######## block 1 ########
block_1/placement.png
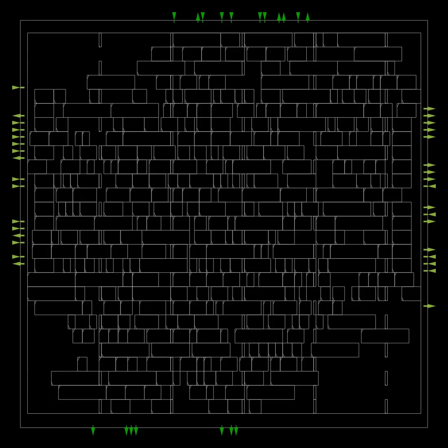

==> src/rtl/guarded_ctr_pkg.sv <==
// Shared types and helpers for the guarded counter scrubber.
package guarded_ctr_pkg;

  // Controller states
  typedef enum logic [1:0] {
    ST_IDLE    = 2'b00,
    ST_RUN     = 2'b01,
    ST_FAULT   = 2'b10,
    ST_RECOVER = 2'b11
  } state_e;

  // Command bus opcodes
  typedef enum logic [1:0] {
    OP_START = 2'b00,
    OP_STOP  = 2'b01,
    OP_LOAD  = 2'b10,
    OP_CLEAR = 2'b11
  } cmd_op_e;

  // Bit positions within the injection select
  localparam int INJ_PRI = 0;
  localparam int INJ_SHD = 1;

  // Guard width large enough to hold a popcount of 0..width/2
  function automatic int guard_bits(input int width);
    return $clog2(width / 2) + 1;
  endfunction

endpackage

==> src/rtl/guarded_counter_scrubber_popcount_split.sv <==
// Splits a value into popcounts of its even-indexed and odd-indexed bits.
module popcount_split #(
  parameter int WIDTH = 8,
  parameter int GB    = 3
) (
  input  logic [WIDTH-1:0] i_val,
  output logic [GB-1:0]    o_even,
  output logic [GB-1:0]    o_odd
);

  logic [GB-1:0] w_even;
  logic [GB-1:0] w_odd;

  // Accumulate one bit from each half per bit pair
  always_comb begin
    w_even = '0;
    w_odd  = '0;
    for (int i = 0; i < WIDTH / 2; i++) begin
      w_even = w_even + GB'(i_val[2*i]);
      w_odd  = w_odd  + GB'(i_val[2*i+1]);
    end
  end

  assign o_even = w_even;
  assign o_odd  = w_odd;

endmodule

==> src/rtl/guarded_counter_scrubber.sv <==
// Guarded counter with primary/shadow copies, continuous guard checking and
// single-copy upset recovery. Guards are always derived from the value being
// written; the injection hook perturbs stored values only.
module guarded_counter_scrubber
  import guarded_ctr_pkg::*;
#(
  parameter int WIDTH      = 8,
  parameter int GUARD_BITS = guard_bits(WIDTH),
  parameter int ERR_CNT_W  = 8
) (
  input  logic                  i_clk,
  input  logic                  i_rst,
  input  logic                  i_cmd_valid,
  output logic                  o_cmd_ready,
  input  logic [1:0]            i_cmd_op,
  input  logic [WIDTH-1:0]      i_cmd_data,
  input  logic                  i_inj_valid,
  input  logic [1:0]            i_inj_sel,
  input  logic [WIDTH-1:0]      i_inj_mask,
  output logic [WIDTH-1:0]      o_count,
  output logic [GUARD_BITS-1:0] o_even_guard,
  output logic [GUARD_BITS-1:0] o_odd_guard,
  output logic                  o_running,
  output logic                  o_fault,
  output logic                  o_fatal,
  output logic                  o_err_pulse,
  output logic [ERR_CNT_W-1:0]  o_err_count
);

  localparam int GB = GUARD_BITS;

  state_e               r_state;
  logic [WIDTH-1:0]     r_p_val, r_s_val;
  logic [GB-1:0]        r_p_eg, r_p_og, r_s_eg, r_s_og;
  logic                 r_resume;
  logic                 r_fatal;
  logic [ERR_CNT_W-1:0] r_err_cnt;

  logic [WIDTH-1:0]     w_nxt_p, w_nxt_s;
  logic [GB-1:0]        w_nxt_p_eg, w_nxt_p_og, w_nxt_s_eg, w_nxt_s_og;
  logic [GB-1:0]        w_chk_p_eg, w_chk_p_og, w_chk_s_eg, w_chk_s_og;
  logic                 w_bad_p, w_bad_s, w_diverge, w_active, w_mismatch;
  logic                 w_cmd_fire;
  logic [WIDTH-1:0]     w_mask_p, w_mask_s;

  // Guards for the values about to be written
  popcount_split #(.WIDTH(WIDTH), .GB(GB)) u_pc_nxt_p (
    .i_val(w_nxt_p), .o_even(w_nxt_p_eg), .o_odd(w_nxt_p_og));
  popcount_split #(.WIDTH(WIDTH), .GB(GB)) u_pc_nxt_s (
    .i_val(w_nxt_s), .o_even(w_nxt_s_eg), .o_odd(w_nxt_s_og));

  // Guards recomputed from the stored values, for checking
  popcount_split #(.WIDTH(WIDTH), .GB(GB)) u_pc_chk_p (
    .i_val(r_p_val), .o_even(w_chk_p_eg), .o_odd(w_chk_p_og));
  popcount_split #(.WIDTH(WIDTH), .GB(GB)) u_pc_chk_s (
    .i_val(r_s_val), .o_even(w_chk_s_eg), .o_odd(w_chk_s_og));

  assign w_bad_p    = (w_chk_p_eg != r_p_eg) || (w_chk_p_og != r_p_og);
  assign w_bad_s    = (w_chk_s_eg != r_s_eg) || (w_chk_s_og != r_s_og);
  assign w_diverge  = (r_p_val != r_s_val);
  assign w_active   = (r_state == ST_IDLE) || (r_state == ST_RUN);
  assign w_mismatch = w_active && (w_bad_p || w_bad_s || w_diverge);
  assign w_cmd_fire = i_cmd_valid && o_cmd_ready;

  assign w_mask_p = (i_inj_valid && i_inj_sel[INJ_PRI]) ? i_inj_mask : '0;
  assign w_mask_s = (i_inj_valid && i_inj_sel[INJ_SHD]) ? i_inj_mask : '0;

  // Next copy values on a normal IDLE/RUN edge: increment in RUN, LOAD overrides
  always_comb begin
    w_nxt_p = r_p_val;
    w_nxt_s = r_s_val;
    if (r_state == ST_RUN) begin
      w_nxt_p = r_p_val + WIDTH'(1);
      w_nxt_s = r_s_val + WIDTH'(1);
    end
    if (w_cmd_fire && (cmd_op_e'(i_cmd_op) == OP_LOAD)) begin
      w_nxt_p = i_cmd_data;
      w_nxt_s = i_cmd_data;
    end
  end

  // Controller: command handling, fault entry, error accounting and recovery
  always_ff @(posedge i_clk or posedge i_rst) begin
    if (i_rst) begin
      r_state   <= ST_IDLE;
      r_p_val   <= '0;
      r_p_eg    <= '0;
      r_p_og    <= '0;
      r_s_val   <= '0;
      r_s_eg    <= '0;
      r_s_og    <= '0;
      r_resume  <= 1'b0;
      r_fatal   <= 1'b0;
      r_err_cnt <= '0;
    end else begin
      case (r_state)
        ST_IDLE, ST_RUN: begin
          if (w_mismatch) begin
            // Upset seen: freeze copies, remember whether to resume counting
            r_state  <= ST_FAULT;
            r_resume <= (r_state == ST_RUN);
          end else if (w_cmd_fire && (cmd_op_e'(i_cmd_op) == OP_CLEAR)) begin
            r_state   <= ST_IDLE;
            r_p_val   <= '0;
            r_p_eg    <= '0;
            r_p_og    <= '0;
            r_s_val   <= '0;
            r_s_eg    <= '0;
            r_s_og    <= '0;
            r_fatal   <= 1'b0;
            r_err_cnt <= '0;
          end else begin
            r_p_val <= w_nxt_p ^ w_mask_p;
            r_p_eg  <= w_nxt_p_eg;
            r_p_og  <= w_nxt_p_og;
            r_s_val <= w_nxt_s ^ w_mask_s;
            r_s_eg  <= w_nxt_s_eg;
            r_s_og  <= w_nxt_s_og;
            if (w_cmd_fire) begin
              case (cmd_op_e'(i_cmd_op))
                OP_START: if (!r_fatal) r_state <= ST_RUN;
                OP_STOP:  r_state <= ST_IDLE;
                default:  ;
              endcase
            end
          end
        end
        ST_FAULT: begin
          if (r_err_cnt != '1) r_err_cnt <= r_err_cnt + ERR_CNT_W'(1);
          r_state <= ST_RECOVER;
        end
        ST_RECOVER: begin
          // Prefer the shadow if intact, else the primary, else give up
          if (!w_bad_s) begin
            r_p_val <= r_s_val;
            r_p_eg  <= r_s_eg;
            r_p_og  <= r_s_og;
            r_state <= (r_resume && !r_fatal) ? ST_RUN : ST_IDLE;
          end else if (!w_bad_p) begin
            r_s_val <= r_p_val;
            r_s_eg  <= r_p_eg;
            r_s_og  <= r_p_og;
            r_state <= (r_resume && !r_fatal) ? ST_RUN : ST_IDLE;
          end else begin
            r_p_val <= '0;
            r_p_eg  <= '0;
            r_p_og  <= '0;
            r_s_val <= '0;
            r_s_eg  <= '0;
            r_s_og  <= '0;
            r_fatal <= 1'b1;
            r_state <= ST_IDLE;
          end
        end
        default: r_state <= ST_IDLE;
      endcase
    end
  end

  assign o_cmd_ready  = w_active && !w_mismatch;
  assign o_count      = r_p_val;
  assign o_even_guard = r_p_eg;
  assign o_odd_guard  = r_p_og;
  assign o_running    = (r_state == ST_RUN);
  assign o_fault      = (r_state == ST_FAULT) || (r_state == ST_RECOVER);
  assign o_fatal      = r_fatal;
  assign o_err_pulse  = (r_state == ST_FAULT);
  assign o_err_count  = r_err_cnt;

endmodule
==> config.mk <==
export PLATFORM = sky130hd
export DESIGN_NAME = guarded_counter_scrubber
export DESIGN_NICKNAME = d
export VERILOG_FILES = /design/src/rtl/guarded_ctr_pkg.sv /design/src/rtl/guarded_counter_scrubber_popcount_split.sv /design/src/rtl/guarded_counter_scrubber.sv
export SDC_FILE = /design/constraint.sdc
export NUM_CORES = 1
export LEC_CHECK = 0
export CORE_UTILIZATION = 55
export CTS_CLUSTER_SIZE = 16
export DETAILED_ROUTE_END_ITERATION = 8
export GPL_ROUTABILITY_DRIVEN = 0
export PLACE_DENSITY = 0.85
export SYNTH_ARGS = -nofsm -noshare
export SYNTH_HDL_FRONTEND = slang
export SYNTH_SLANG_ARGS = --single-unit
==> constraint.sdc <==
create_clock -name i_clk -period 6.05 [get_ports i_clk]
set_input_delay 1.5125 -clock i_clk [delete_from_list [all_inputs] [get_ports i_clk]]
set_output_delay 1.5125 -clock i_clk [all_outputs]
set_load 0.01 [all_outputs]
######## block 2 ########
<file path="src/rtl/gpio_in_debounce.sv">
// gpio_in_debounce: per-bit synchroniser and bounce filter with edge pulses and change counter
module gpio_in_debounce #(
  parameter int WIDTH = 16,
  parameter int STABLE_CYCLES = 1000000
) (
  input  logic             clk_i,
  input  logic             rst_i,
  input  logic [WIDTH-1:0] sw_i,
  output logic [WIDTH-1:0] sw_o,
  output logic [WIDTH-1:0] rise_o,
  output logic [WIDTH-1:0] fall_o,
  output logic             change_o,
  output logic [7:0]       chg_cnt_o
);
  localparam int CNT_W = (STABLE_CYCLES > 1) ? $clog2(STABLE_CYCLES) : 1;
  localparam logic [CNT_W-1:0] LAST = CNT_W'(STABLE_CYCLES - 1);
  if (STABLE_CYCLES < 1 || STABLE_CYCLES > 16777215) begin : g_bad_stable
    $error("gpio_in_debounce: STABLE_CYCLES must be 1 to 2^24-1");
  end
  logic [WIDTH-1:0] s1, s2, acc;
  logic [CNT_W-1:0] cnt [WIDTH];
  logic [CNT_W-1:0] cnt_nx [WIDTH];
  // next-state: count while s2 disagrees with the accepted level, accept on the last count
  always_comb begin
    acc = '0;
    cnt_nx = cnt;
    for (int i = 0; i < WIDTH; i++) begin
      acc[i] = (s2[i] != sw_o[i]) && (cnt[i] == LAST);
      cnt_nx[i] = (s2[i] == sw_o[i] || acc[i]) ? '0 : cnt[i] + CNT_W'(1);
    end
  end
  // synchroniser, counters and registered outputs
  always_ff @(posedge clk_i) begin
    if (rst_i) begin
      s1 <= '0;
      s2 <= '0;
      cnt <= '{default: '0};
      sw_o <= '0;
      rise_o <= '0;
      fall_o <= '0;
      change_o <= 1'b0;
      chg_cnt_o <= '0;
    end else begin
      s1 <= sw_i;
      s2 <= s1;
      cnt <= cnt_nx;
      sw_o <= sw_o ^ acc;
      rise_o <= acc & s2;
      fall_o <= acc & ~s2;
      change_o <= |acc;
      chg_cnt_o <= chg_cnt_o + {7'b0, change_o};
    end
  end
endmodule

</file>
<file path="config.mk">
export PLATFORM = sky130hd
export DESIGN_NAME = gpio_in_debounce
export DESIGN_NICKNAME = d
export VERILOG_FILES = /design/src/rtl/gpio_in_debounce.sv
export SDC_FILE = /design/constraint.sdc
export NUM_CORES = 1
export LEC_CHECK = 0
export CAP_MARGIN = 20
export CORE_ASPECT_RATIO = 1.4
export CORE_MARGIN = 3
export CORE_UTILIZATION = 45
export DETAILED_ROUTE_END_ITERATION = 7
export GPL_TIMING_DRIVEN = 0
export RECOVER_POWER = 100
export SYNTH_ARGS = -nofsm -noshare
export SYNTH_HDL_FRONTEND = slang
export SYNTH_SLANG_ARGS = --single-unit
export TNS_END_PERCENT = 10
</file>
<file path="constraint.sdc">
create_clock -name clk_i -period 7.1 [get_ports clk_i]
set_clock_uncertainty 0.2 [all_clocks]
set_input_delay 1.065 -clock clk_i [delete_from_list [all_inputs] [get_ports clk_i]]
set_output_delay 1.065 -clock clk_i [all_outputs]
set_load 0.02 [all_outputs]
</file>
block_1/wires.png
Scale: 6 px per um. Only two layers are drawn.
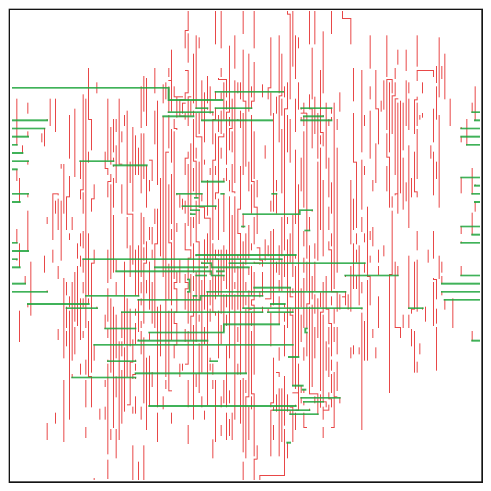
[green] metal 3 | wire length: 620 um
[red] metal 2 | wire length: 3840 um

block_1/io_fan.png
Scale: 4 px per um.
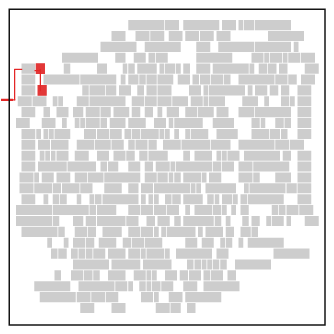
[red] i_inj_valid | bits: 1 | direction: input | end cells: 2 | buffers: 1 | wire: 17.3 um
IO buf count: 50
Ports: 51

## Picture notes: block_1/placement.png
Fill cells: 439
Cell Count, Final, Fillers Out: 461
final core occ: 68.8%
Core ar.: 5570 um2

==> flow_metrics.env, block 1 <==
# yosys + openroad results
export IMPL_status="completed"
export IMPL_power_density_nw_per_um2=499
export IMPL_path_delay_family="simple AND/OR/NAND/NOR gates"
export IMPL_top_cell="dfrtp_1"
export IMPL_cts_tree="built"
export IMPL_setup_tns_ps=0
export IMPL_num_vias=2835
export IMPL_numSynthFlops=40
export IMPL_firstDrtPassIters=5
export IMPL_synthCells=351
export IMPL_n_tap_cell=72
export IMPL_seq_share_pct=26.1
export IMPL_power_group_top="combinational logic"
export IMPL_clockBufferDepth=2
export IMPL_clock_sinks=40
export IMPL_antenna_cells=0
export IMPL_synth_area_um2=3230
export IMPL_crit_fanout=10
export IMPL_cts_resized=0
export IMPL_synth_top_cell_by_area="dfrtp_1"
export IMPL_intPower_mw=0.923
export IMPL_grt_usage_pct=28.5
export IMPL_grt_ovfl_total=0
export IMPL_hp_class="reg -> reg"
export IMPL_wl_per_cell_um=17.5
export IMPL_clock_buffers=6
==> block 1: state kept, by name, indices dropped and copies added, names as in the netlist <==
| name | cells |
|---|---|
| o_count | 8 |
| o_err_count | 8 |
| r_s_val | 8 |
| o_even_guard | 3 |
| o_odd_guard | 3 |
| r_s_eg | 3 |
| r_s_og | 3 |
| r_state | 2 |
| o_fatal | 1 |
| r_resume | 1 |
==> block 1: path summary, 6_finish.rpt <==
path	from	endpoint	slack [ps]	depth (start not counted)
worst max-delay path	o_count[0]	o_cmd_ready	1000	10
worst min-delay path	r_resume	r_resume	520	2
worst max register to register	o_count[0]	o_odd_guard[1]	1140	18
worst min register to register	r_resume	r_resume	520	2
max in group asynchronous	i_rst	o_odd_guard[2]	4060	3
min in group asynchronous	i_rst	o_count[2]	1630	3
==> block 1: layer usage <==
metal / share of wire (%) / up-vias / routed length, um / GRT usage, %
met5: 0 / - / 0 / 0
met4: 1.9 / 0 / 152 / 11.9
met3: 7.7 / 19 / 619 / 5.70
met2: 48 / 147 / 3840 / 44.8
met1: 43 / 1372 / 3460 / 38.1
li1: - / 1297 / - / -
block_2/wires.png
Scale: 2 px per um. Only two layers are drawn.
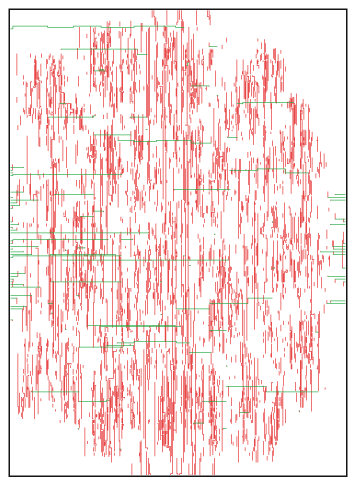
[red] metal 2 | wire length: 16100 um
[green] metal 3 | wire length: 1360 um
GRT Resource Usage Total: 17.3%
DR WL/cell: 14.0 um

==> flow_metrics.env, block 2 <==
# yosys + openroad results
export IMPL_grt_antenna_before_repair=0
export IMPL_status="completed"
export IMPL_ir_worst_vdd_mv=0.171
export IMPL_seq_area_um2=8190
export IMPL_hp_class="reg -> reg"
export IMPL_cts_hold_buf=0
export IMPL_num_vias=12100
export IMPL_crit_arrival_ps=3410
export IMPL_path_clk_slew_ps=60
export IMPL_synth_top_area_share_pct=49.5
export IMPL_endpoint_kind="register"
export IMPL_synth_area_per_cell_um2=9.16
export IMPL_core_um2=36000
export IMPL_grt_first_pass_wirelength_um=56800
export IMPL_intPower_mw=3.53
export IMPL_n_tap_cell=462
export IMPL_top_cell="dfxtp_1"
==> block 2: per-layer routing <==
layer / vias to the layer above / GRT usage (%) / routed length [um]
met2: 139 / 29.9 / 16100
met1: 5636 / 21.7 / 15400
met4: 0 / 5.35 / 816
li1: 6287 / - / -
met3: 57 / 3.33 / 1360
met5: - / 0 / 0
==> block 2: power by group through the flow <==
stage / combinational, mW / clock, mW / sequential (mW)
2_1_floorplan: 0.0337 / 0 / 2.36
3_3_place_gp: 0.0634 / 0 / 2.36
3_5_place_dp: 0.0638 / 0 / 2.37
4_1_cts: 0.0638 / 2.14 / 2.31
5_1_grt: 0.0666 / 2.23 / 2.31
6_report: 0.0598 / 2.07 / 2.31
==> block 2: cell families after synthesis <==
logic type / count (synthesis)
AND/OR/NAND/NOR: 973
flip-flops: 409
XOR/XNOR: 302
buffers and inverters: 61
AND-OR/OR-AND: 25
adder cells (fa/ha/maj): 18
multiplexers: 16
==> block 2: flip-flops by register name, indices dropped and copies added (netlist names), named ones only <==
name / cells
rise_o: 16
s2: 16
change_o: 1
cnt: 320
s1: 16
fall_o: 16
chg_cnt_o: 8

######## block 3 ########
block_3/wires.png
Scale: 4 px per um. Only two layers are drawn.
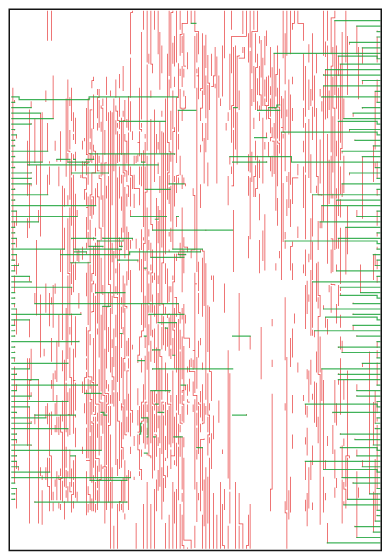

## src/rtl/fetch_unit_if.sv

```systemverilog
// Handshake bundles used by the instruction fetch stage.
//
//   imem_if  : word-read port towards instruction memory
//              req/addr driven by the requester, ack/rdata by the memory
//   instr_if : issue port towards the control unit
//              valid/instr/fields driven by the fetch stage,
//              ready/pc_src/branch_tgt driven by the control unit
//
// In both bundles the fetch stage takes the master modport.

interface imem_if;
  logic        req;
  logic [31:0] addr;
  logic        ack;
  logic [31:0] rdata;

  modport master (output req, addr, input ack, rdata);
  modport slave  (input req, addr, output ack, rdata);
endinterface

interface instr_if;
  logic        valid;
  logic        ready;
  logic        pc_src;
  logic [31:0] branch_tgt;
  logic [31:0] instr;
  logic [3:0]  cond;
  logic [1:0]  op;
  logic [5:0]  funct;
  logic [3:0]  rn;
  logic [3:0]  rd;

  modport master (
    output valid, instr, cond, op, funct, rn, rd,
    input  ready, pc_src, branch_tgt
  );
  modport slave (
    input  valid, instr, cond, op, funct, rn, rd,
    output ready, pc_src, branch_tgt
  );
endinterface

```

## src/rtl/fetch_unit.sv

```systemverilog
// Instruction fetch stage feeding the control unit.
//
// Holds the PC, reads one instruction word at a time from instruction memory,
// latches it and presents the word plus its decoded fields to the control
// unit. When the control unit consumes the instruction the PC moves to PC+4,
// or to the (word-aligned) branch target if pc_src is set.
//
// Ports
//   clk       in   clock, rising edge
//   rst       in   asynchronous active-high reset
//   imem      imem_if.master   memory read request (req/addr out, ack/rdata in)
//   iss       instr_if.master  issue handshake (valid/instr/fields out,
//                              ready/pc_src/branch_tgt in)
//   pc        out  address of the current instruction
//   pc_plus8  out  pc+8, the architectural PC read value
//   retired   out  count of consumed instructions (wraps)

module fetch_unit #(
  parameter logic [31:0] RESET_PC = 32'h0000_0000,
  parameter int          CNT_W    = 16
) (
  input  logic             clk,
  input  logic             rst,
  imem_if.master           imem,
  instr_if.master          iss,
  output logic [31:0]      pc,
  output logic [31:0]      pc_plus8,
  output logic [CNT_W-1:0] retired
);

  typedef enum logic [1:0] {
    IDLE  = 2'd0,
    FETCH = 2'd1,
    ISSUE = 2'd2
  } state_t;

  state_t      state, state_d;
  logic [31:0] instr_q;
  logic        fetch_done;
  logic        consume;

  // An ack only counts while we are actually requesting; a stray or late ack
  // (for example one arriving just after reset) is dropped.
  assign fetch_done = (state == FETCH) && imem.ack;
  assign consume    = (state == ISSUE) && iss.ready;

  // NOTE: always_comb assigns every output a default first, so no path can
  //       leave state_d unassigned and infer a latch.
  always_comb begin
    state_d = state;
    unique case (state)
      IDLE:    state_d = FETCH;
      FETCH:   if (fetch_done) state_d = ISSUE;
      ISSUE:   if (consume)    state_d = FETCH;
      default: state_d = IDLE;
    endcase
  end

  // NOTE: every register here uses non-blocking assignment so all updates
  //       see the pre-edge values of state, pc and retired.
  always_ff @(posedge clk or posedge rst) begin
    if (rst) begin
      state   <= IDLE;
      pc      <= RESET_PC;
      // NOTE: instr_q is an ordinary datapath register, not a memory; it is
      //       reset so the decoded fields are defined straight out of reset.
      instr_q <= '0;
      retired <= '0;
    end else begin
      state <= state_d;
      if (fetch_done) begin
        instr_q <= imem.rdata;
      end
      if (consume) begin
        // Low two bits of a branch target are discarded: fetch is always
        // word aligned and a misaligned target raises no exception.
        pc      <= iss.pc_src ? {iss.branch_tgt[31:2], 2'b00} : pc + 32'd4;
        retired <= retired + CNT_W'(1);
      end
    end
  end

  // Request and address are pure functions of registered state, so both stay
  // stable for the whole FETCH phase and drop as soon as reset asserts.
  assign imem.req  = (state == FETCH);
  assign imem.addr = pc;

  assign iss.valid = (state == ISSUE);
  assign iss.instr = instr_q;

  // Fields are sliced from the latched word, never from imem.rdata, so they
  // stay stable while the control unit stalls.
  assign iss.cond  = instr_q[31:28];
  assign iss.op    = instr_q[27:26];
  assign iss.funct = instr_q[25:20];
  assign iss.rn    = instr_q[19:16];
  assign iss.rd    = instr_q[15:12];

  assign pc_plus8  = pc + 32'd8;

endmodule
```

## src/flat_wrapper.sv

```systemverilog
// flat-port wrapper written by rule: the top's interface ports become plain ports
module fetch_unit_flat 
#(
  parameter logic [31:0] RESET_PC = 32'h0000_0000,
  parameter int          CNT_W    = 16
)
  (clk, rst, pc, pc_plus8, retired, imem_req, imem_addr, imem_ack, imem_rdata, iss_valid, iss_instr, iss_cond, iss_op, iss_funct, iss_rn, iss_rd, iss_ready, iss_pc_src, iss_branch_tgt);
  imem_if imem_i ();
  instr_if iss_i ();
  input  logic clk;
  input  logic rst;
  output logic [31:0] pc;
  output logic [31:0] pc_plus8;
  output logic [CNT_W-1:0] retired;
  output wire logic [$bits(imem_i.req)-1:0] imem_req;
  output wire logic [$bits(imem_i.addr)-1:0] imem_addr;
  input wire logic [$bits(imem_i.ack)-1:0] imem_ack;
  input wire logic [$bits(imem_i.rdata)-1:0] imem_rdata;
  output wire logic [$bits(iss_i.valid)-1:0] iss_valid;
  output wire logic [$bits(iss_i.instr)-1:0] iss_instr;
  output wire logic [$bits(iss_i.cond)-1:0] iss_cond;
  output wire logic [$bits(iss_i.op)-1:0] iss_op;
  output wire logic [$bits(iss_i.funct)-1:0] iss_funct;
  output wire logic [$bits(iss_i.rn)-1:0] iss_rn;
  output wire logic [$bits(iss_i.rd)-1:0] iss_rd;
  input wire logic [$bits(iss_i.ready)-1:0] iss_ready;
  input wire logic [$bits(iss_i.pc_src)-1:0] iss_pc_src;
  input wire logic [$bits(iss_i.branch_tgt)-1:0] iss_branch_tgt;
  assign imem_req = imem_i.req;
  assign imem_addr = imem_i.addr;
  assign imem_i.ack = imem_ack;
  assign imem_i.rdata = imem_rdata;
  assign iss_valid = iss_i.valid;
  assign iss_instr = iss_i.instr;
  assign iss_cond = iss_i.cond;
  assign iss_op = iss_i.op;
  assign iss_funct = iss_i.funct;
  assign iss_rn = iss_i.rn;
  assign iss_rd = iss_i.rd;
  assign iss_i.ready = iss_ready;
  assign iss_i.pc_src = iss_pc_src;
  assign iss_i.branch_tgt = iss_branch_tgt;
  fetch_unit #(.RESET_PC(RESET_PC), .CNT_W(CNT_W)) u_core (.clk(clk), .rst(rst), .imem(imem_i), .iss(iss_i), .pc(pc), .pc_plus8(pc_plus8), .retired(retired));
endmodule
```

## config.mk

```make
export PLATFORM = sky130hd
export DESIGN_NAME = fetch_unit_flat
export DESIGN_NICKNAME = d
export VERILOG_FILES = /design/src/rtl/fetch_unit_if.sv /design/src/rtl/fetch_unit.sv /design/src/flat_wrapper.sv
export SDC_FILE = /design/constraint.sdc
export NUM_CORES = 1
export LEC_CHECK = 0
export CAP_MARGIN = 20
export CORE_ASPECT_RATIO = 1.5
export CORE_MARGIN = 4
export CORE_UTILIZATION = 45
export CTS_CLUSTER_SIZE = 14
export DETAILED_ROUTE_END_ITERATION = 12
export PLACE_DENSITY = 0.88
export SYNTH_ARGS = -nofsm -noshare
export SYNTH_HDL_FRONTEND = slang
export SYNTH_SLANG_ARGS = --single-unit
```

## constraint.sdc

```tcl
create_clock -name clk -period 5.4 [get_ports clk]
set_input_delay 1.62 -clock clk [delete_from_list [all_inputs] [get_ports clk]]
set_output_delay 1.62 -clock clk [all_outputs]
set_load 0.05 [all_outputs]
```

######## block 4 ########
===== src/rtl/network_interface_pkg.sv =====
// Shared widths, boolean constants and NI state encodings for the network interface.
package network_interface_pkg;

  localparam int unsigned NetworkAddressWidth   = 4;
  localparam int unsigned CacheBankAddressWidth = 4;
  localparam int unsigned DataWidth             = 8;

  localparam logic True  = 1'b1;
  localparam logic False = 1'b0;

  // Encodings are fixed so waveforms match the rest of the codebase.
  typedef enum logic [1:0] {
    StIdle = 2'd0,
    StSend = 2'd1,
    StWait = 2'd2,
    StDone = 2'd3
  } ni_state_e;

endpackage


===== src/rtl/network_interface.sv =====
// Core-side network interface: turns one core load/store into a router packet, keeps a single
// transaction outstanding, and returns the reply (or a timeout error) to the core.
module network_interface
  import network_interface_pkg::*;
#(
  parameter int unsigned NET_AW  = NetworkAddressWidth,
  parameter int unsigned BANK_AW = CacheBankAddressWidth,
  parameter int unsigned DW      = DataWidth,
  parameter int unsigned TIMEOUT = 64
) (
  input  logic                      clk,
  input  logic                      reset,
  input  logic [NET_AW-1:0]         localRouterAddress,
  input  logic                      coreReqValid,
  output logic                      coreReqReady,
  input  logic                      coreWrite,
  input  logic [NET_AW+BANK_AW-1:0] coreAddress,
  input  logic [DW-1:0]             coreWriteData,
  output logic                      coreRespValid,
  output logic [DW-1:0]             coreRespData,
  output logic                      coreRespError,
  output logic [NET_AW+BANK_AW-1:0] destinationAddressOut,
  output logic [NET_AW-1:0]         requesterAddressOut,
  output logic                      readOut,
  output logic                      writeOut,
  output logic [DW-1:0]             dataOut,
  input  logic [NET_AW+BANK_AW-1:0] destinationAddressIn,
  input  logic [NET_AW-1:0]         requesterAddressIn,
  input  logic                      readIn,
  input  logic                      writeIn,
  input  logic [DW-1:0]             dataIn
);

  localparam int unsigned AW   = NET_AW + BANK_AW;
  localparam int unsigned CntW = $clog2(TIMEOUT) + 1;
  localparam logic [CntW-1:0] CntLast = CntW'(TIMEOUT - 1);

  ni_state_e       state_q, state_d;
  logic [AW-1:0]   addr_q, addr_d;
  logic            write_q, write_d;
  logic [DW-1:0]   wdata_q, wdata_d;
  logic [CntW-1:0] cnt_q, cnt_d;
  logic [DW-1:0]   resp_data_d;
  logic            resp_error_d;
  logic            reply;
  logic            send_next;

  // Replies are routed by requester, so the inbound destination field carries no information here.
  logic unused_dest;
  assign unused_dest = ^destinationAddressIn;

  // Held low during reset so a request presented under reset is never accepted.
  assign coreReqReady = (state_q == StIdle) && reset;
  assign reply        = readIn && !writeIn && (requesterAddressIn == localRouterAddress);
  assign send_next    = (state_d == StSend);

  // Next-state, request capture, timeout counting and response selection.
  always_comb begin
    state_d      = state_q;
    addr_d       = addr_q;
    write_d      = write_q;
    wdata_d      = wdata_q;
    cnt_d        = cnt_q;
    resp_data_d  = '0;
    resp_error_d = False;
    unique case (state_q)
      StIdle: begin
        if (coreReqValid && coreReqReady) begin
          state_d = StSend;
          addr_d  = coreAddress;
          write_d = coreWrite;
          wdata_d = coreWrite ? coreWriteData : '0;
        end
      end
      StSend: begin
        cnt_d   = '0;
        state_d = write_q ? StDone : StWait;
      end
      StWait: begin
        // A reply beats a timeout landing on the same edge.
        if (reply) begin
          state_d     = StDone;
          resp_data_d = dataIn;
        end else if (cnt_q == CntLast) begin
          state_d      = StDone;
          resp_error_d = True;
        end else begin
          cnt_d = cnt_q + CntW'(1);
        end
      end
      StDone:  state_d = StIdle;
      default: state_d = StIdle;
    endcase
  end

  // State, captured request and registered packet/response outputs; outputs are computed from
  // the next state so they are valid exactly while the FSM sits in SEND or DONE.
  always_ff @(posedge clk) begin
    if (!reset) begin
      state_q               <= StIdle;
      addr_q                <= '0;
      write_q               <= 1'b0;
      wdata_q               <= '0;
      cnt_q                 <= '0;
      destinationAddressOut <= '0;
      requesterAddressOut   <= '0;
      readOut               <= 1'b0;
      writeOut              <= 1'b0;
      dataOut               <= '0;
      coreRespValid         <= 1'b0;
      coreRespData          <= '0;
      coreRespError         <= 1'b0;
    end else begin
      state_q               <= state_d;
      addr_q                <= addr_d;
      write_q               <= write_d;
      wdata_q               <= wdata_d;
      cnt_q                 <= cnt_d;
      destinationAddressOut <= send_next ? addr_d : '0;
      requesterAddressOut   <= send_next ? localRouterAddress : '0;
      readOut               <= send_next && !write_d;
      writeOut              <= send_next && write_d;
      dataOut               <= send_next ? wdata_d : '0;
      coreRespValid         <= (state_d == StDone);
      coreRespData          <= resp_data_d;
      coreRespError         <= resp_error_d;
    end
  end

endmodule


===== config.mk =====
export PLATFORM = sky130hd
export DESIGN_NAME = network_interface
export DESIGN_NICKNAME = d
export VERILOG_FILES = /design/src/rtl/network_interface_pkg.sv /design/src/rtl/network_interface.sv
export SDC_FILE = /design/constraint.sdc
export NUM_CORES = 1
export LEC_CHECK = 0
export CAP_MARGIN = 20
export CORE_UTILIZATION = 39
export CTS_CLUSTER_SIZE = 28
export DETAILED_ROUTE_END_ITERATION = 6
export PLACE_DENSITY = 0.74
export SYNTH_ARGS = -nofsm -noshare
export SYNTH_HDL_FRONTEND = slang
export SYNTH_SLANG_ARGS = --single-unit

===== constraint.sdc =====
create_clock -name clk -period 1.6 [get_ports clk]
set_input_delay 0.32 -clock clk [delete_from_list [all_inputs] [get_ports clk]]
set_output_delay 0.32 -clock clk [all_outputs]
set_load 0.02 [all_outputs]


## Gallery

Pin map.
image #1
Scale: 4 px per um. Pins as bars across the die edge, other pins in grey.
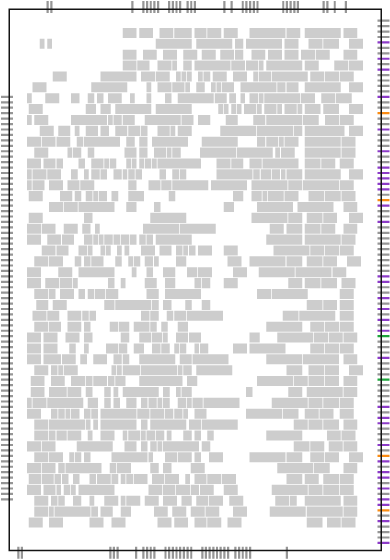
image #2
Scale: 6 px per um. Pins as bars across the die edge, other pins in grey.
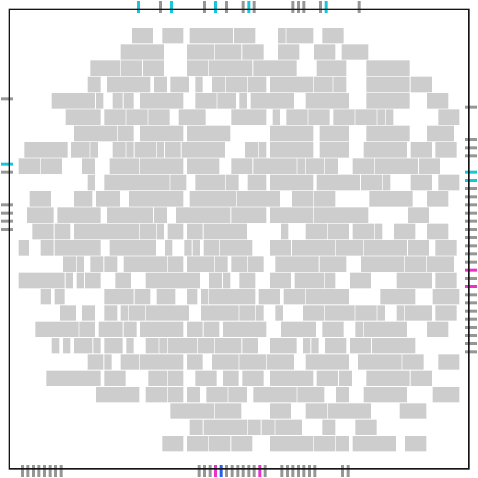
- largest die: image #1
Image #1 comes from block 3.
Image #2 comes from block 4.

block_3/io_fan.png
Scale: 2 px per um.
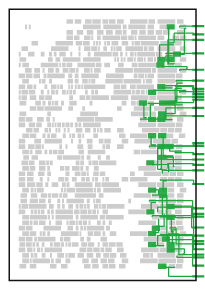
[green] imem_rdata | bits: 32 | direction: input | end cells: 32 | buffers: 32 | wire: 986 um

block_3/sizes.png
Scale: 4 px per um.
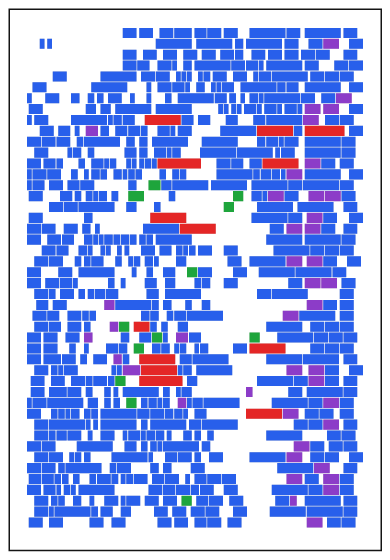
[green] _3 and _4 cells | cells: 12 | share: 1.7%
[red] _6 and larger | cells: 13 | share: 1.9%
[purple] _2 cells | cells: 42 | share: 6.1%
[blue] _0 and _1 cells | cells: 621 | share: 90%

Notes on block_3/wires.png above:
[red] metal 2 | wire length: 8230 um
[green] metal 3 | wire length: 1610 um
via count: 4629
DR WL/cell: 19.4 um
GRT Resource Usage Total: 25.5%
DRT Wirelength: 16200 um

==> flow_metrics.env, block 3 <==
# yosys + openroad results
export IMPL_ff2ff_setup_slack_ps=2810
export IMPL_cts_resized=0
export IMPL_die_x_um=92.6
export IMPL_path_depth=7
export IMPL_boundaryPins=235
export IMPL_ctsHtreeMaxLevel=3
export IMPL_p_sw_mw=2.83
export IMPL_buffers=236
export IMPL_path_delay_family="simple AND/OR/NAND/NOR gates"
export IMPL_ys_seq_share_pct=41.4
export IMPL_max_freq_mhz=203
export IMPL_initialDrtViolationCount=169
export IMPL_buf_share_pct=33.0
export IMPL_ys_sh_xor_pct=7.61
export IMPL_reg2reg_to="u_core.imem.addr[21]"
export IMPL_dieArea_um2=12500
export IMPL_maxSlewHeadroom_pct=50.7
export IMPL_pg_clk_mw=0.659
export IMPL_r2r_start="u_core.imem.addr[4]"
export IMPL_clkPwrFrac_pct=12.7
export IMPL_powerComb_mw=3.35
export IMPL_synth_area_um2=4830
export IMPL_firstDrtPassIters=5
export IMPL_port_buffers=226
export IMPL_area_share_clock_buf_inv_pct=4.50
export IMPL_post_route_min_period_ps=4920
export IMPL_dominant_cells="buffers"
export IMPL_path_buffers=2
export IMPL_mostFrequentLayoutCell="clkdlybuf4s50_1"
export IMPL_reg2regPathDepth=6
export IMPL_ys_area_um2=4830
export IMPL_status="completed"
export IMPL_p_seq_share_pct=22.6
export IMPL_clock_buffers=10
export IMPL_drv_slew=0
export IMPL_endpoint_kind="output pin"
export IMPL_num_rows=46
export IMPL_clk_latency_ps=330
export IMPL_cp_slowest_stage_delay_ps=860
export IMPL_seq_cell_count=80
export IMPL_min_from="u_core.retired[15]"
## block 3: sequential cells by signal, indices dropped and copies added, names as in the netlist
signal,cells
u_core.imem.addr,30
u_core.state,2
u_core.iss.instr,32
u_core.retired,16
## block 3: metrics by stage
stage,setup WS [ps],power (mW),hold slack [ps],instances
floorplan,824,3.56,484,525
detailed placement,907,4.53,473,816
global route,410,5.37,492,832
CTS,528,5.20,485,832
global placement,870,4.46,460,815
finish,479,5.18,486,832
## block 3: routing by layer
layer / up-vias / part of all wire, % / GRT usage [%]
met5: - / 0 / 0
met4: 0 / 2.9 / 9.13
met3: 36 / 10 / 8.03
met2: 286 / 51 / 44.9
met1: 2209 / 36 / 29.0
li1: 2098 / - / -
## block 3: synthesized netlist by cell type (all sizes together) (2+ instances only)
library cell   n
o22a           3
or3            7
a311oi         3
mux2          32
o22ai          4
nor4          10
and3          11
inv            5
a22o           2
a21oi         24
nand3         27
o211ai         3
and2           2
nor3          17
o311ai         3
a211oi         3
or2            4
a32oi          2
a41oi          2
buf           73
nand2b         3
nor2          28
dfrtp         80
o21a           2
and4           2
a22oi          2
mux2i          3
clkbuf        16
nor2b          3
ha             3
or4            3
o21ai         21
nand2         50
nand4         12
xor2          15
xnor2         27
block_4/sizes.png
Scale: 6 px per um.
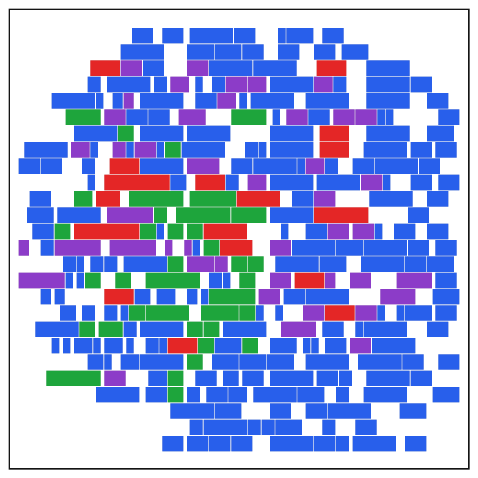
[green] _3 and _4 cells | cells: 37 | share: 12%
[blue] _0 and _1 cells | cells: 210 | share: 68%
[red] _6 and larger | cells: 17 | share: 5.5%
[purple] _2 cells | cells: 44 | share: 14%

==> flow_metrics.env, block 4 <==
# yosys + openroad results
export IMPL_tightest_slew_ps=326
export IMPL_multiInputCombCellCount=129
export IMPL_path_delay_family="simple AND/OR/NAND/NOR gates"
export IMPL_post_route_min_period_ps=1640
export IMPL_flop_cell="dfxtp_1"
export IMPL_layout_drive_gt1_share_pct=31.8
export IMPL_grt_ovfl_total=0
export IMPL_rsz0062_at_grt="yes"
export IMPL_grt_antenna_before_repair=0
export IMPL_num_vias=1772
export IMPL_cp_data_required_time_ps=1860
export IMPL_grt_max_degree=24
export IMPL_finalWorstSetupSlack_ps=-39.3
export IMPL_firstDrtPassIters=4
export IMPL_grt_first_pass_wirelength_um=7560
export IMPL_status="finished, violations left"
export IMPL_final_cells=378
export IMPL_ys_async_sr_fraction_pct=0
export IMPL_n_tap_cell=70
export IMPL_nFillCells=373
export IMPL_hold_depth=3
export IMPL_area_share_clock_buf_inv_pct=6.07
export IMPL_synthCells=204
export IMPL_inverters_excl_clock=8
export IMPL_min_to="requesterAddressOut[0]"
export IMPL_clockBufferDepth=2
export IMPL_maxSlewHeadroom_pct=77.6
export IMPL_finalSetupViolations=1
export IMPL_reg2regPathDepth=7
export IMPL_die_x_um=76.4
export IMPL_failed_checks="setup timing"
export IMPL_drv_cap=0
export IMPL_crit_arrival_ps=1890
export IMPL_worst_clock_skew_ps=7.91
-- block 4: through the flow --
step	TNS [ps]	area, um2	util, %
detailed placement	-12260	3060	58.7
global route	-1060	3600	69.3
CTS	0	3300	63.5
floorplan	0	2170	-
finish	-39.3	3600	69.3
global placement	-11500	3060	58.7
-- block 4: synth_stat cells (2+ instances only) --
cell / n / area, um2
a21o_1: 4 / 30.0
xnor2_1: 4 / 35.0
buf_2: 2 / 10.0
clkbuf_1: 5 / 18.8
nor3_2: 20 / 200
inv_1: 7 / 26.3
buf_6: 2 / 22.5
and3_1: 12 / 75.1
nand3_1: 2 / 10.0
and2_1: 11 / 68.8
a21oi_1: 9 / 45.0
nand4b_1: 4 / 35.0
nand2_1: 12 / 45.0
mux2i_1: 10 / 100
dfxtp_1: 58 / 1160
nor2_1: 20 / 75.1
ha_1: 5 / 62.6
-- block 4: report_power, final --
part | total, mW | internal [mW] | switching (mW)
Combinational | 2.39 | 1.17 | 1.22
Sequential | 1.72 | 1.64 | 0.0841
Clock | 1.48 | 0.914 | 0.569
Total | 5.60 | 3.72 | 1.87

######## block 5 ########
block_5/io_fan.png
Scale: 3 px per um.
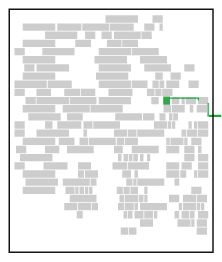

==> src/rtl/fifo_umbral_pkg.sv <==
// rtl/fifo_umbral_pkg.sv - shared defaults and queue indices for fifo_umbral
package fifo_umbral_pkg;

  // Default geometry; UMB_W must hold DEPTH, so 2**UMB_W > DEPTH
  localparam int DATA_W_DEF = 6;
  localparam int ADDR_W_DEF = 2;
  localparam int UMB_W_DEF  = 5;
  localparam int DEPTH_DEF  = 1 << ADDR_W_DEF;

  // Bit positions of each queue in FIFO_empties / FIFO_errors
  localparam int MF = 0;
  localparam int VC = 1;
  localparam int D  = 2;

endpackage

==> src/rtl/fifo_mem.sv <==
// rtl/fifo_mem.sv - DEPTH x DATA_W storage with one write port and a registered read port
module fifo_mem
  import fifo_umbral_pkg::*;
#(
  parameter int DATA_W = DATA_W_DEF,
  parameter int ADDR_W = ADDR_W_DEF
) (
  input  logic              clk,
  input  logic              reset,
  input  logic              wr_en,
  input  logic [ADDR_W-1:0] wr_addr,
  input  logic [DATA_W-1:0] wr_data,
  input  logic              rd_en,
  input  logic [ADDR_W-1:0] rd_addr,
  output logic [DATA_W-1:0] rd_data
);

  localparam int DEPTH = 1 << ADDR_W;

  logic [DATA_W-1:0] r_mem [DEPTH];
  logic [DATA_W-1:0] r_rd_data;

  // Storage is never reset: stale words are unreachable once the pointers clear
  always_ff @(posedge clk) begin
    if (wr_en) r_mem[wr_addr] <= wr_data;
  end

  // Read register holds its value between pops; a write to the same slot
  // on the same edge is not seen (old word is read)
  always_ff @(posedge clk or posedge reset) begin
    if (reset)      r_rd_data <= '0;
    else if (rd_en) r_rd_data <= r_mem[rd_addr];
  end

  assign rd_data = r_rd_data;

endmodule

==> src/rtl/fifo_umbral.sv <==
// rtl/fifo_umbral.sv - threshold FIFO; FIFO_ERR_CLEAR_EN adds the err_clr input
module fifo_umbral
  import fifo_umbral_pkg::*;
#(
  parameter int DATA_W = DATA_W_DEF,
  parameter int ADDR_W = ADDR_W_DEF,
  parameter int UMB_W  = UMB_W_DEF
) (
  input  logic              clk,
  input  logic              reset,
  input  logic              wr_en,
  input  logic [DATA_W-1:0] data_in,
  input  logic              rd_en,
  output logic [DATA_W-1:0] data_out,
  output logic              valid_out,
  input  logic [UMB_W-1:0]  umbral_alto,
  input  logic [UMB_W-1:0]  umbral_bajo,
`ifdef FIFO_ERR_CLEAR_EN
  input  logic              err_clr,
`endif
  output logic [UMB_W-1:0]  count,
  output logic              full,
  output logic              empty,
  output logic              almost_full,
  output logic              almost_empty,
  output logic              error
);

  localparam int               DEPTH   = 1 << ADDR_W;
  localparam logic [UMB_W-1:0] DEPTH_C = UMB_W'(DEPTH);

  logic [ADDR_W-1:0] r_wr_ptr;
  logic [ADDR_W-1:0] r_rd_ptr;
  logic [UMB_W-1:0]  r_count;
  logic              r_valid;
  logic              r_error;

  logic w_full;
  logic w_empty;
  logic w_push;
  logic w_pop;
  logic w_ovf;
  logic w_unf;

  assign w_full  = (r_count == DEPTH_C);
  assign w_empty = (r_count == '0);

  // A full FIFO still accepts a push when a pop frees the head slot;
  // an empty FIFO never bypasses the pushed word to the read side.
  assign w_push = wr_en & (~w_full | rd_en);
  assign w_pop  = rd_en & ~w_empty;
  assign w_ovf  = wr_en & w_full & ~rd_en;
  assign w_unf  = rd_en & w_empty;

  fifo_mem #(
    .DATA_W (DATA_W),
    .ADDR_W (ADDR_W)
  ) u_mem (
    .clk     (clk),
    .reset   (reset),
    .wr_en   (w_push),
    .wr_addr (r_wr_ptr),
    .wr_data (data_in),
    .rd_en   (w_pop),
    .rd_addr (r_rd_ptr),
    .rd_data (data_out)
  );

  // Pointers wrap naturally at DEPTH because they are exactly ADDR_W wide
  always_ff @(posedge clk or posedge reset) begin
    if (reset) begin
      r_wr_ptr <= '0;
      r_rd_ptr <= '0;
    end else begin
      if (w_push) r_wr_ptr <= r_wr_ptr + 1'b1;
      if (w_pop)  r_rd_ptr <= r_rd_ptr + 1'b1;
    end
  end

  // Occupancy moves only when exactly one of push/pop is accepted
  always_ff @(posedge clk or posedge reset) begin
    if (reset) begin
      r_count <= '0;
    end else begin
      case ({w_push, w_pop})
        2'b10:   r_count <= r_count + UMB_W'(1);
        2'b01:   r_count <= r_count - UMB_W'(1);
        default: r_count <= r_count;
      endcase
    end
  end

  // valid_out marks the cycle after an accepted pop
  always_ff @(posedge clk or posedge reset) begin
    if (reset) r_valid <= 1'b0;
    else       r_valid <= w_pop;
  end

  // Sticky error; a new fault in the clearing cycle keeps it set
  always_ff @(posedge clk or posedge reset) begin
    if (reset)               r_error <= 1'b0;
    else if (w_ovf | w_unf)  r_error <= 1'b1;
`ifdef FIFO_ERR_CLEAR_EN
    else if (err_clr)        r_error <= 1'b0;
`endif
  end

  assign count        = r_count;
  assign full         = w_full;
  assign empty        = w_empty;
  assign almost_full  = (r_count >= umbral_alto);
  assign almost_empty = (r_count <= umbral_bajo);
  assign valid_out    = r_valid;
  assign error        = r_error;

endmodule

==> config.mk <==
export PLATFORM = sky130hd
export DESIGN_NAME = fifo_umbral
export DESIGN_NICKNAME = d
export VERILOG_FILES = /design/src/rtl/fifo_umbral_pkg.sv /design/src/rtl/fifo_mem.sv /design/src/rtl/fifo_umbral.sv
export SDC_FILE = /design/constraint.sdc
export NUM_CORES = 1
export LEC_CHECK = 0
export ABC_CLOCK_PERIOD_IN_PS = 5700
export CAP_MARGIN = 10
export CORE_ASPECT_RATIO = 1.2
export CORE_UTILIZATION = 40
export CTS_CLUSTER_DIAMETER = 40
export DETAILED_ROUTE_END_ITERATION = 10
export GPL_TIMING_DRIVEN = 0
export REMOVE_ABC_BUFFERS = 1
export SYNTH_ARGS = -nofsm -noshare
export SYNTH_HDL_FRONTEND = slang
export SYNTH_SLANG_ARGS = --single-unit
export TNS_END_PERCENT = 100
==> constraint.sdc <==
create_clock -name clk -period 5.7 [get_ports clk]
set_clock_uncertainty 0.1 [all_clocks]
set_input_delay 0.57 -clock clk [delete_from_list [all_inputs] [get_ports clk]]
set_output_delay 0.57 -clock clk [all_outputs]
set_load 0.01 [all_outputs]
######## block 6 ########
<file path="src/rtl/pipe_hazard_ctrl.sv">
// Pipeline hazard/interrupt controller: load-use stalls, redirect flushes, RET drain and interrupt entry.
// Zero-cycle combinational controls from registered state; stall_cnt saturates at 255.
module pipe_hazard_ctrl (
    input  logic       clk,
    input  logic       rst,
    input  logic [1:0] id_ra,
    input  logic [1:0] id_rb,
    input  logic       id_uses_ra,
    input  logic       id_uses_rb,
    input  logic       id_is_ret,
    input  logic       ex_MemRead,
    input  logic       ex_RegWrite,
    input  logic [1:0] ex_rd,
    input  logic       ex_branch_taken,
    input  logic       irq,
    output logic       pc_stall,
    output logic       if_id_stall,
    output logic       if_id_flush,
    output logic       id_ex_flush,
    output logic       id_ex_bubble,
    output logic       int_signal,
    output logic [2:0] state_o,
    output logic [7:0] stall_cnt
);

    typedef enum logic [2:0] {
        S_RUN       = 3'd0,
        S_RET_WAIT  = 3'd1,
        S_INT_ENTRY = 3'd2,
        S_INT_DRAIN = 3'd3
    } state_t;

    state_t     r_state;
    state_t     w_state_nxt;
    logic [1:0] r_wait_cnt;
    logic [1:0] w_wait_nxt;
    logic [1:0] w_wait_dec;
    logic       r_irq_d;
    logic       r_irq_pend;
    logic       w_irq_rise;
    logic       w_irq_clr;
    logic       w_load_use;
    logic       w_ra_hit;
    logic       w_rb_hit;
    logic [7:0] r_stall_cnt;

    assign w_ra_hit   = id_uses_ra && (id_ra == ex_rd);
    assign w_rb_hit   = id_uses_rb && (id_rb == ex_rd);
    assign w_load_use = ex_MemRead && ex_RegWrite && (w_ra_hit || w_rb_hit);
    assign w_irq_rise = irq && !r_irq_d;
    assign w_irq_clr  = (r_state == S_INT_ENTRY);
    assign w_wait_dec = (r_wait_cnt == 2'd0) ? 2'd0 : (r_wait_cnt - 2'd1);

    always_comb begin
        pc_stall     = 1'b0;
        if_id_stall  = 1'b0;
        if_id_flush  = 1'b0;
        id_ex_flush  = 1'b0;
        id_ex_bubble = 1'b0;
        int_signal   = 1'b0;
        w_state_nxt  = r_state;
        w_wait_nxt   = r_wait_cnt;
        if (!rst) begin
            case (r_state)
                S_RUN: begin
                    if (ex_branch_taken) begin
                        if_id_flush = 1'b1;
                        id_ex_flush = 1'b1;
                    end else if (r_irq_pend && !id_is_ret) begin
                        pc_stall    = 1'b1;
                        if_id_flush = 1'b1;
                        w_state_nxt = S_INT_ENTRY;
                    end else if (w_load_use) begin
                        pc_stall     = 1'b1;
                        if_id_stall  = 1'b1;
                        id_ex_bubble = 1'b1;
                    end else if (id_is_ret) begin
                        pc_stall    = 1'b1;
                        w_wait_nxt  = 2'd2;
                        w_state_nxt = S_RET_WAIT;
                    end
                end
                S_RET_WAIT: begin
                    pc_stall    = 1'b1;
                    if_id_flush = 1'b1;
                    w_wait_nxt  = w_wait_dec;
                    if (ex_branch_taken) begin
                        id_ex_flush = 1'b1;
                        w_state_nxt = S_RUN;
                    end else if (r_wait_cnt == 2'd0) begin
                        w_state_nxt = S_RUN;
                    end
                end
                S_INT_ENTRY: begin
                    int_signal  = 1'b1;
                    pc_stall    = 1'b1;
                    if_id_flush = 1'b1;
                    w_wait_nxt  = 2'd1;
                    w_state_nxt = S_INT_DRAIN;
                end
                S_INT_DRAIN: begin
                    pc_stall   = 1'b1;
                    w_wait_nxt = w_wait_dec;
                    // A redirect flushes ID/EX, which takes precedence over the bubble.
                    if (ex_branch_taken) begin
                        if_id_flush = 1'b1;
                        id_ex_flush = 1'b1;
                    end else begin
                        id_ex_bubble = 1'b1;
                    end
                    if (r_wait_cnt == 2'd0) begin
                        w_state_nxt = S_RUN;
                    end
                end
                default: begin
                    w_state_nxt = S_RUN;
                    w_wait_nxt  = 2'd0;
                end
            endcase
        end
    end

    always_ff @(posedge clk) begin
        if (rst) begin
            r_state     <= S_RUN;
            r_wait_cnt  <= 2'd0;
            r_irq_d     <= 1'b0;
            r_irq_pend  <= 1'b0;
            r_stall_cnt <= 8'd0;
        end else begin
            r_state    <= w_state_nxt;
            r_wait_cnt <= w_wait_nxt;
            r_irq_d    <= irq;
            // Leaving INT_ENTRY consumes the request even if a new edge lands that cycle.
            if (w_irq_clr) begin
                r_irq_pend <= 1'b0;
            end else if (w_irq_rise) begin
                r_irq_pend <= 1'b1;
            end
            if (pc_stall && (r_stall_cnt != 8'hFF)) begin
                r_stall_cnt <= r_stall_cnt + 8'd1;
            end
        end
    end

    assign state_o   = r_state;
    assign stall_cnt = r_stall_cnt;

endmodule

</file>
<file path="config.mk">
export PLATFORM = sky130hd
export DESIGN_NAME = pipe_hazard_ctrl
export DESIGN_NICKNAME = d
export VERILOG_FILES = /design/src/rtl/pipe_hazard_ctrl.sv
export SDC_FILE = /design/constraint.sdc
export NUM_CORES = 1
export LEC_CHECK = 0
export CAP_MARGIN = 20
export CELL_PAD_IN_SITES_DETAIL_PLACEMENT = 1
export CELL_PAD_IN_SITES_GLOBAL_PLACEMENT = 2
export CORE_MARGIN = 1.5
export CORE_UTILIZATION = 26
export DETAILED_ROUTE_END_ITERATION = 10
export PLACE_DENSITY = 0.93
export REMOVE_ABC_BUFFERS = 1
export SETUP_SLACK_MARGIN = 0.1
export SLEW_MARGIN = 20
export SYNTH_ARGS = -nofsm -noshare
export SYNTH_HDL_FRONTEND = slang
export SYNTH_SLANG_ARGS = --single-unit
</file>
<file path="constraint.sdc">
create_clock -name clk -period 3.9 [get_ports clk]
set_input_delay 0.78 -clock clk [delete_from_list [all_inputs] [get_ports clk]]
set_output_delay 0.78 -clock clk [all_outputs]
set_load 0.05 [all_outputs]
</file>
######## block 7 ########
### src/rtl/ring_node_pkg.sv
// Shared port indices, source codes and routing rule for the ring router node.
package ring_node_pkg;

  localparam int PORT_LEFT  = 0;
  localparam int PORT_RIGHT = 1;
  localparam int PORT_SELF  = 2;
  localparam int NUM_PORTS  = 3;

  typedef enum logic [1:0] {
    SRC_NONE = 2'b00,
    SRC_L    = 2'b01,
    SRC_R    = 2'b10,
    SRC_S    = 2'b11
  } srcCode_e;

  // Unsigned destination compare; callers zero-extend narrower fields.
  function automatic logic [1:0] routePort(input logic [15:0] dst, input logic [15:0] nodeId);
    if (dst < nodeId) return 2'(PORT_LEFT);
    if (dst > nodeId) return 2'(PORT_RIGHT);
    return 2'(PORT_SELF);
  endfunction

  function automatic srcCode_e srcCode(input logic [1:0] port);
    return srcCode_e'(port + 2'd1);
  endfunction

endpackage

### src/rtl/node_fifo.sv
// Small input FIFO with a combinational head word so the arbiter can look at it directly.
module node_fifo #(
  parameter int DATA_W     = 32,
  parameter int FIFO_DEPTH = 4
) (
  input  logic              clk,
  input  logic              reset,
  input  logic              push,
  input  logic [DATA_W-1:0] pushData,
  input  logic              pop,
  output logic              full,
  output logic              empty,
  output logic [DATA_W-1:0] head
);

  localparam int PTR_W = $clog2(FIFO_DEPTH);
  localparam logic [PTR_W:0] FULL_COUNT = FIFO_DEPTH[PTR_W:0];

  logic [DATA_W-1:0] mem [FIFO_DEPTH];
  logic [PTR_W-1:0]  wrPtr;
  logic [PTR_W-1:0]  rdPtr;
  logic [PTR_W:0]    count;
  logic              doPush;
  logic              doPop;

  assign doPush = push && !full;
  assign doPop  = pop && !empty;
  assign full   = (count == FULL_COUNT);
  assign empty  = (count == '0);
  assign head   = mem[rdPtr];

  // Storage is not reset: the count alone decides what is valid.
  always_ff @(posedge clk) begin
    if (doPush) mem[wrPtr] <= pushData;
  end

  always_ff @(posedge clk or posedge reset) begin
    if (reset) begin
      wrPtr <= '0;
      rdPtr <= '0;
      count <= '0;
    end else begin
      if (doPush) wrPtr <= wrPtr + PTR_W'(1);
      if (doPop)  rdPtr <= rdPtr + PTR_W'(1);
      case ({doPush, doPop})
        2'b10:   count <= count + (PTR_W+1)'(1);
        2'b01:   count <= count - (PTR_W+1)'(1);
        default: count <= count;
      endcase
    end
  end

endmodule

### src/rtl/ring_router_node.sv
// Linear-array router node: three buffered inputs, destination routing, and a
// round-robin arbitrated output register per port with valid/ready handshake.
module ring_router_node
  import ring_node_pkg::*;
#(
  parameter int DATA_W     = 32,
  parameter int ADDR_W     = 4,
  parameter int NODE_ID    = 0,
  parameter int FIFO_DEPTH = 4
) (
  input  logic              shiftInCLK,
  input  logic              reset,
  input  logic [DATA_W-1:0] shiftInLeftData,
  input  logic              shiftInLeftCS,
  output logic              shiftInLeftReady,
  input  logic [DATA_W-1:0] shiftInRightData,
  input  logic              shiftInRightCS,
  output logic              shiftInRightReady,
  input  logic [DATA_W-1:0] shiftInData,
  input  logic              shiftInCS,
  output logic              shiftInReady,
  output logic [DATA_W-1:0] shiftOutLeftData,
  output logic              shiftOutLeftCS,
  input  logic              shiftOutLeftReady,
  output logic [DATA_W-1:0] shiftOutRightData,
  output logic              shiftOutRightCS,
  input  logic              shiftOutRightReady,
  output logic [DATA_W-1:0] shiftOutData,
  output logic              shiftOutCS,
  input  logic              shiftOutReady,
  output logic [1:0]        dataSource,
  output logic [2:0]        outputSelect
);

  logic [DATA_W-1:0]    inData    [NUM_PORTS];
  logic [DATA_W-1:0]    fifoHead  [NUM_PORTS];
  logic [1:0]           headRoute [NUM_PORTS];
  logic [DATA_W-1:0]    outData   [NUM_PORTS];
  logic [NUM_PORTS-1:0] grant     [NUM_PORTS];
  logic [1:0]           winner    [NUM_PORTS];
  logic [NUM_PORTS-1:0] inCS, inReady, fifoFull, fifoEmpty, fifoPop;
  logic [NUM_PORTS-1:0] outCS, outReady, outGrantAny;
  srcCode_e             srcReg;
  logic [2:0]           selectReg;

  assign inData[PORT_LEFT]  = shiftInLeftData;
  assign inData[PORT_RIGHT] = shiftInRightData;
  assign inData[PORT_SELF]  = shiftInData;
  assign inCS     = {shiftInCS, shiftInRightCS, shiftInLeftCS};
  assign outReady = {shiftOutReady, shiftOutRightReady, shiftOutLeftReady};
  assign inReady  = ~fifoFull & {NUM_PORTS{~reset}};

  assign shiftInLeftReady  = inReady[PORT_LEFT];
  assign shiftInRightReady = inReady[PORT_RIGHT];
  assign shiftInReady      = inReady[PORT_SELF];
  assign shiftOutLeftData  = outData[PORT_LEFT];
  assign shiftOutRightData = outData[PORT_RIGHT];
  assign shiftOutData      = outData[PORT_SELF];
  assign shiftOutLeftCS    = outCS[PORT_LEFT];
  assign shiftOutRightCS   = outCS[PORT_RIGHT];
  assign shiftOutCS        = outCS[PORT_SELF];
  assign dataSource        = srcReg;
  assign outputSelect      = selectReg;

  genvar gi;
  generate
    for (gi = 0; gi < NUM_PORTS; gi++) begin : gIn
      node_fifo #(
        .DATA_W     (DATA_W),
        .FIFO_DEPTH (FIFO_DEPTH)
      ) uFifo (
        .clk      (shiftInCLK),
        .reset    (reset),
        .push     (inCS[gi] && inReady[gi]),
        .pushData (inData[gi]),
        .pop      (fifoPop[gi]),
        .full     (fifoFull[gi]),
        .empty    (fifoEmpty[gi]),
        .head     (fifoHead[gi])
      );
      assign headRoute[gi] = routePort(16'(fifoHead[gi][DATA_W-1 -: ADDR_W]), 16'(NODE_ID));
    end

    for (gi = 0; gi < NUM_PORTS; gi++) begin : gOut
      logic [NUM_PORTS-1:0] cand;
      logic [NUM_PORTS-1:0] gnt;
      logic [1:0]           win;
      logic [1:0]           idx;
      logic [2:0]           sum;
      logic [1:0]           rrNext;
      logic [DATA_W-1:0]    dataReg;
      logic                 csReg;
      logic                 load;

      assign load = !csReg || outReady[gi];

      always_comb begin
        cand = '0;
        for (int i = 0; i < NUM_PORTS; i++)
          cand[i] = !fifoEmpty[i] && (headRoute[i] == 2'(gi));
      end

      // Scan L,R,S cyclically from rrNext; first pending head wins.
      always_comb begin
        gnt = '0;
        win = '0;
        idx = '0;
        sum = '0;
        for (int k = 0; k < NUM_PORTS; k++) begin
          sum = {1'b0, rrNext} + 3'(k);
          idx = (sum >= 3'd3) ? 2'(sum - 3'd3) : sum[1:0];
          if (gnt == '0 && cand[idx]) begin
            gnt[idx] = 1'b1;
            win      = idx;
          end
        end
        if (!load) gnt = '0;
      end

      always_ff @(posedge shiftInCLK or posedge reset) begin
        if (reset) begin
          dataReg <= '0;
          csReg   <= 1'b0;
          rrNext  <= 2'(PORT_LEFT);
        end else if (load) begin
          csReg <= |gnt;
          if (|gnt) begin
            dataReg <= fifoHead[win];
            rrNext  <= (win == 2'd2) ? 2'd0 : win + 2'd1;
          end
        end
      end

      assign outData[gi]     = dataReg;
      assign outCS[gi]       = csReg;
      assign grant[gi]       = gnt;
      assign winner[gi]      = win;
      assign outGrantAny[gi] = |gnt;
    end
  endgenerate

  // A head routes to exactly one output, so at most one grant per FIFO.
  always_comb begin
    fifoPop = '0;
    for (int o = 0; o < NUM_PORTS; o++) fifoPop = fifoPop | grant[o];
  end

  always_ff @(posedge shiftInCLK or posedge reset) begin
    if (reset) begin
      srcReg    <= SRC_NONE;
      selectReg <= '0;
    end else begin
      selectReg <= outGrantAny;
      if (outGrantAny[PORT_SELF]) srcReg <= srcCode(winner[PORT_SELF]);
    end
  end

endmodule

### config.mk
export PLATFORM = sky130hd
export DESIGN_NAME = ring_router_node
export DESIGN_NICKNAME = d
export VERILOG_FILES = /design/src/rtl/ring_node_pkg.sv /design/src/rtl/node_fifo.sv /design/src/rtl/ring_router_node.sv
export SDC_FILE = /design/constraint.sdc
export NUM_CORES = 1
export LEC_CHECK = 0
export CORE_ASPECT_RATIO = 0.75
export CORE_UTILIZATION = 30
export CTS_CLUSTER_DIAMETER = 80
export DETAILED_ROUTE_END_ITERATION = 10
export PLACE_DENSITY_LB_ADDON = 0.25
export SYNTH_ARGS = -nofsm -noshare
export SYNTH_HDL_FRONTEND = slang
export SYNTH_SLANG_ARGS = --single-unit
### constraint.sdc
create_clock -name shiftInCLK -period 5.6 [get_ports shiftInCLK]
set_clock_uncertainty 0.15 [all_clocks]
set_input_delay 0.84 -clock shiftInCLK [delete_from_list [all_inputs] [get_ports shiftInCLK]]
set_output_delay 0.84 -clock shiftInCLK [all_outputs]
set_load 0.01 [all_outputs]
######## block 8 ########
--- config.mk ---
export PLATFORM = sky130hd
export DESIGN_NAME = ex_operand_stage
export DESIGN_NICKNAME = d
export VERILOG_FILES = /design/src/rtl/ex_pkg.sv /design/src/rtl/ex_operand_buf.sv /design/src/rtl/ex_operand_stage.sv
export SDC_FILE = /design/constraint.sdc
export NUM_CORES = 1
export LEC_CHECK = 0
export CORE_MARGIN = 5
export CORE_UTILIZATION = 40
export CTS_CLUSTER_SIZE = 25
export DETAILED_ROUTE_END_ITERATION = 8
export PLACE_DENSITY = 0.67
export SETUP_SLACK_MARGIN = 0.05
export SLEW_MARGIN = 20
export SYNTH_ARGS = -nofsm -noshare
export SYNTH_HDL_FRONTEND = slang
export SYNTH_HIERARCHICAL = 1
export SYNTH_SLANG_ARGS = --single-unit
--- constraint.sdc ---
create_clock -name clk -period 7.6 [get_ports clk]
set_input_delay 1.52 -clock clk [delete_from_list [all_inputs] [get_ports clk]]
set_output_delay 1.52 -clock clk [all_outputs]
set_load 0.02 [all_outputs]
--- src/rtl/ex_pkg.sv ---
// Shared types for the execute operand stage: ALU opcodes, buffered entry layout
// and the writeback forwarding helper.
package ex_pkg;

    localparam int unsigned EX_DEPTH   = 2;
    localparam int unsigned XLEN       = 32;
    localparam int unsigned REG_AW     = 5;
    localparam int unsigned ALU_OP_W   = 3;

    typedef enum logic [ALU_OP_W-1:0] {
        ALU_ADD = 3'b000,
        ALU_SLL = 3'b001,
        ALU_SRA = 3'b010,
        ALU_SUB = 3'b011,
        ALU_XOR = 3'b100,
        ALU_SRL = 3'b101,
        ALU_OR  = 3'b110,
        ALU_AND = 3'b111
    } alu_op_t;

    typedef struct packed {
        alu_op_t             aluop;
        logic [XLEN-1:0]     a;
        logic [XLEN-1:0]     b;
        logic [REG_AW-1:0]   rd;
        logic                cmp;
        logic                cmp_unsigned;
        logic [REG_AW-1:0]   rs1_addr;
        logic [REG_AW-1:0]   rs2_addr;
        logic                a_is_reg;
        logic                b_is_reg;
    } ex_entry_t;

    // Replace register-sourced operands that match a live, non-x0 writeback.
    function automatic ex_entry_t fwd_entry(input ex_entry_t e,
                                            input logic wb_v,
                                            input logic [REG_AW-1:0] wb_rd,
                                            input logic [XLEN-1:0] wb_d);
        ex_entry_t r;
        r = e;
        if (wb_v && (wb_rd != REG_AW'(0))) begin
            if (e.a_is_reg && (e.rs1_addr == wb_rd)) r.a = wb_d;
            if (e.b_is_reg && (e.rs2_addr == wb_rd)) r.b = wb_d;
        end
        return r;
    endfunction

endpackage

--- src/rtl/ex_operand_buf.sv ---
// Two-entry FIFO of decoded ALU entries; head is slot 0. Held entries are
// refreshed from the forwarding port every cycle.
module ex_operand_buf
    import ex_pkg::*;
#(
    parameter int unsigned DEPTH = EX_DEPTH
) (
    input  logic              clk,
    input  logic              rst,
    input  logic              push_i,
    input  logic              pop_i,
    input  logic              flush_i,
    input  ex_entry_t         entry_i,
    input  logic              fwd_valid_i,
    input  logic [REG_AW-1:0] fwd_rd_i,
    input  logic [XLEN-1:0]   fwd_data_i,
    output ex_entry_t         head_o,
    output logic              valid_o,
    output logic              ready_o
);

    localparam logic [1:0] FULL = 2'(DEPTH);

    ex_entry_t  e0_q, e0_d, e1_q, e1_d;
    ex_entry_t  e0_fwd_c, e1_fwd_c, in_fwd_c;
    logic [1:0] count_q, count_d;
    logic       valid_q, ready_q;

    always_comb begin
        e0_fwd_c = e0_q;
        e1_fwd_c = e1_q;
        if (count_q != 2'd0) e0_fwd_c = fwd_entry(e0_q, fwd_valid_i, fwd_rd_i, fwd_data_i);
        if (count_q == FULL) e1_fwd_c = fwd_entry(e1_q, fwd_valid_i, fwd_rd_i, fwd_data_i);
        in_fwd_c = fwd_entry(entry_i, fwd_valid_i, fwd_rd_i, fwd_data_i);

        e0_d    = e0_fwd_c;
        e1_d    = e1_fwd_c;
        count_d = count_q;

        // Slot 0 is left untouched when the buffer drains so outputs keep last values.
        if (flush_i) begin
            count_d = 2'd0;
        end else begin
            case ({push_i, pop_i})
                2'b10: begin
                    if (count_q == 2'd0) e0_d = in_fwd_c;
                    else                 e1_d = in_fwd_c;
                    count_d = count_q + 2'd1;
                end
                2'b01: begin
                    if (count_q == FULL) e0_d = e1_fwd_c;
                    count_d = count_q - 2'd1;
                end
                2'b11: begin
                    if (count_q == FULL) begin
                        e0_d = e1_fwd_c;
                        e1_d = in_fwd_c;
                    end else begin
                        e0_d = in_fwd_c;
                    end
                end
                default: ;
            endcase
        end
    end

    always_ff @(posedge clk or posedge rst) begin
        if (rst) begin
            e0_q    <= '0;
            e1_q    <= '0;
            count_q <= 2'd0;
            valid_q <= 1'b0;
            ready_q <= 1'b1;
        end else begin
            e0_q    <= e0_d;
            e1_q    <= e1_d;
            count_q <= count_d;
            valid_q <= (count_d != 2'd0);
            ready_q <= (count_d < FULL);
        end
    end

    assign head_o  = e0_q;
    assign valid_o = valid_q;
    assign ready_o = ready_q;

endmodule

--- src/rtl/ex_operand_stage.sv ---
// Execute-stage front end: funct3/funct7 to ALU opcode, operand muxes and a
// two-entry buffer toward the ALU. Define EX_FORWARD_EN for writeback forwarding.
module ex_operand_stage
    import ex_pkg::*;
#(
    parameter int unsigned DEPTH = EX_DEPTH
) (
    input  logic        clk,
    input  logic        rst,
    input  logic        id_valid,
    output logic        id_ready,
    input  logic [31:0] id_rs1_v,
    input  logic [31:0] id_rs2_v,
    input  logic [4:0]  id_rs1_addr,
    input  logic [4:0]  id_rs2_addr,
    input  logic [4:0]  id_rd_addr,
    input  logic [31:0] id_imm,
    input  logic [31:0] id_pc,
    input  logic [2:0]  id_funct3,
    input  logic        id_funct7b5,
    input  logic        id_is_rtype,
    input  logic        id_a_sel,
    input  logic        id_b_sel,
    input  logic        id_force_add,
    input  logic        flush,
    input  logic        wb_valid,
    input  logic [4:0]  wb_rd,
    input  logic [31:0] wb_data,
    output logic        ex_valid,
    input  logic        ex_ready,
    output logic [2:0]  ex_aluop,
    output logic [31:0] ex_a,
    output logic [31:0] ex_b,
    output logic [4:0]  ex_rd,
    output logic        ex_cmp,
    output logic        ex_cmp_unsigned
);

    alu_op_t          aluop_c;
    logic             cmp_c, cmpu_c;
    logic [XLEN-1:0]  rs1_val_c, rs2_val_c;
    ex_entry_t        entry_c, head;
    logic             fwd_valid;
    logic [REG_AW-1:0] fwd_rd;
    logic [XLEN-1:0]  fwd_data;

    // Decode to ALU opcode; SLT/SLTU reuse subtract and flag the compare.
    always_comb begin
        aluop_c = ALU_ADD;
        cmp_c   = 1'b0;
        cmpu_c  = 1'b0;
        if (!id_force_add) begin
            case (id_funct3)
                3'b000: aluop_c = (id_is_rtype && id_funct7b5) ? ALU_SUB : ALU_ADD;
                3'b001: aluop_c = ALU_SLL;
                3'b010,
                3'b011: begin
                    aluop_c = ALU_SUB;
                    cmp_c   = 1'b1;
                    cmpu_c  = id_funct3[0];
                end
                3'b100: aluop_c = ALU_XOR;
                3'b101: aluop_c = id_funct7b5 ? ALU_SRA : ALU_SRL;
                3'b110: aluop_c = ALU_OR;
                3'b111: aluop_c = ALU_AND;
                default: aluop_c = ALU_ADD;
            endcase
        end
    end

    always_comb begin
        rs1_val_c = (id_rs1_addr == REG_AW'(0)) ? XLEN'(0) : id_rs1_v;
        rs2_val_c = (id_rs2_addr == REG_AW'(0)) ? XLEN'(0) : id_rs2_v;

        entry_c              = '0;
        entry_c.aluop        = aluop_c;
        entry_c.a            = id_a_sel ? id_pc  : rs1_val_c;
        entry_c.b            = id_b_sel ? id_imm : rs2_val_c;
        entry_c.rd           = id_rd_addr;
        entry_c.cmp          = cmp_c;
        entry_c.cmp_unsigned = cmpu_c;
        entry_c.rs1_addr     = id_rs1_addr;
        entry_c.rs2_addr     = id_rs2_addr;
        entry_c.a_is_reg     = !id_a_sel;
        entry_c.b_is_reg     = !id_b_sel;
    end

`ifdef EX_FORWARD_EN
    assign fwd_valid = wb_valid;
    assign fwd_rd    = wb_rd;
    assign fwd_data  = wb_data;
`else
    // Hazards are resolved by stalling decode; writeback is not observed here.
    logic unused_wb;
    assign unused_wb = ^{wb_valid, wb_rd, wb_data};
    assign fwd_valid = 1'b0;
    assign fwd_rd    = '0;
    assign fwd_data  = '0;
`endif

    ex_operand_buf #(
        .DEPTH (DEPTH)
    ) u_buf (
        .clk         (clk),
        .rst         (rst),
        .push_i      (id_valid && id_ready),
        .pop_i       (ex_valid && ex_ready),
        .flush_i     (flush),
        .entry_i     (entry_c),
        .fwd_valid_i (fwd_valid),
        .fwd_rd_i    (fwd_rd),
        .fwd_data_i  (fwd_data),
        .head_o      (head),
        .valid_o     (ex_valid),
        .ready_o     (id_ready)
    );

    assign ex_aluop        = head.aluop;
    assign ex_a            = head.a;
    assign ex_b            = head.b;
    assign ex_rd           = head.rd;
    assign ex_cmp          = head.cmp;
    assign ex_cmp_unsigned = head.cmp_unsigned;

endmodule

block_5/io_placement.png
Scale: 6 px per um. Pins as bars across the die edge, other pins in grey.
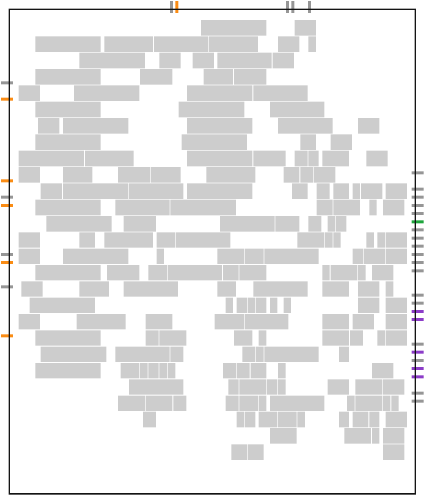
[orange] data_in | pins: 6 | direction: input | edge: 5 left, 1 top
[purple] umbral_alto | pins: 5 | direction: input | edge: right
[green] full | pins: 1 | direction: output | edge: right
all pins by edge: 23 right, 9 left, 5 top
IO buf count: 36
Die Width: 67.4 um

block_5/placement.png
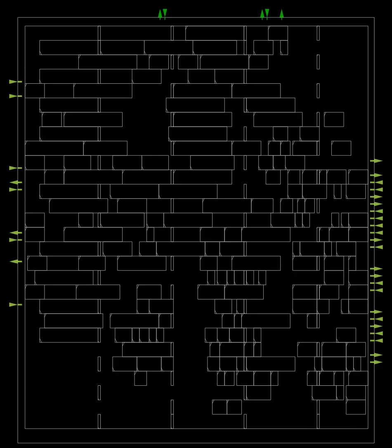
Cell Count, Final, Fillers Out: 251
sequential cell area share: 44.4%
Fill cells: 409
sequential cells: 41
Core ar.: 4940 um2

About block_5/io_fan.png:
[green] full | bits: 1 | direction: output | end cells: 1 | buffers: 1 | wire: 15.3 um
Ports: 37

==> flow_metrics.env, block 5 <==
# yosys + openroad results
export IMPL_status="completed"
export IMPL_dp_hpwl_um=2700
export IMPL_cts_inserted_buffers=5
export IMPL_ctsHtreeMaxLevel=2
export IMPL_drc=0
export IMPL_ir_worst_vdd_mv=0.264
export IMPL_first_global_vias=1278
export IMPL_endpoint="count[4]"
export IMPL_leakage_nw=1.06
export IMPL_antenna_cells=0
export IMPL_endpoint_kind="register"
export IMPL_yosys_warnings=0
export IMPL_reg2reg_to="count[4]"
export IMPL_tightest_slew_ps=673
export IMPL_min_to="error"
export IMPL_syn_to_final_growth_pct=25.6
export IMPL_cp_startpoint="count[1]"
export IMPL_period_used_pct=54.8
export IMPL_num_rows=28
export IMPL_p_sw_share_pct=32.9
export IMPL_dieArea_um2=5430
export IMPL_reg2regPathDepth=7
export IMPL_firstDrtPassIters=3
export IMPL_rsz0062_at_grt="no"
export IMPL_max_freq_mhz=320
export IMPL_vias_per_cell=5.10
export IMPL_clkPwrFrac_pct=18.4
export IMPL_warning_count=28
export IMPL_crit_fanout=10
export IMPL_startpoint_type="register"
export IMPL_cts_resized=0
export IMPL_grt_ovfl_total=0
export IMPL_hold_ws_ps=386
export IMPL_p_sw_mw=0.416
export IMPL_final_area_um2=2580
export IMPL_numSynthFlops=41
export IMPL_ff2ff_setup_slack_ps=2570
export IMPL_initial_core_util_pct=41.6
export IMPL_maxSlewHeadroom_pct=55.1
export IMPL_fin_nets=229
export IMPL_clk_latency_ps=290
export IMPL_place_ws_ps=2350
export IMPL_synthTopCellsByArea="edfxtp_1 (35%), dfrtp_1 (21%), ha_1 (11%)"
export IMPL_power_mw=1.26
export IMPL_intPower_mw=0.847
[block 5: registers in the layout, summed over array words and instances (netlist names)]
register       count
r_wr_ptr           2
count              5
error              1
valid_out          1
u_mem.r_mem       24
u_mem.rd_data      6
r_rd_ptr           2
[block 5: cell families after synthesis]
family / count (synthesis) / synth area share (%)
AOI/OAI and AO/OA: 23 / 7.13
xor gates and xnor gates: 6 / 2.56
and+or+nand+nor: 29 / 7.37
adders and majority gates: 19 / 11.9
DFF: 41 / 55.8
muxes: 12 / 11.0
buffers and inverters: 21 / 4.26
[block 5: worst max-delay path: stages (launching register included)]
cell      delay [ps]
dfrtp_1          480
or4_4            570
o21a_1           380
ha_1             390
ha_1             270
or4_1            520
o311ai_0         120
o221ai_1         160
[block 5: final cells by class]
cell class                 count  area (um2)
fill                         409        2360
tap                           60        75.1
timing repair buffer          36         360
multi-input combinational     89         821
inverter                      17        63.8
clock buffer                   5        68.8
clock inverter                 3        46.3
sequential                    41        1150
[block 5: routing by layer]
layer	global-route usage, %	routed length, um	vias up	share of wire, %
li1	-	-	616	-
met1	17.3	1610	623	43
met2	28.4	1920	36	51
met5	0	0	-	0
met3	3.98	187	4	5.0
met4	4.47	34	0	0.90
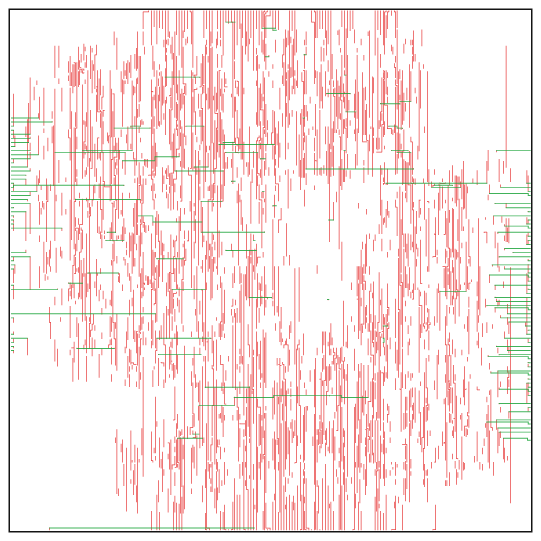
block_8/wires.png
Scale: 3 px per um. Only two layers are drawn.
[red] metal 2 | wire length: 15000 um
[green] metal 3 | wire length: 1300 um
GRT Resource Usage Total: 20.1%
DR WL/cell: 17.4 um
via count: 9067

==> flow_metrics.env, block 8 <==
# yosys + openroad results
export IMPL_status="finished, violations left"
export IMPL_failed_checks="slew limit"
export IMPL_core_um2=26700
export IMPL_synth_top_area_share_pct=40.9
export IMPL_seq_share_pct=30.5
export IMPL_wl_um=30800
export IMPL_startpoint_type="input port"
export IMPL_ff2ff_setup_slack_ps=4530
export IMPL_finalSetupViolations=0
export IMPL_drv_cap=0
export IMPL_dp_cells=1736
export IMPL_clockBufferDepth=2
export IMPL_ys_async_sr_fraction_pct=100
export IMPL_ys_seq_share_pct=41.1
export IMPL_yosys_cells=1045
export IMPL_num_rows=60
export IMPL_adder_share_pct=0.467
export IMPL_warning_count=67
export IMPL_ant_nets=0
export IMPL_grt_first_pass_wirelength_um=49700
export IMPL_final_area_um2=14500
export IMPL_cts_hold_buf=0
export IMPL_min_to="u_buf/head_o[83]"
export IMPL_numSynthFlops=176
export IMPL_drv_slew=165
block 8: registers in the layout, summed over array words and instances, names as in the netlist:
register,flops
u_buf/ready_o,1
u_buf/valid_o,1
u_buf/e1_q,86
u_buf/count_q,2
u_buf/head_o,86
block 8: worst max-delay path by stage:
stage                     slack, ps  cells after the start      from               end
final                          3460                      8  ex_ready     u_buf/e1_q[9]
after global routing           3300                      7  id_valid  u_buf/head_o[56]
after CTS                      3450                      8  ex_ready     u_buf/e1_q[1]
after detailed placement       3000                      8  ex_ready    u_buf/e1_q[10]
after global placement         3070                      8  ex_ready    u_buf/e1_q[16]
after floorplan                1310                      1       rst  u_buf/count_q[0]
block 8: where the power goes:
group	internal (mW)	leakage [nW]	switching, mW
logic	0.998	4.11	1.16
clock network	0.517	0.303	0.410
registers	1.37	2.28	0.222
block 8: worst register-to-register path, stage by stage, from the launching register on:
cell and delay (ps):
dfstp_2 520, and2_1 180, ha_1 250, o21a_1 840, nand2_4 710, o221ai_1 460
block 8: logic make-up after synthesis:
family	count (synthesis)
flops	176
compound gates	231
buf+inv	107
simple gates	247
xor+xnor	33
mux	246
fa+ha+maj	4
other cells	1
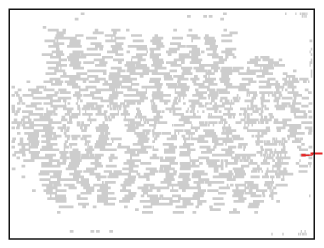
block_7/io_fan.png
Scale: 1 px per um.
[red] shiftOutRightReady | bits: 1 | direction: input | end cells: 2 | buffers: 1 | wire: 15.9 um
IO buf count: 175
Ports: 211

==> flow_metrics.env, block 7 <==
# yosys + openroad results
export IMPL_vias_per_cell=5.05
export IMPL_use_met3_pct=3.74
export IMPL_cp_startpoint="gIn[2].uFifo.rdPtr[0]"
export IMPL_hold_viol_final=0
export IMPL_synth_top_cell_by_area="edfxtp_1"
export IMPL_clkPwrFrac_pct=21.0
export IMPL_status="completed"
export IMPL_clk_latency_ps=560
export IMPL_p_sw_mw=5.66
export IMPL_adder_share_pct=1.82
export IMPL_ff2ff_setup_slack_ps=510
export IMPL_cts_hold_buf=0
export IMPL_wl_met1_um=23900
export IMPL_ctsRootBufferMaster="clkbuf_16"
export IMPL_final_cells=2312
export IMPL_numSynthFlops=479
export IMPL_drv_cap=0
export IMPL_cts_inserted_buffers=48
export IMPL_core_um2=67100
export IMPL_place_ws_ps=600
export IMPL_seq_share_pct=56.4
export IMPL_endpoint="gIn[2].uFifo.count[2]"
export IMPL_multiInputGateArea_um2=5910
export IMPL_dp_cells=2222
export IMPL_edf_count=384
export IMPL_post_route_min_period_ps=5090
export IMPL_dominant_cells="registers"
export IMPL_cp_cell_sequence="mux4_2 > o41ai_1 > a21oi_1 > o2111ai_1 > o21ai_1 > o32ai_1 > o21ai_0 > inv_1 > ha_1 > inv_1 > fa_1 > xor2_1 > nor2_1 > xor2_1"
export IMPL_grt_antenna_before_repair=7
export IMPL_buffers=204
export IMPL_rsz0062_at_grt="no"
export IMPL_postCtsSetupBuffers=0
export IMPL_hp_class="reg -> reg"
export IMPL_crit_arrival_ps=5410
export IMPL_top_layer_used="met5"
export IMPL_crit_fanout=7
export IMPL_die_x_um=304
-- block 7: placed cells by master, fill, tap and decap left out, types with 5 or more instances in the layout --
| cell | count |
|---|---|
| o21ai_0 | 17 |
| and2_1 | 7 |
| nor2b_1 | 34 |
| o31ai_1 | 30 |
| ha_1 | 25 |
| nor2_1 | 14 |
| and3_1 | 8 |
| dfrtp_1 | 92 |
| a211oi_1 | 29 |
| a21oi_1 | 10 |
| nor3_1 | 7 |
| clkdlybuf4s50_1 | 175 |
| buf_4 | 29 |
| clkinv_1 | 11 |
| mux2_2 | 6 |
| nand2_1 | 54 |
| a221o_1 | 33 |
| or3_1 | 5 |
| mux2_1 | 27 |
| clkinv_2 | 8 |
| inv_1 | 61 |
| mux4_2 | 96 |
| a221oi_1 | 19 |
| clkbuf_1 | 11 |
| edfxtp_1 | 384 |
| xnor2_1 | 11 |
| a221oi_2 | 10 |
| a31oi_1 | 6 |
| conb_1 | 34 |
| o21ai_1 | 30 |
| clkbuf_16 | 50 |
| xor2_1 | 7 |
block_6/placement.png
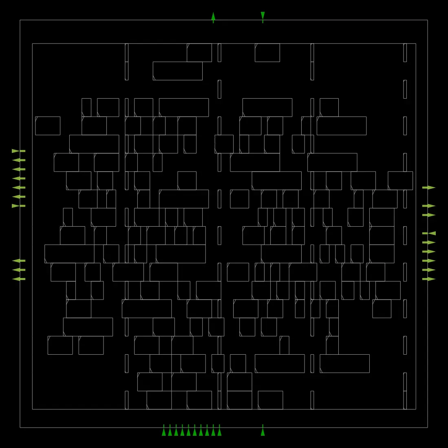
Fill cells: 407
Cell Count, Final, Fillers Out: 182
Well-Tap Cells: 44

==> flow_metrics.env, block 6 <==
# yosys + openroad results
export IMPL_edf_count=0
export IMPL_grt_antenna_before_repair=0
export IMPL_r2r_start="stall_cnt[0]"
export IMPL_ys_seq_share_pct=34.8
export IMPL_reg2reg_to="stall_cnt[6]"
export IMPL_numSynthFlops=15
export IMPL_status="completed"
export IMPL_hold_viol_final=0
export IMPL_worst_clock_skew_ps=4.32
export IMPL_ctsHtreeMaxLevel=1
export IMPL_drv_slew=0
export IMPL_cp_slowest_cell="clkdlybuf4s50_1"
export IMPL_use_met1_pct=17.5
export IMPL_mostFrequentLayoutCell="clkdlybuf4s50_1"
export IMPL_warning_count=25
export IMPL_num_rows=20
export IMPL_clock_sinks=15
export IMPL_num_vias=883
export IMPL_drv_cap=0
block 6: Yosys cell counts (all sizes together), types with 3 or more instances:
master,count
nor2,11
mux2i,3
nand2,9
nand4,3
o21ai,3
o31ai,3
nor3,5
a21oi,7
nor2b,5
dfxtp,15
and3,3
nand3,8
block 6: per-layer routing:
layer	routed length, um	up-vias
li1	-	447
met3	122	0
met5	0	-
met1	1050	417
met2	1190	19
met4	0	0
block 6: worst max path at each step:
stage                        start  depth (start not counted)            to  slack (ps)
after detailed placement       rst                          4   if_id_flush         580
final                          rst                          4   if_id_flush         600
after global routing           rst                          4   if_id_flush         480
after CTS                      rst                          4   if_id_flush         580
after global placement         rst                          4   if_id_flush         590
after floorplan           ex_rd[0]                          4  id_ex_bubble         530
block 6: state kept, by name, indices dropped and copies added (netlist names):
register / count
r_irq_d: 1
r_wait_cnt: 2
r_irq_pend: 1
state_o: 3
stall_cnt: 8
block 6: stage by stage:
stage               setup slack, ps  cell area [um2]  util, %  cells
finish                          602             1230     39.8    182
CTS                             576             1230     39.8    182
floorplan                       527              841        -    102
global placement                586             1210     38.9    178
global route                    482             1230     39.8    182
detailed placement              578             1210     38.9    178

==> notes/layouts.md <==
Pictures saved along the way, in no particular order.

Cells by drive strength.
shot_01.png
Scale: 8 px per um.
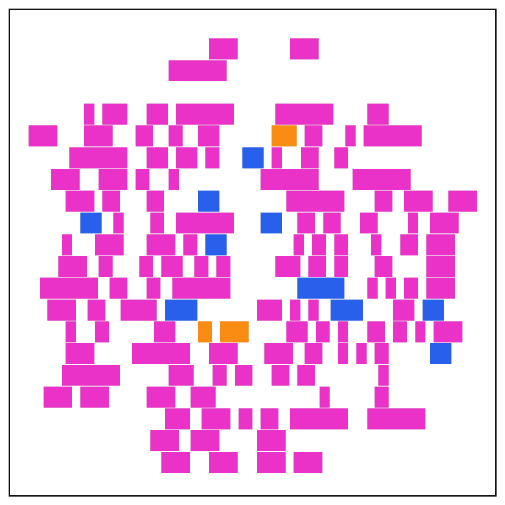
shot_02.png
Scale: 3 px per um.
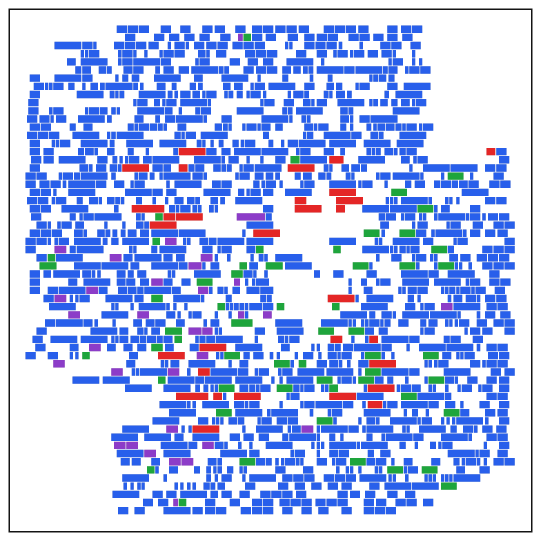
shot_03.png
Scale: 1.5 px per um.
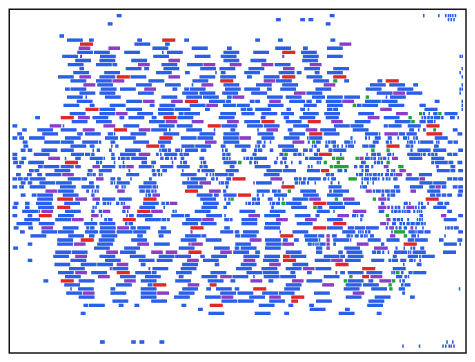
shot_04.png
Scale: 6 px per um.
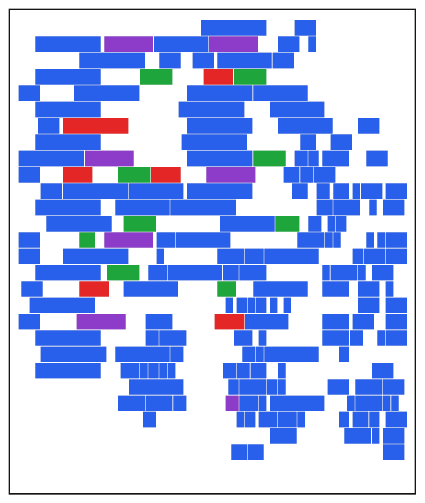
- smallest die: shot_01.png
- shot_01.png = block 6
- shot_03.png = block 7
- shot_02.png = block 8
- shot_04.png = block 5


######## block 9 ########
block_9/placement.png
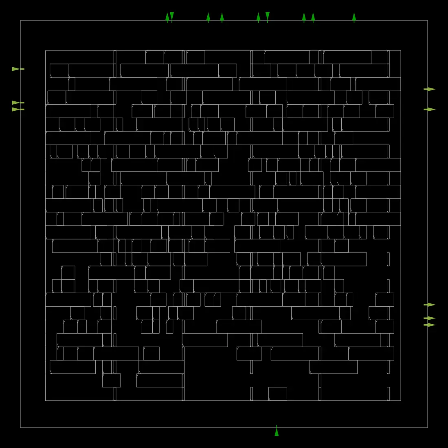
`config.mk`:
```
export PLATFORM = sky130hd
export DESIGN_NAME = multi_key_debouncer
export DESIGN_NICKNAME = d
export VERILOG_FILES = /design/src/rtl/multi_key_debouncer.sv
export SDC_FILE = /design/constraint.sdc
export NUM_CORES = 1
export LEC_CHECK = 0
export CORE_MARGIN = 5
export CORE_UTILIZATION = 52
export DETAILED_ROUTE_END_ITERATION = 10
export PLACE_DENSITY = 0.72
export SETUP_SLACK_MARGIN = 0.02
export SLEW_MARGIN = 20
export SYNTH_ARGS = -nofsm -noshare
export SYNTH_HDL_FRONTEND = slang
export SYNTH_SLANG_ARGS = --single-unit
```
`constraint.sdc`:
```
create_clock -name iwClk -period 4.3 [get_ports iwClk]
set_input_delay 0.645 -clock iwClk [delete_from_list [all_inputs] [get_ports iwClk]]
set_output_delay 0.645 -clock iwClk [all_outputs]
set_load 0.01 [all_outputs]
```
`src/rtl/multi_key_debouncer.sv`:
```
// multi_key_debouncer: debounces a bank of keys with shared sample tick and press/release pulses
// Ports:
//   iwClk          system clock
//   iwRst          asynchronous reset, active-high
//   iwKeyIn        raw asynchronous key levels, one bit per channel
//   orKeyOut       debounced key levels, raw polarity preserved
//   orPressPulse   one-cycle pulse when a channel becomes pressed (or auto-repeats)
//   orReleasePulse one-cycle pulse when a channel becomes released
// Build option: define MULTI_KEY_DEBOUNCER_REPEAT_EN to enable auto-repeat of press pulses.
module multi_key_debouncer #(
    parameter int pChannels           = 4,
    parameter int pClockDividerFactor = 1000000,
    parameter int pSampleTime         = 15,
    parameter bit pActiveLow          = 1'b1,
    parameter int pRepeatDelay        = 500,
    parameter int pRepeatPeriod       = 100
) (
    input  logic                 iwClk,
    input  logic                 iwRst,
    input  logic [pChannels-1:0] iwKeyIn,
    output logic [pChannels-1:0] orKeyOut,
    output logic [pChannels-1:0] orPressPulse,
    output logic [pChannels-1:0] orReleasePulse
);
    localparam int lDiv    = (pClockDividerFactor < 2) ? 1 : pClockDividerFactor;
    localparam int lPw     = (lDiv > 2) ? $clog2(lDiv) : 1;
    localparam int lSample = (pSampleTime < 1) ? 1 : pSampleTime;
    localparam int lCw     = $clog2(lSample + 1);
    localparam logic [lCw-1:0] lLast = lCw'(lSample - 1);
    localparam logic lPressed = ~pActiveLow;
    localparam logic [pChannels-1:0] lIdle = {pChannels{pActiveLow}};

    logic [pChannels-1:0] rSyncMeta;
    logic [pChannels-1:0] rSyncKey;
    logic [lPw-1:0]       rDiv;
    logic [lCw-1:0]       rCnt [pChannels];
    logic                 wTick;
    logic [pChannels-1:0] wAccept;

    // A divider of 1 ticks every cycle; otherwise the tick is the wrap cycle.
    assign wTick = (lDiv == 1) ? 1'b1 : (rDiv == lPw'(lDiv - 1));

    always_comb begin
        wAccept = '0;
        for (int i = 0; i < pChannels; i++)
            wAccept[i] = wTick && (rSyncKey[i] != orKeyOut[i]) && (rCnt[i] == lLast);
    end

`ifdef MULTI_KEY_DEBOUNCER_REPEAT_EN
    localparam int lDelay  = (pRepeatDelay < 1) ? 1 : pRepeatDelay;
    localparam int lPeriod = (pRepeatPeriod < 1) ? 1 : pRepeatPeriod;
    localparam int lRw     = $clog2(((lDelay > lPeriod) ? lDelay : lPeriod) + 1);

    // Ticks remaining until the next repeat pulse; zero means disarmed.
    logic [lRw-1:0] rRep [pChannels];

    always_ff @(posedge iwClk or posedge iwRst) begin
        if (iwRst) begin
            for (int i = 0; i < pChannels; i++) rRep[i] <= '0;
        end else begin
            for (int i = 0; i < pChannels; i++) begin
                if (wAccept[i])
                    rRep[i] <= (rSyncKey[i] == lPressed) ? lRw'(lDelay) : '0;
                else if (orKeyOut[i] != lPressed)
                    rRep[i] <= '0;
                else if (wTick && rRep[i] != '0)
                    rRep[i] <= (rRep[i] == lRw'(1)) ? lRw'(lPeriod) : rRep[i] - 1'b1;
            end
        end
    end

    // A repeat fires on a tick where the armed count expires and no release is being accepted.
    logic [pChannels-1:0] wRepeat;
    always_comb begin
        wRepeat = '0;
        for (int i = 0; i < pChannels; i++)
            wRepeat[i] = wTick && !wAccept[i] && (orKeyOut[i] == lPressed) && (rRep[i] == lRw'(1));
    end
`else
    logic [pChannels-1:0] wRepeat;
    assign wRepeat = '0;
`endif

    always_ff @(posedge iwClk or posedge iwRst) begin
        if (iwRst) begin
            rSyncMeta      <= lIdle;
            rSyncKey       <= lIdle;
            rDiv           <= '0;
            orKeyOut       <= lIdle;
            orPressPulse   <= '0;
            orReleasePulse <= '0;
            for (int i = 0; i < pChannels; i++) rCnt[i] <= '0;
        end else begin
            rSyncMeta <= iwKeyIn;
            rSyncKey  <= rSyncMeta;
            rDiv      <= wTick ? '0 : rDiv + 1'b1;
            for (int i = 0; i < pChannels; i++) begin
                orPressPulse[i]   <= wRepeat[i] || (wAccept[i] && rSyncKey[i] == lPressed);
                orReleasePulse[i] <= wAccept[i] && rSyncKey[i] != lPressed;
                if (wTick) begin
                    // Any sample matching the current output restarts qualification.
                    if (rSyncKey[i] == orKeyOut[i]) rCnt[i] <= '0;
                    else if (wAccept[i]) begin
                        orKeyOut[i] <= rSyncKey[i];
                        rCnt[i]     <= '0;
                    end else rCnt[i] <= rCnt[i] + 1'b1;
                end
            end
        end
    end
endmodule

```
==> flow_metrics.env <==
# yosys + openroad results
export IMPL_top_usage_layer="met2"
export IMPL_p_sw_mw=0.184
export IMPL_synthTopCellsByArea="dfrtp_1 (41%), dfstp_2 (12%), ha_1 (4.1%)"
export IMPL_final_area_um2=3030
export IMPL_grt_ovfl_total=0
export IMPL_clockBufferDepth=2
export IMPL_cp_data_required_time_ps=4490
export IMPL_edf_count=0
export IMPL_drv_cap=0
export IMPL_yosys_cell_types_count=46
export IMPL_synth_top_cell_by_area="dfrtp_1"
export IMPL_die_x_um=82.2
export IMPL_status="completed"
export IMPL_leakage_nw=1.31
export IMPL_drc=0
export IMPL_fin_nets=276
export IMPL_ctsRootBufferMaster="clkbuf_8"
export IMPL_mostFrequentLayoutCell="dfrtp_1"
## Picture notes: block_9/placement.png
Core Rows: 26
final core occ: 59.7%
Core ar.: 5070 um2
sequential cells: 56

## power by group through the flow
stage	logic, mW	registers (mW)	clock network (mW)
5_1_grt	0.0269	0.537	0.312
6_report	0.0234	0.536	0.282
4_1_cts	0.0242	0.536	0.298
2_1_floorplan	0.0143	0.546	0
3_5_place_dp	0.0242	0.546	0
3_3_place_gp	0.0239	0.546	0
## area by class of cell
type                    count  share of cell area (%)
flip-flops and latches     56                    46.8
clock buffers               6                    2.40
clock inverters             2                   0.537
multi-input cells         168                    39.8
repair buffers             20                    6.36
inverters                  10                    1.24
well taps                  70                    2.89
## cells by family after synthesis
| kind of cell | after synthesis | synth area share (%) |
|---|---|---|
| buf+inv | 20 | 3.37 |
| compound gates | 36 | 10.1 |
| mux | 5 | 2.03 |
| simple gates | 99 | 22.0 |
| fa+ha+maj | 9 | 4.15 |
| xor+xnor | 19 | 6.13 |
| flops | 56 | 52.2 |
## critical path: stages (launching register included)
cell and delay (ps):
dfrtp_1 490, nor4_4 350, nand4_2 420, or2_0 470, o41ai_1 370
## sequential cells by signal (all words and copies together), names as in the netlist
register	flops
orKeyOut	4
orPressPulse	4
orReleasePulse	4
rCnt	16
rDiv	20
rSyncKey	4
rSyncMeta	4


## Gallery

Wires at chosen ports, followed through buffers.
(a)
Scale: 1.5 px per um.
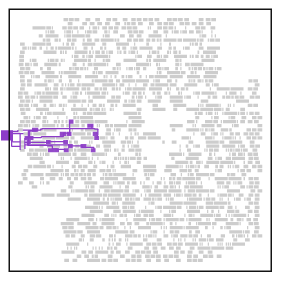
(b)
Scale: 4 px per um.
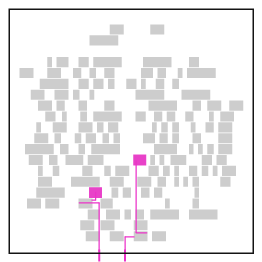
(c)
Scale: 4 px per um.
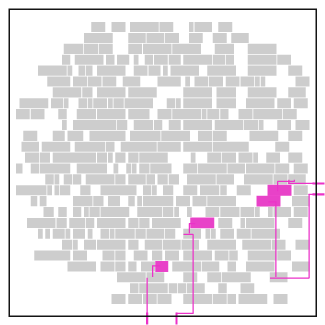
(d)
Scale: 3 px per um.
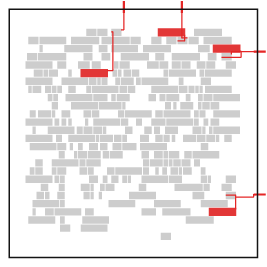
(e)
Scale: 1 px per um.
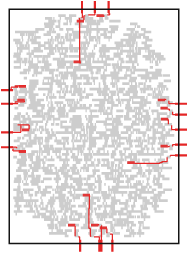
(c) -> block 4
(a) -> block 8
(e) -> block 2
(d) -> block 9
(b) -> block 6
The one with the fewest cells is (b).
The one with the smallest die is (b).

Key to (d):
[red] orReleasePulse | bits: 4 | direction: output | end cells: 4 | buffers: 4 | wire: 70.9 um


==> screenshots <==
Pin map.
panel A
Scale: 6 px per um. Pins as bars across the die edge, other pins in grey.
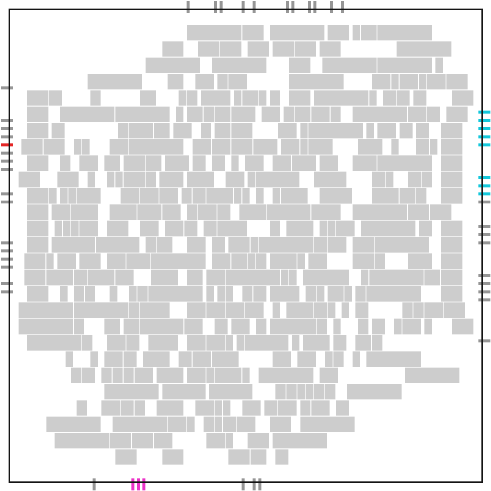
panel B
Scale: 8 px per um. Pins as bars across the die edge, other pins in grey.
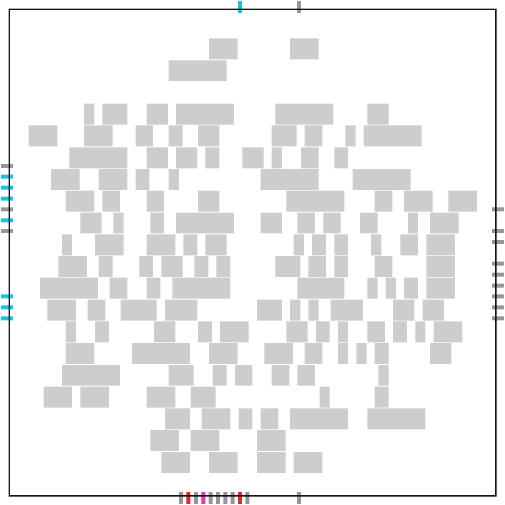
panel C
Scale: 3 px per um. Pins as bars across the die edge, other pins in grey.
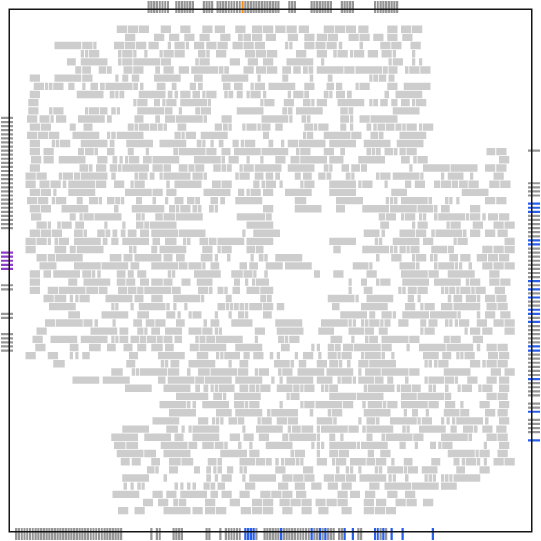
panel D
Scale: 1.5 px per um. Pins as bars across the die edge, other pins in grey.
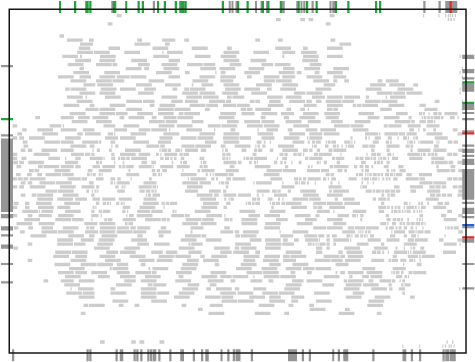
panel E
Scale: 6 px per um. Pins as bars across the die edge, other pins in grey.
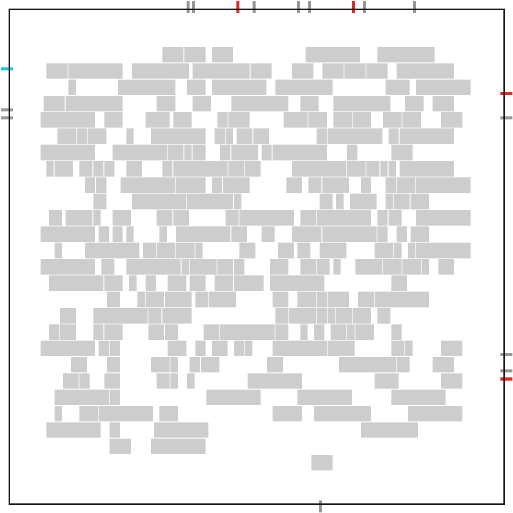
panel F
Scale: 2 px per um. Pins as bars across the die edge, other pins in grey.
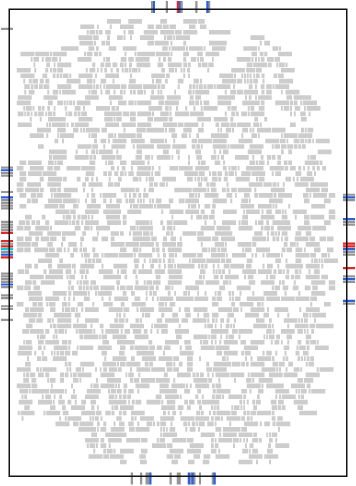
Panel A comes from block 1.
Panel E comes from block 9.
Panel F comes from block 2.
Panel C comes from block 8.
Panel B comes from block 6.
Panel D comes from block 7.

Key to panel D:
[blue] shiftOutRightReady | pins: 1 | direction: input | edge: right
[red] outputSelect | pins: 3 | direction: output | edge: 2 right, 1 top
[green] shiftInData | pins: 32 | direction: input | edge: 29 top, 2 right, 1 left
all pins by edge: 58 top, 53 bottom, 52 right, 48 left

Power is estimated from default activity; no workload was simulated.
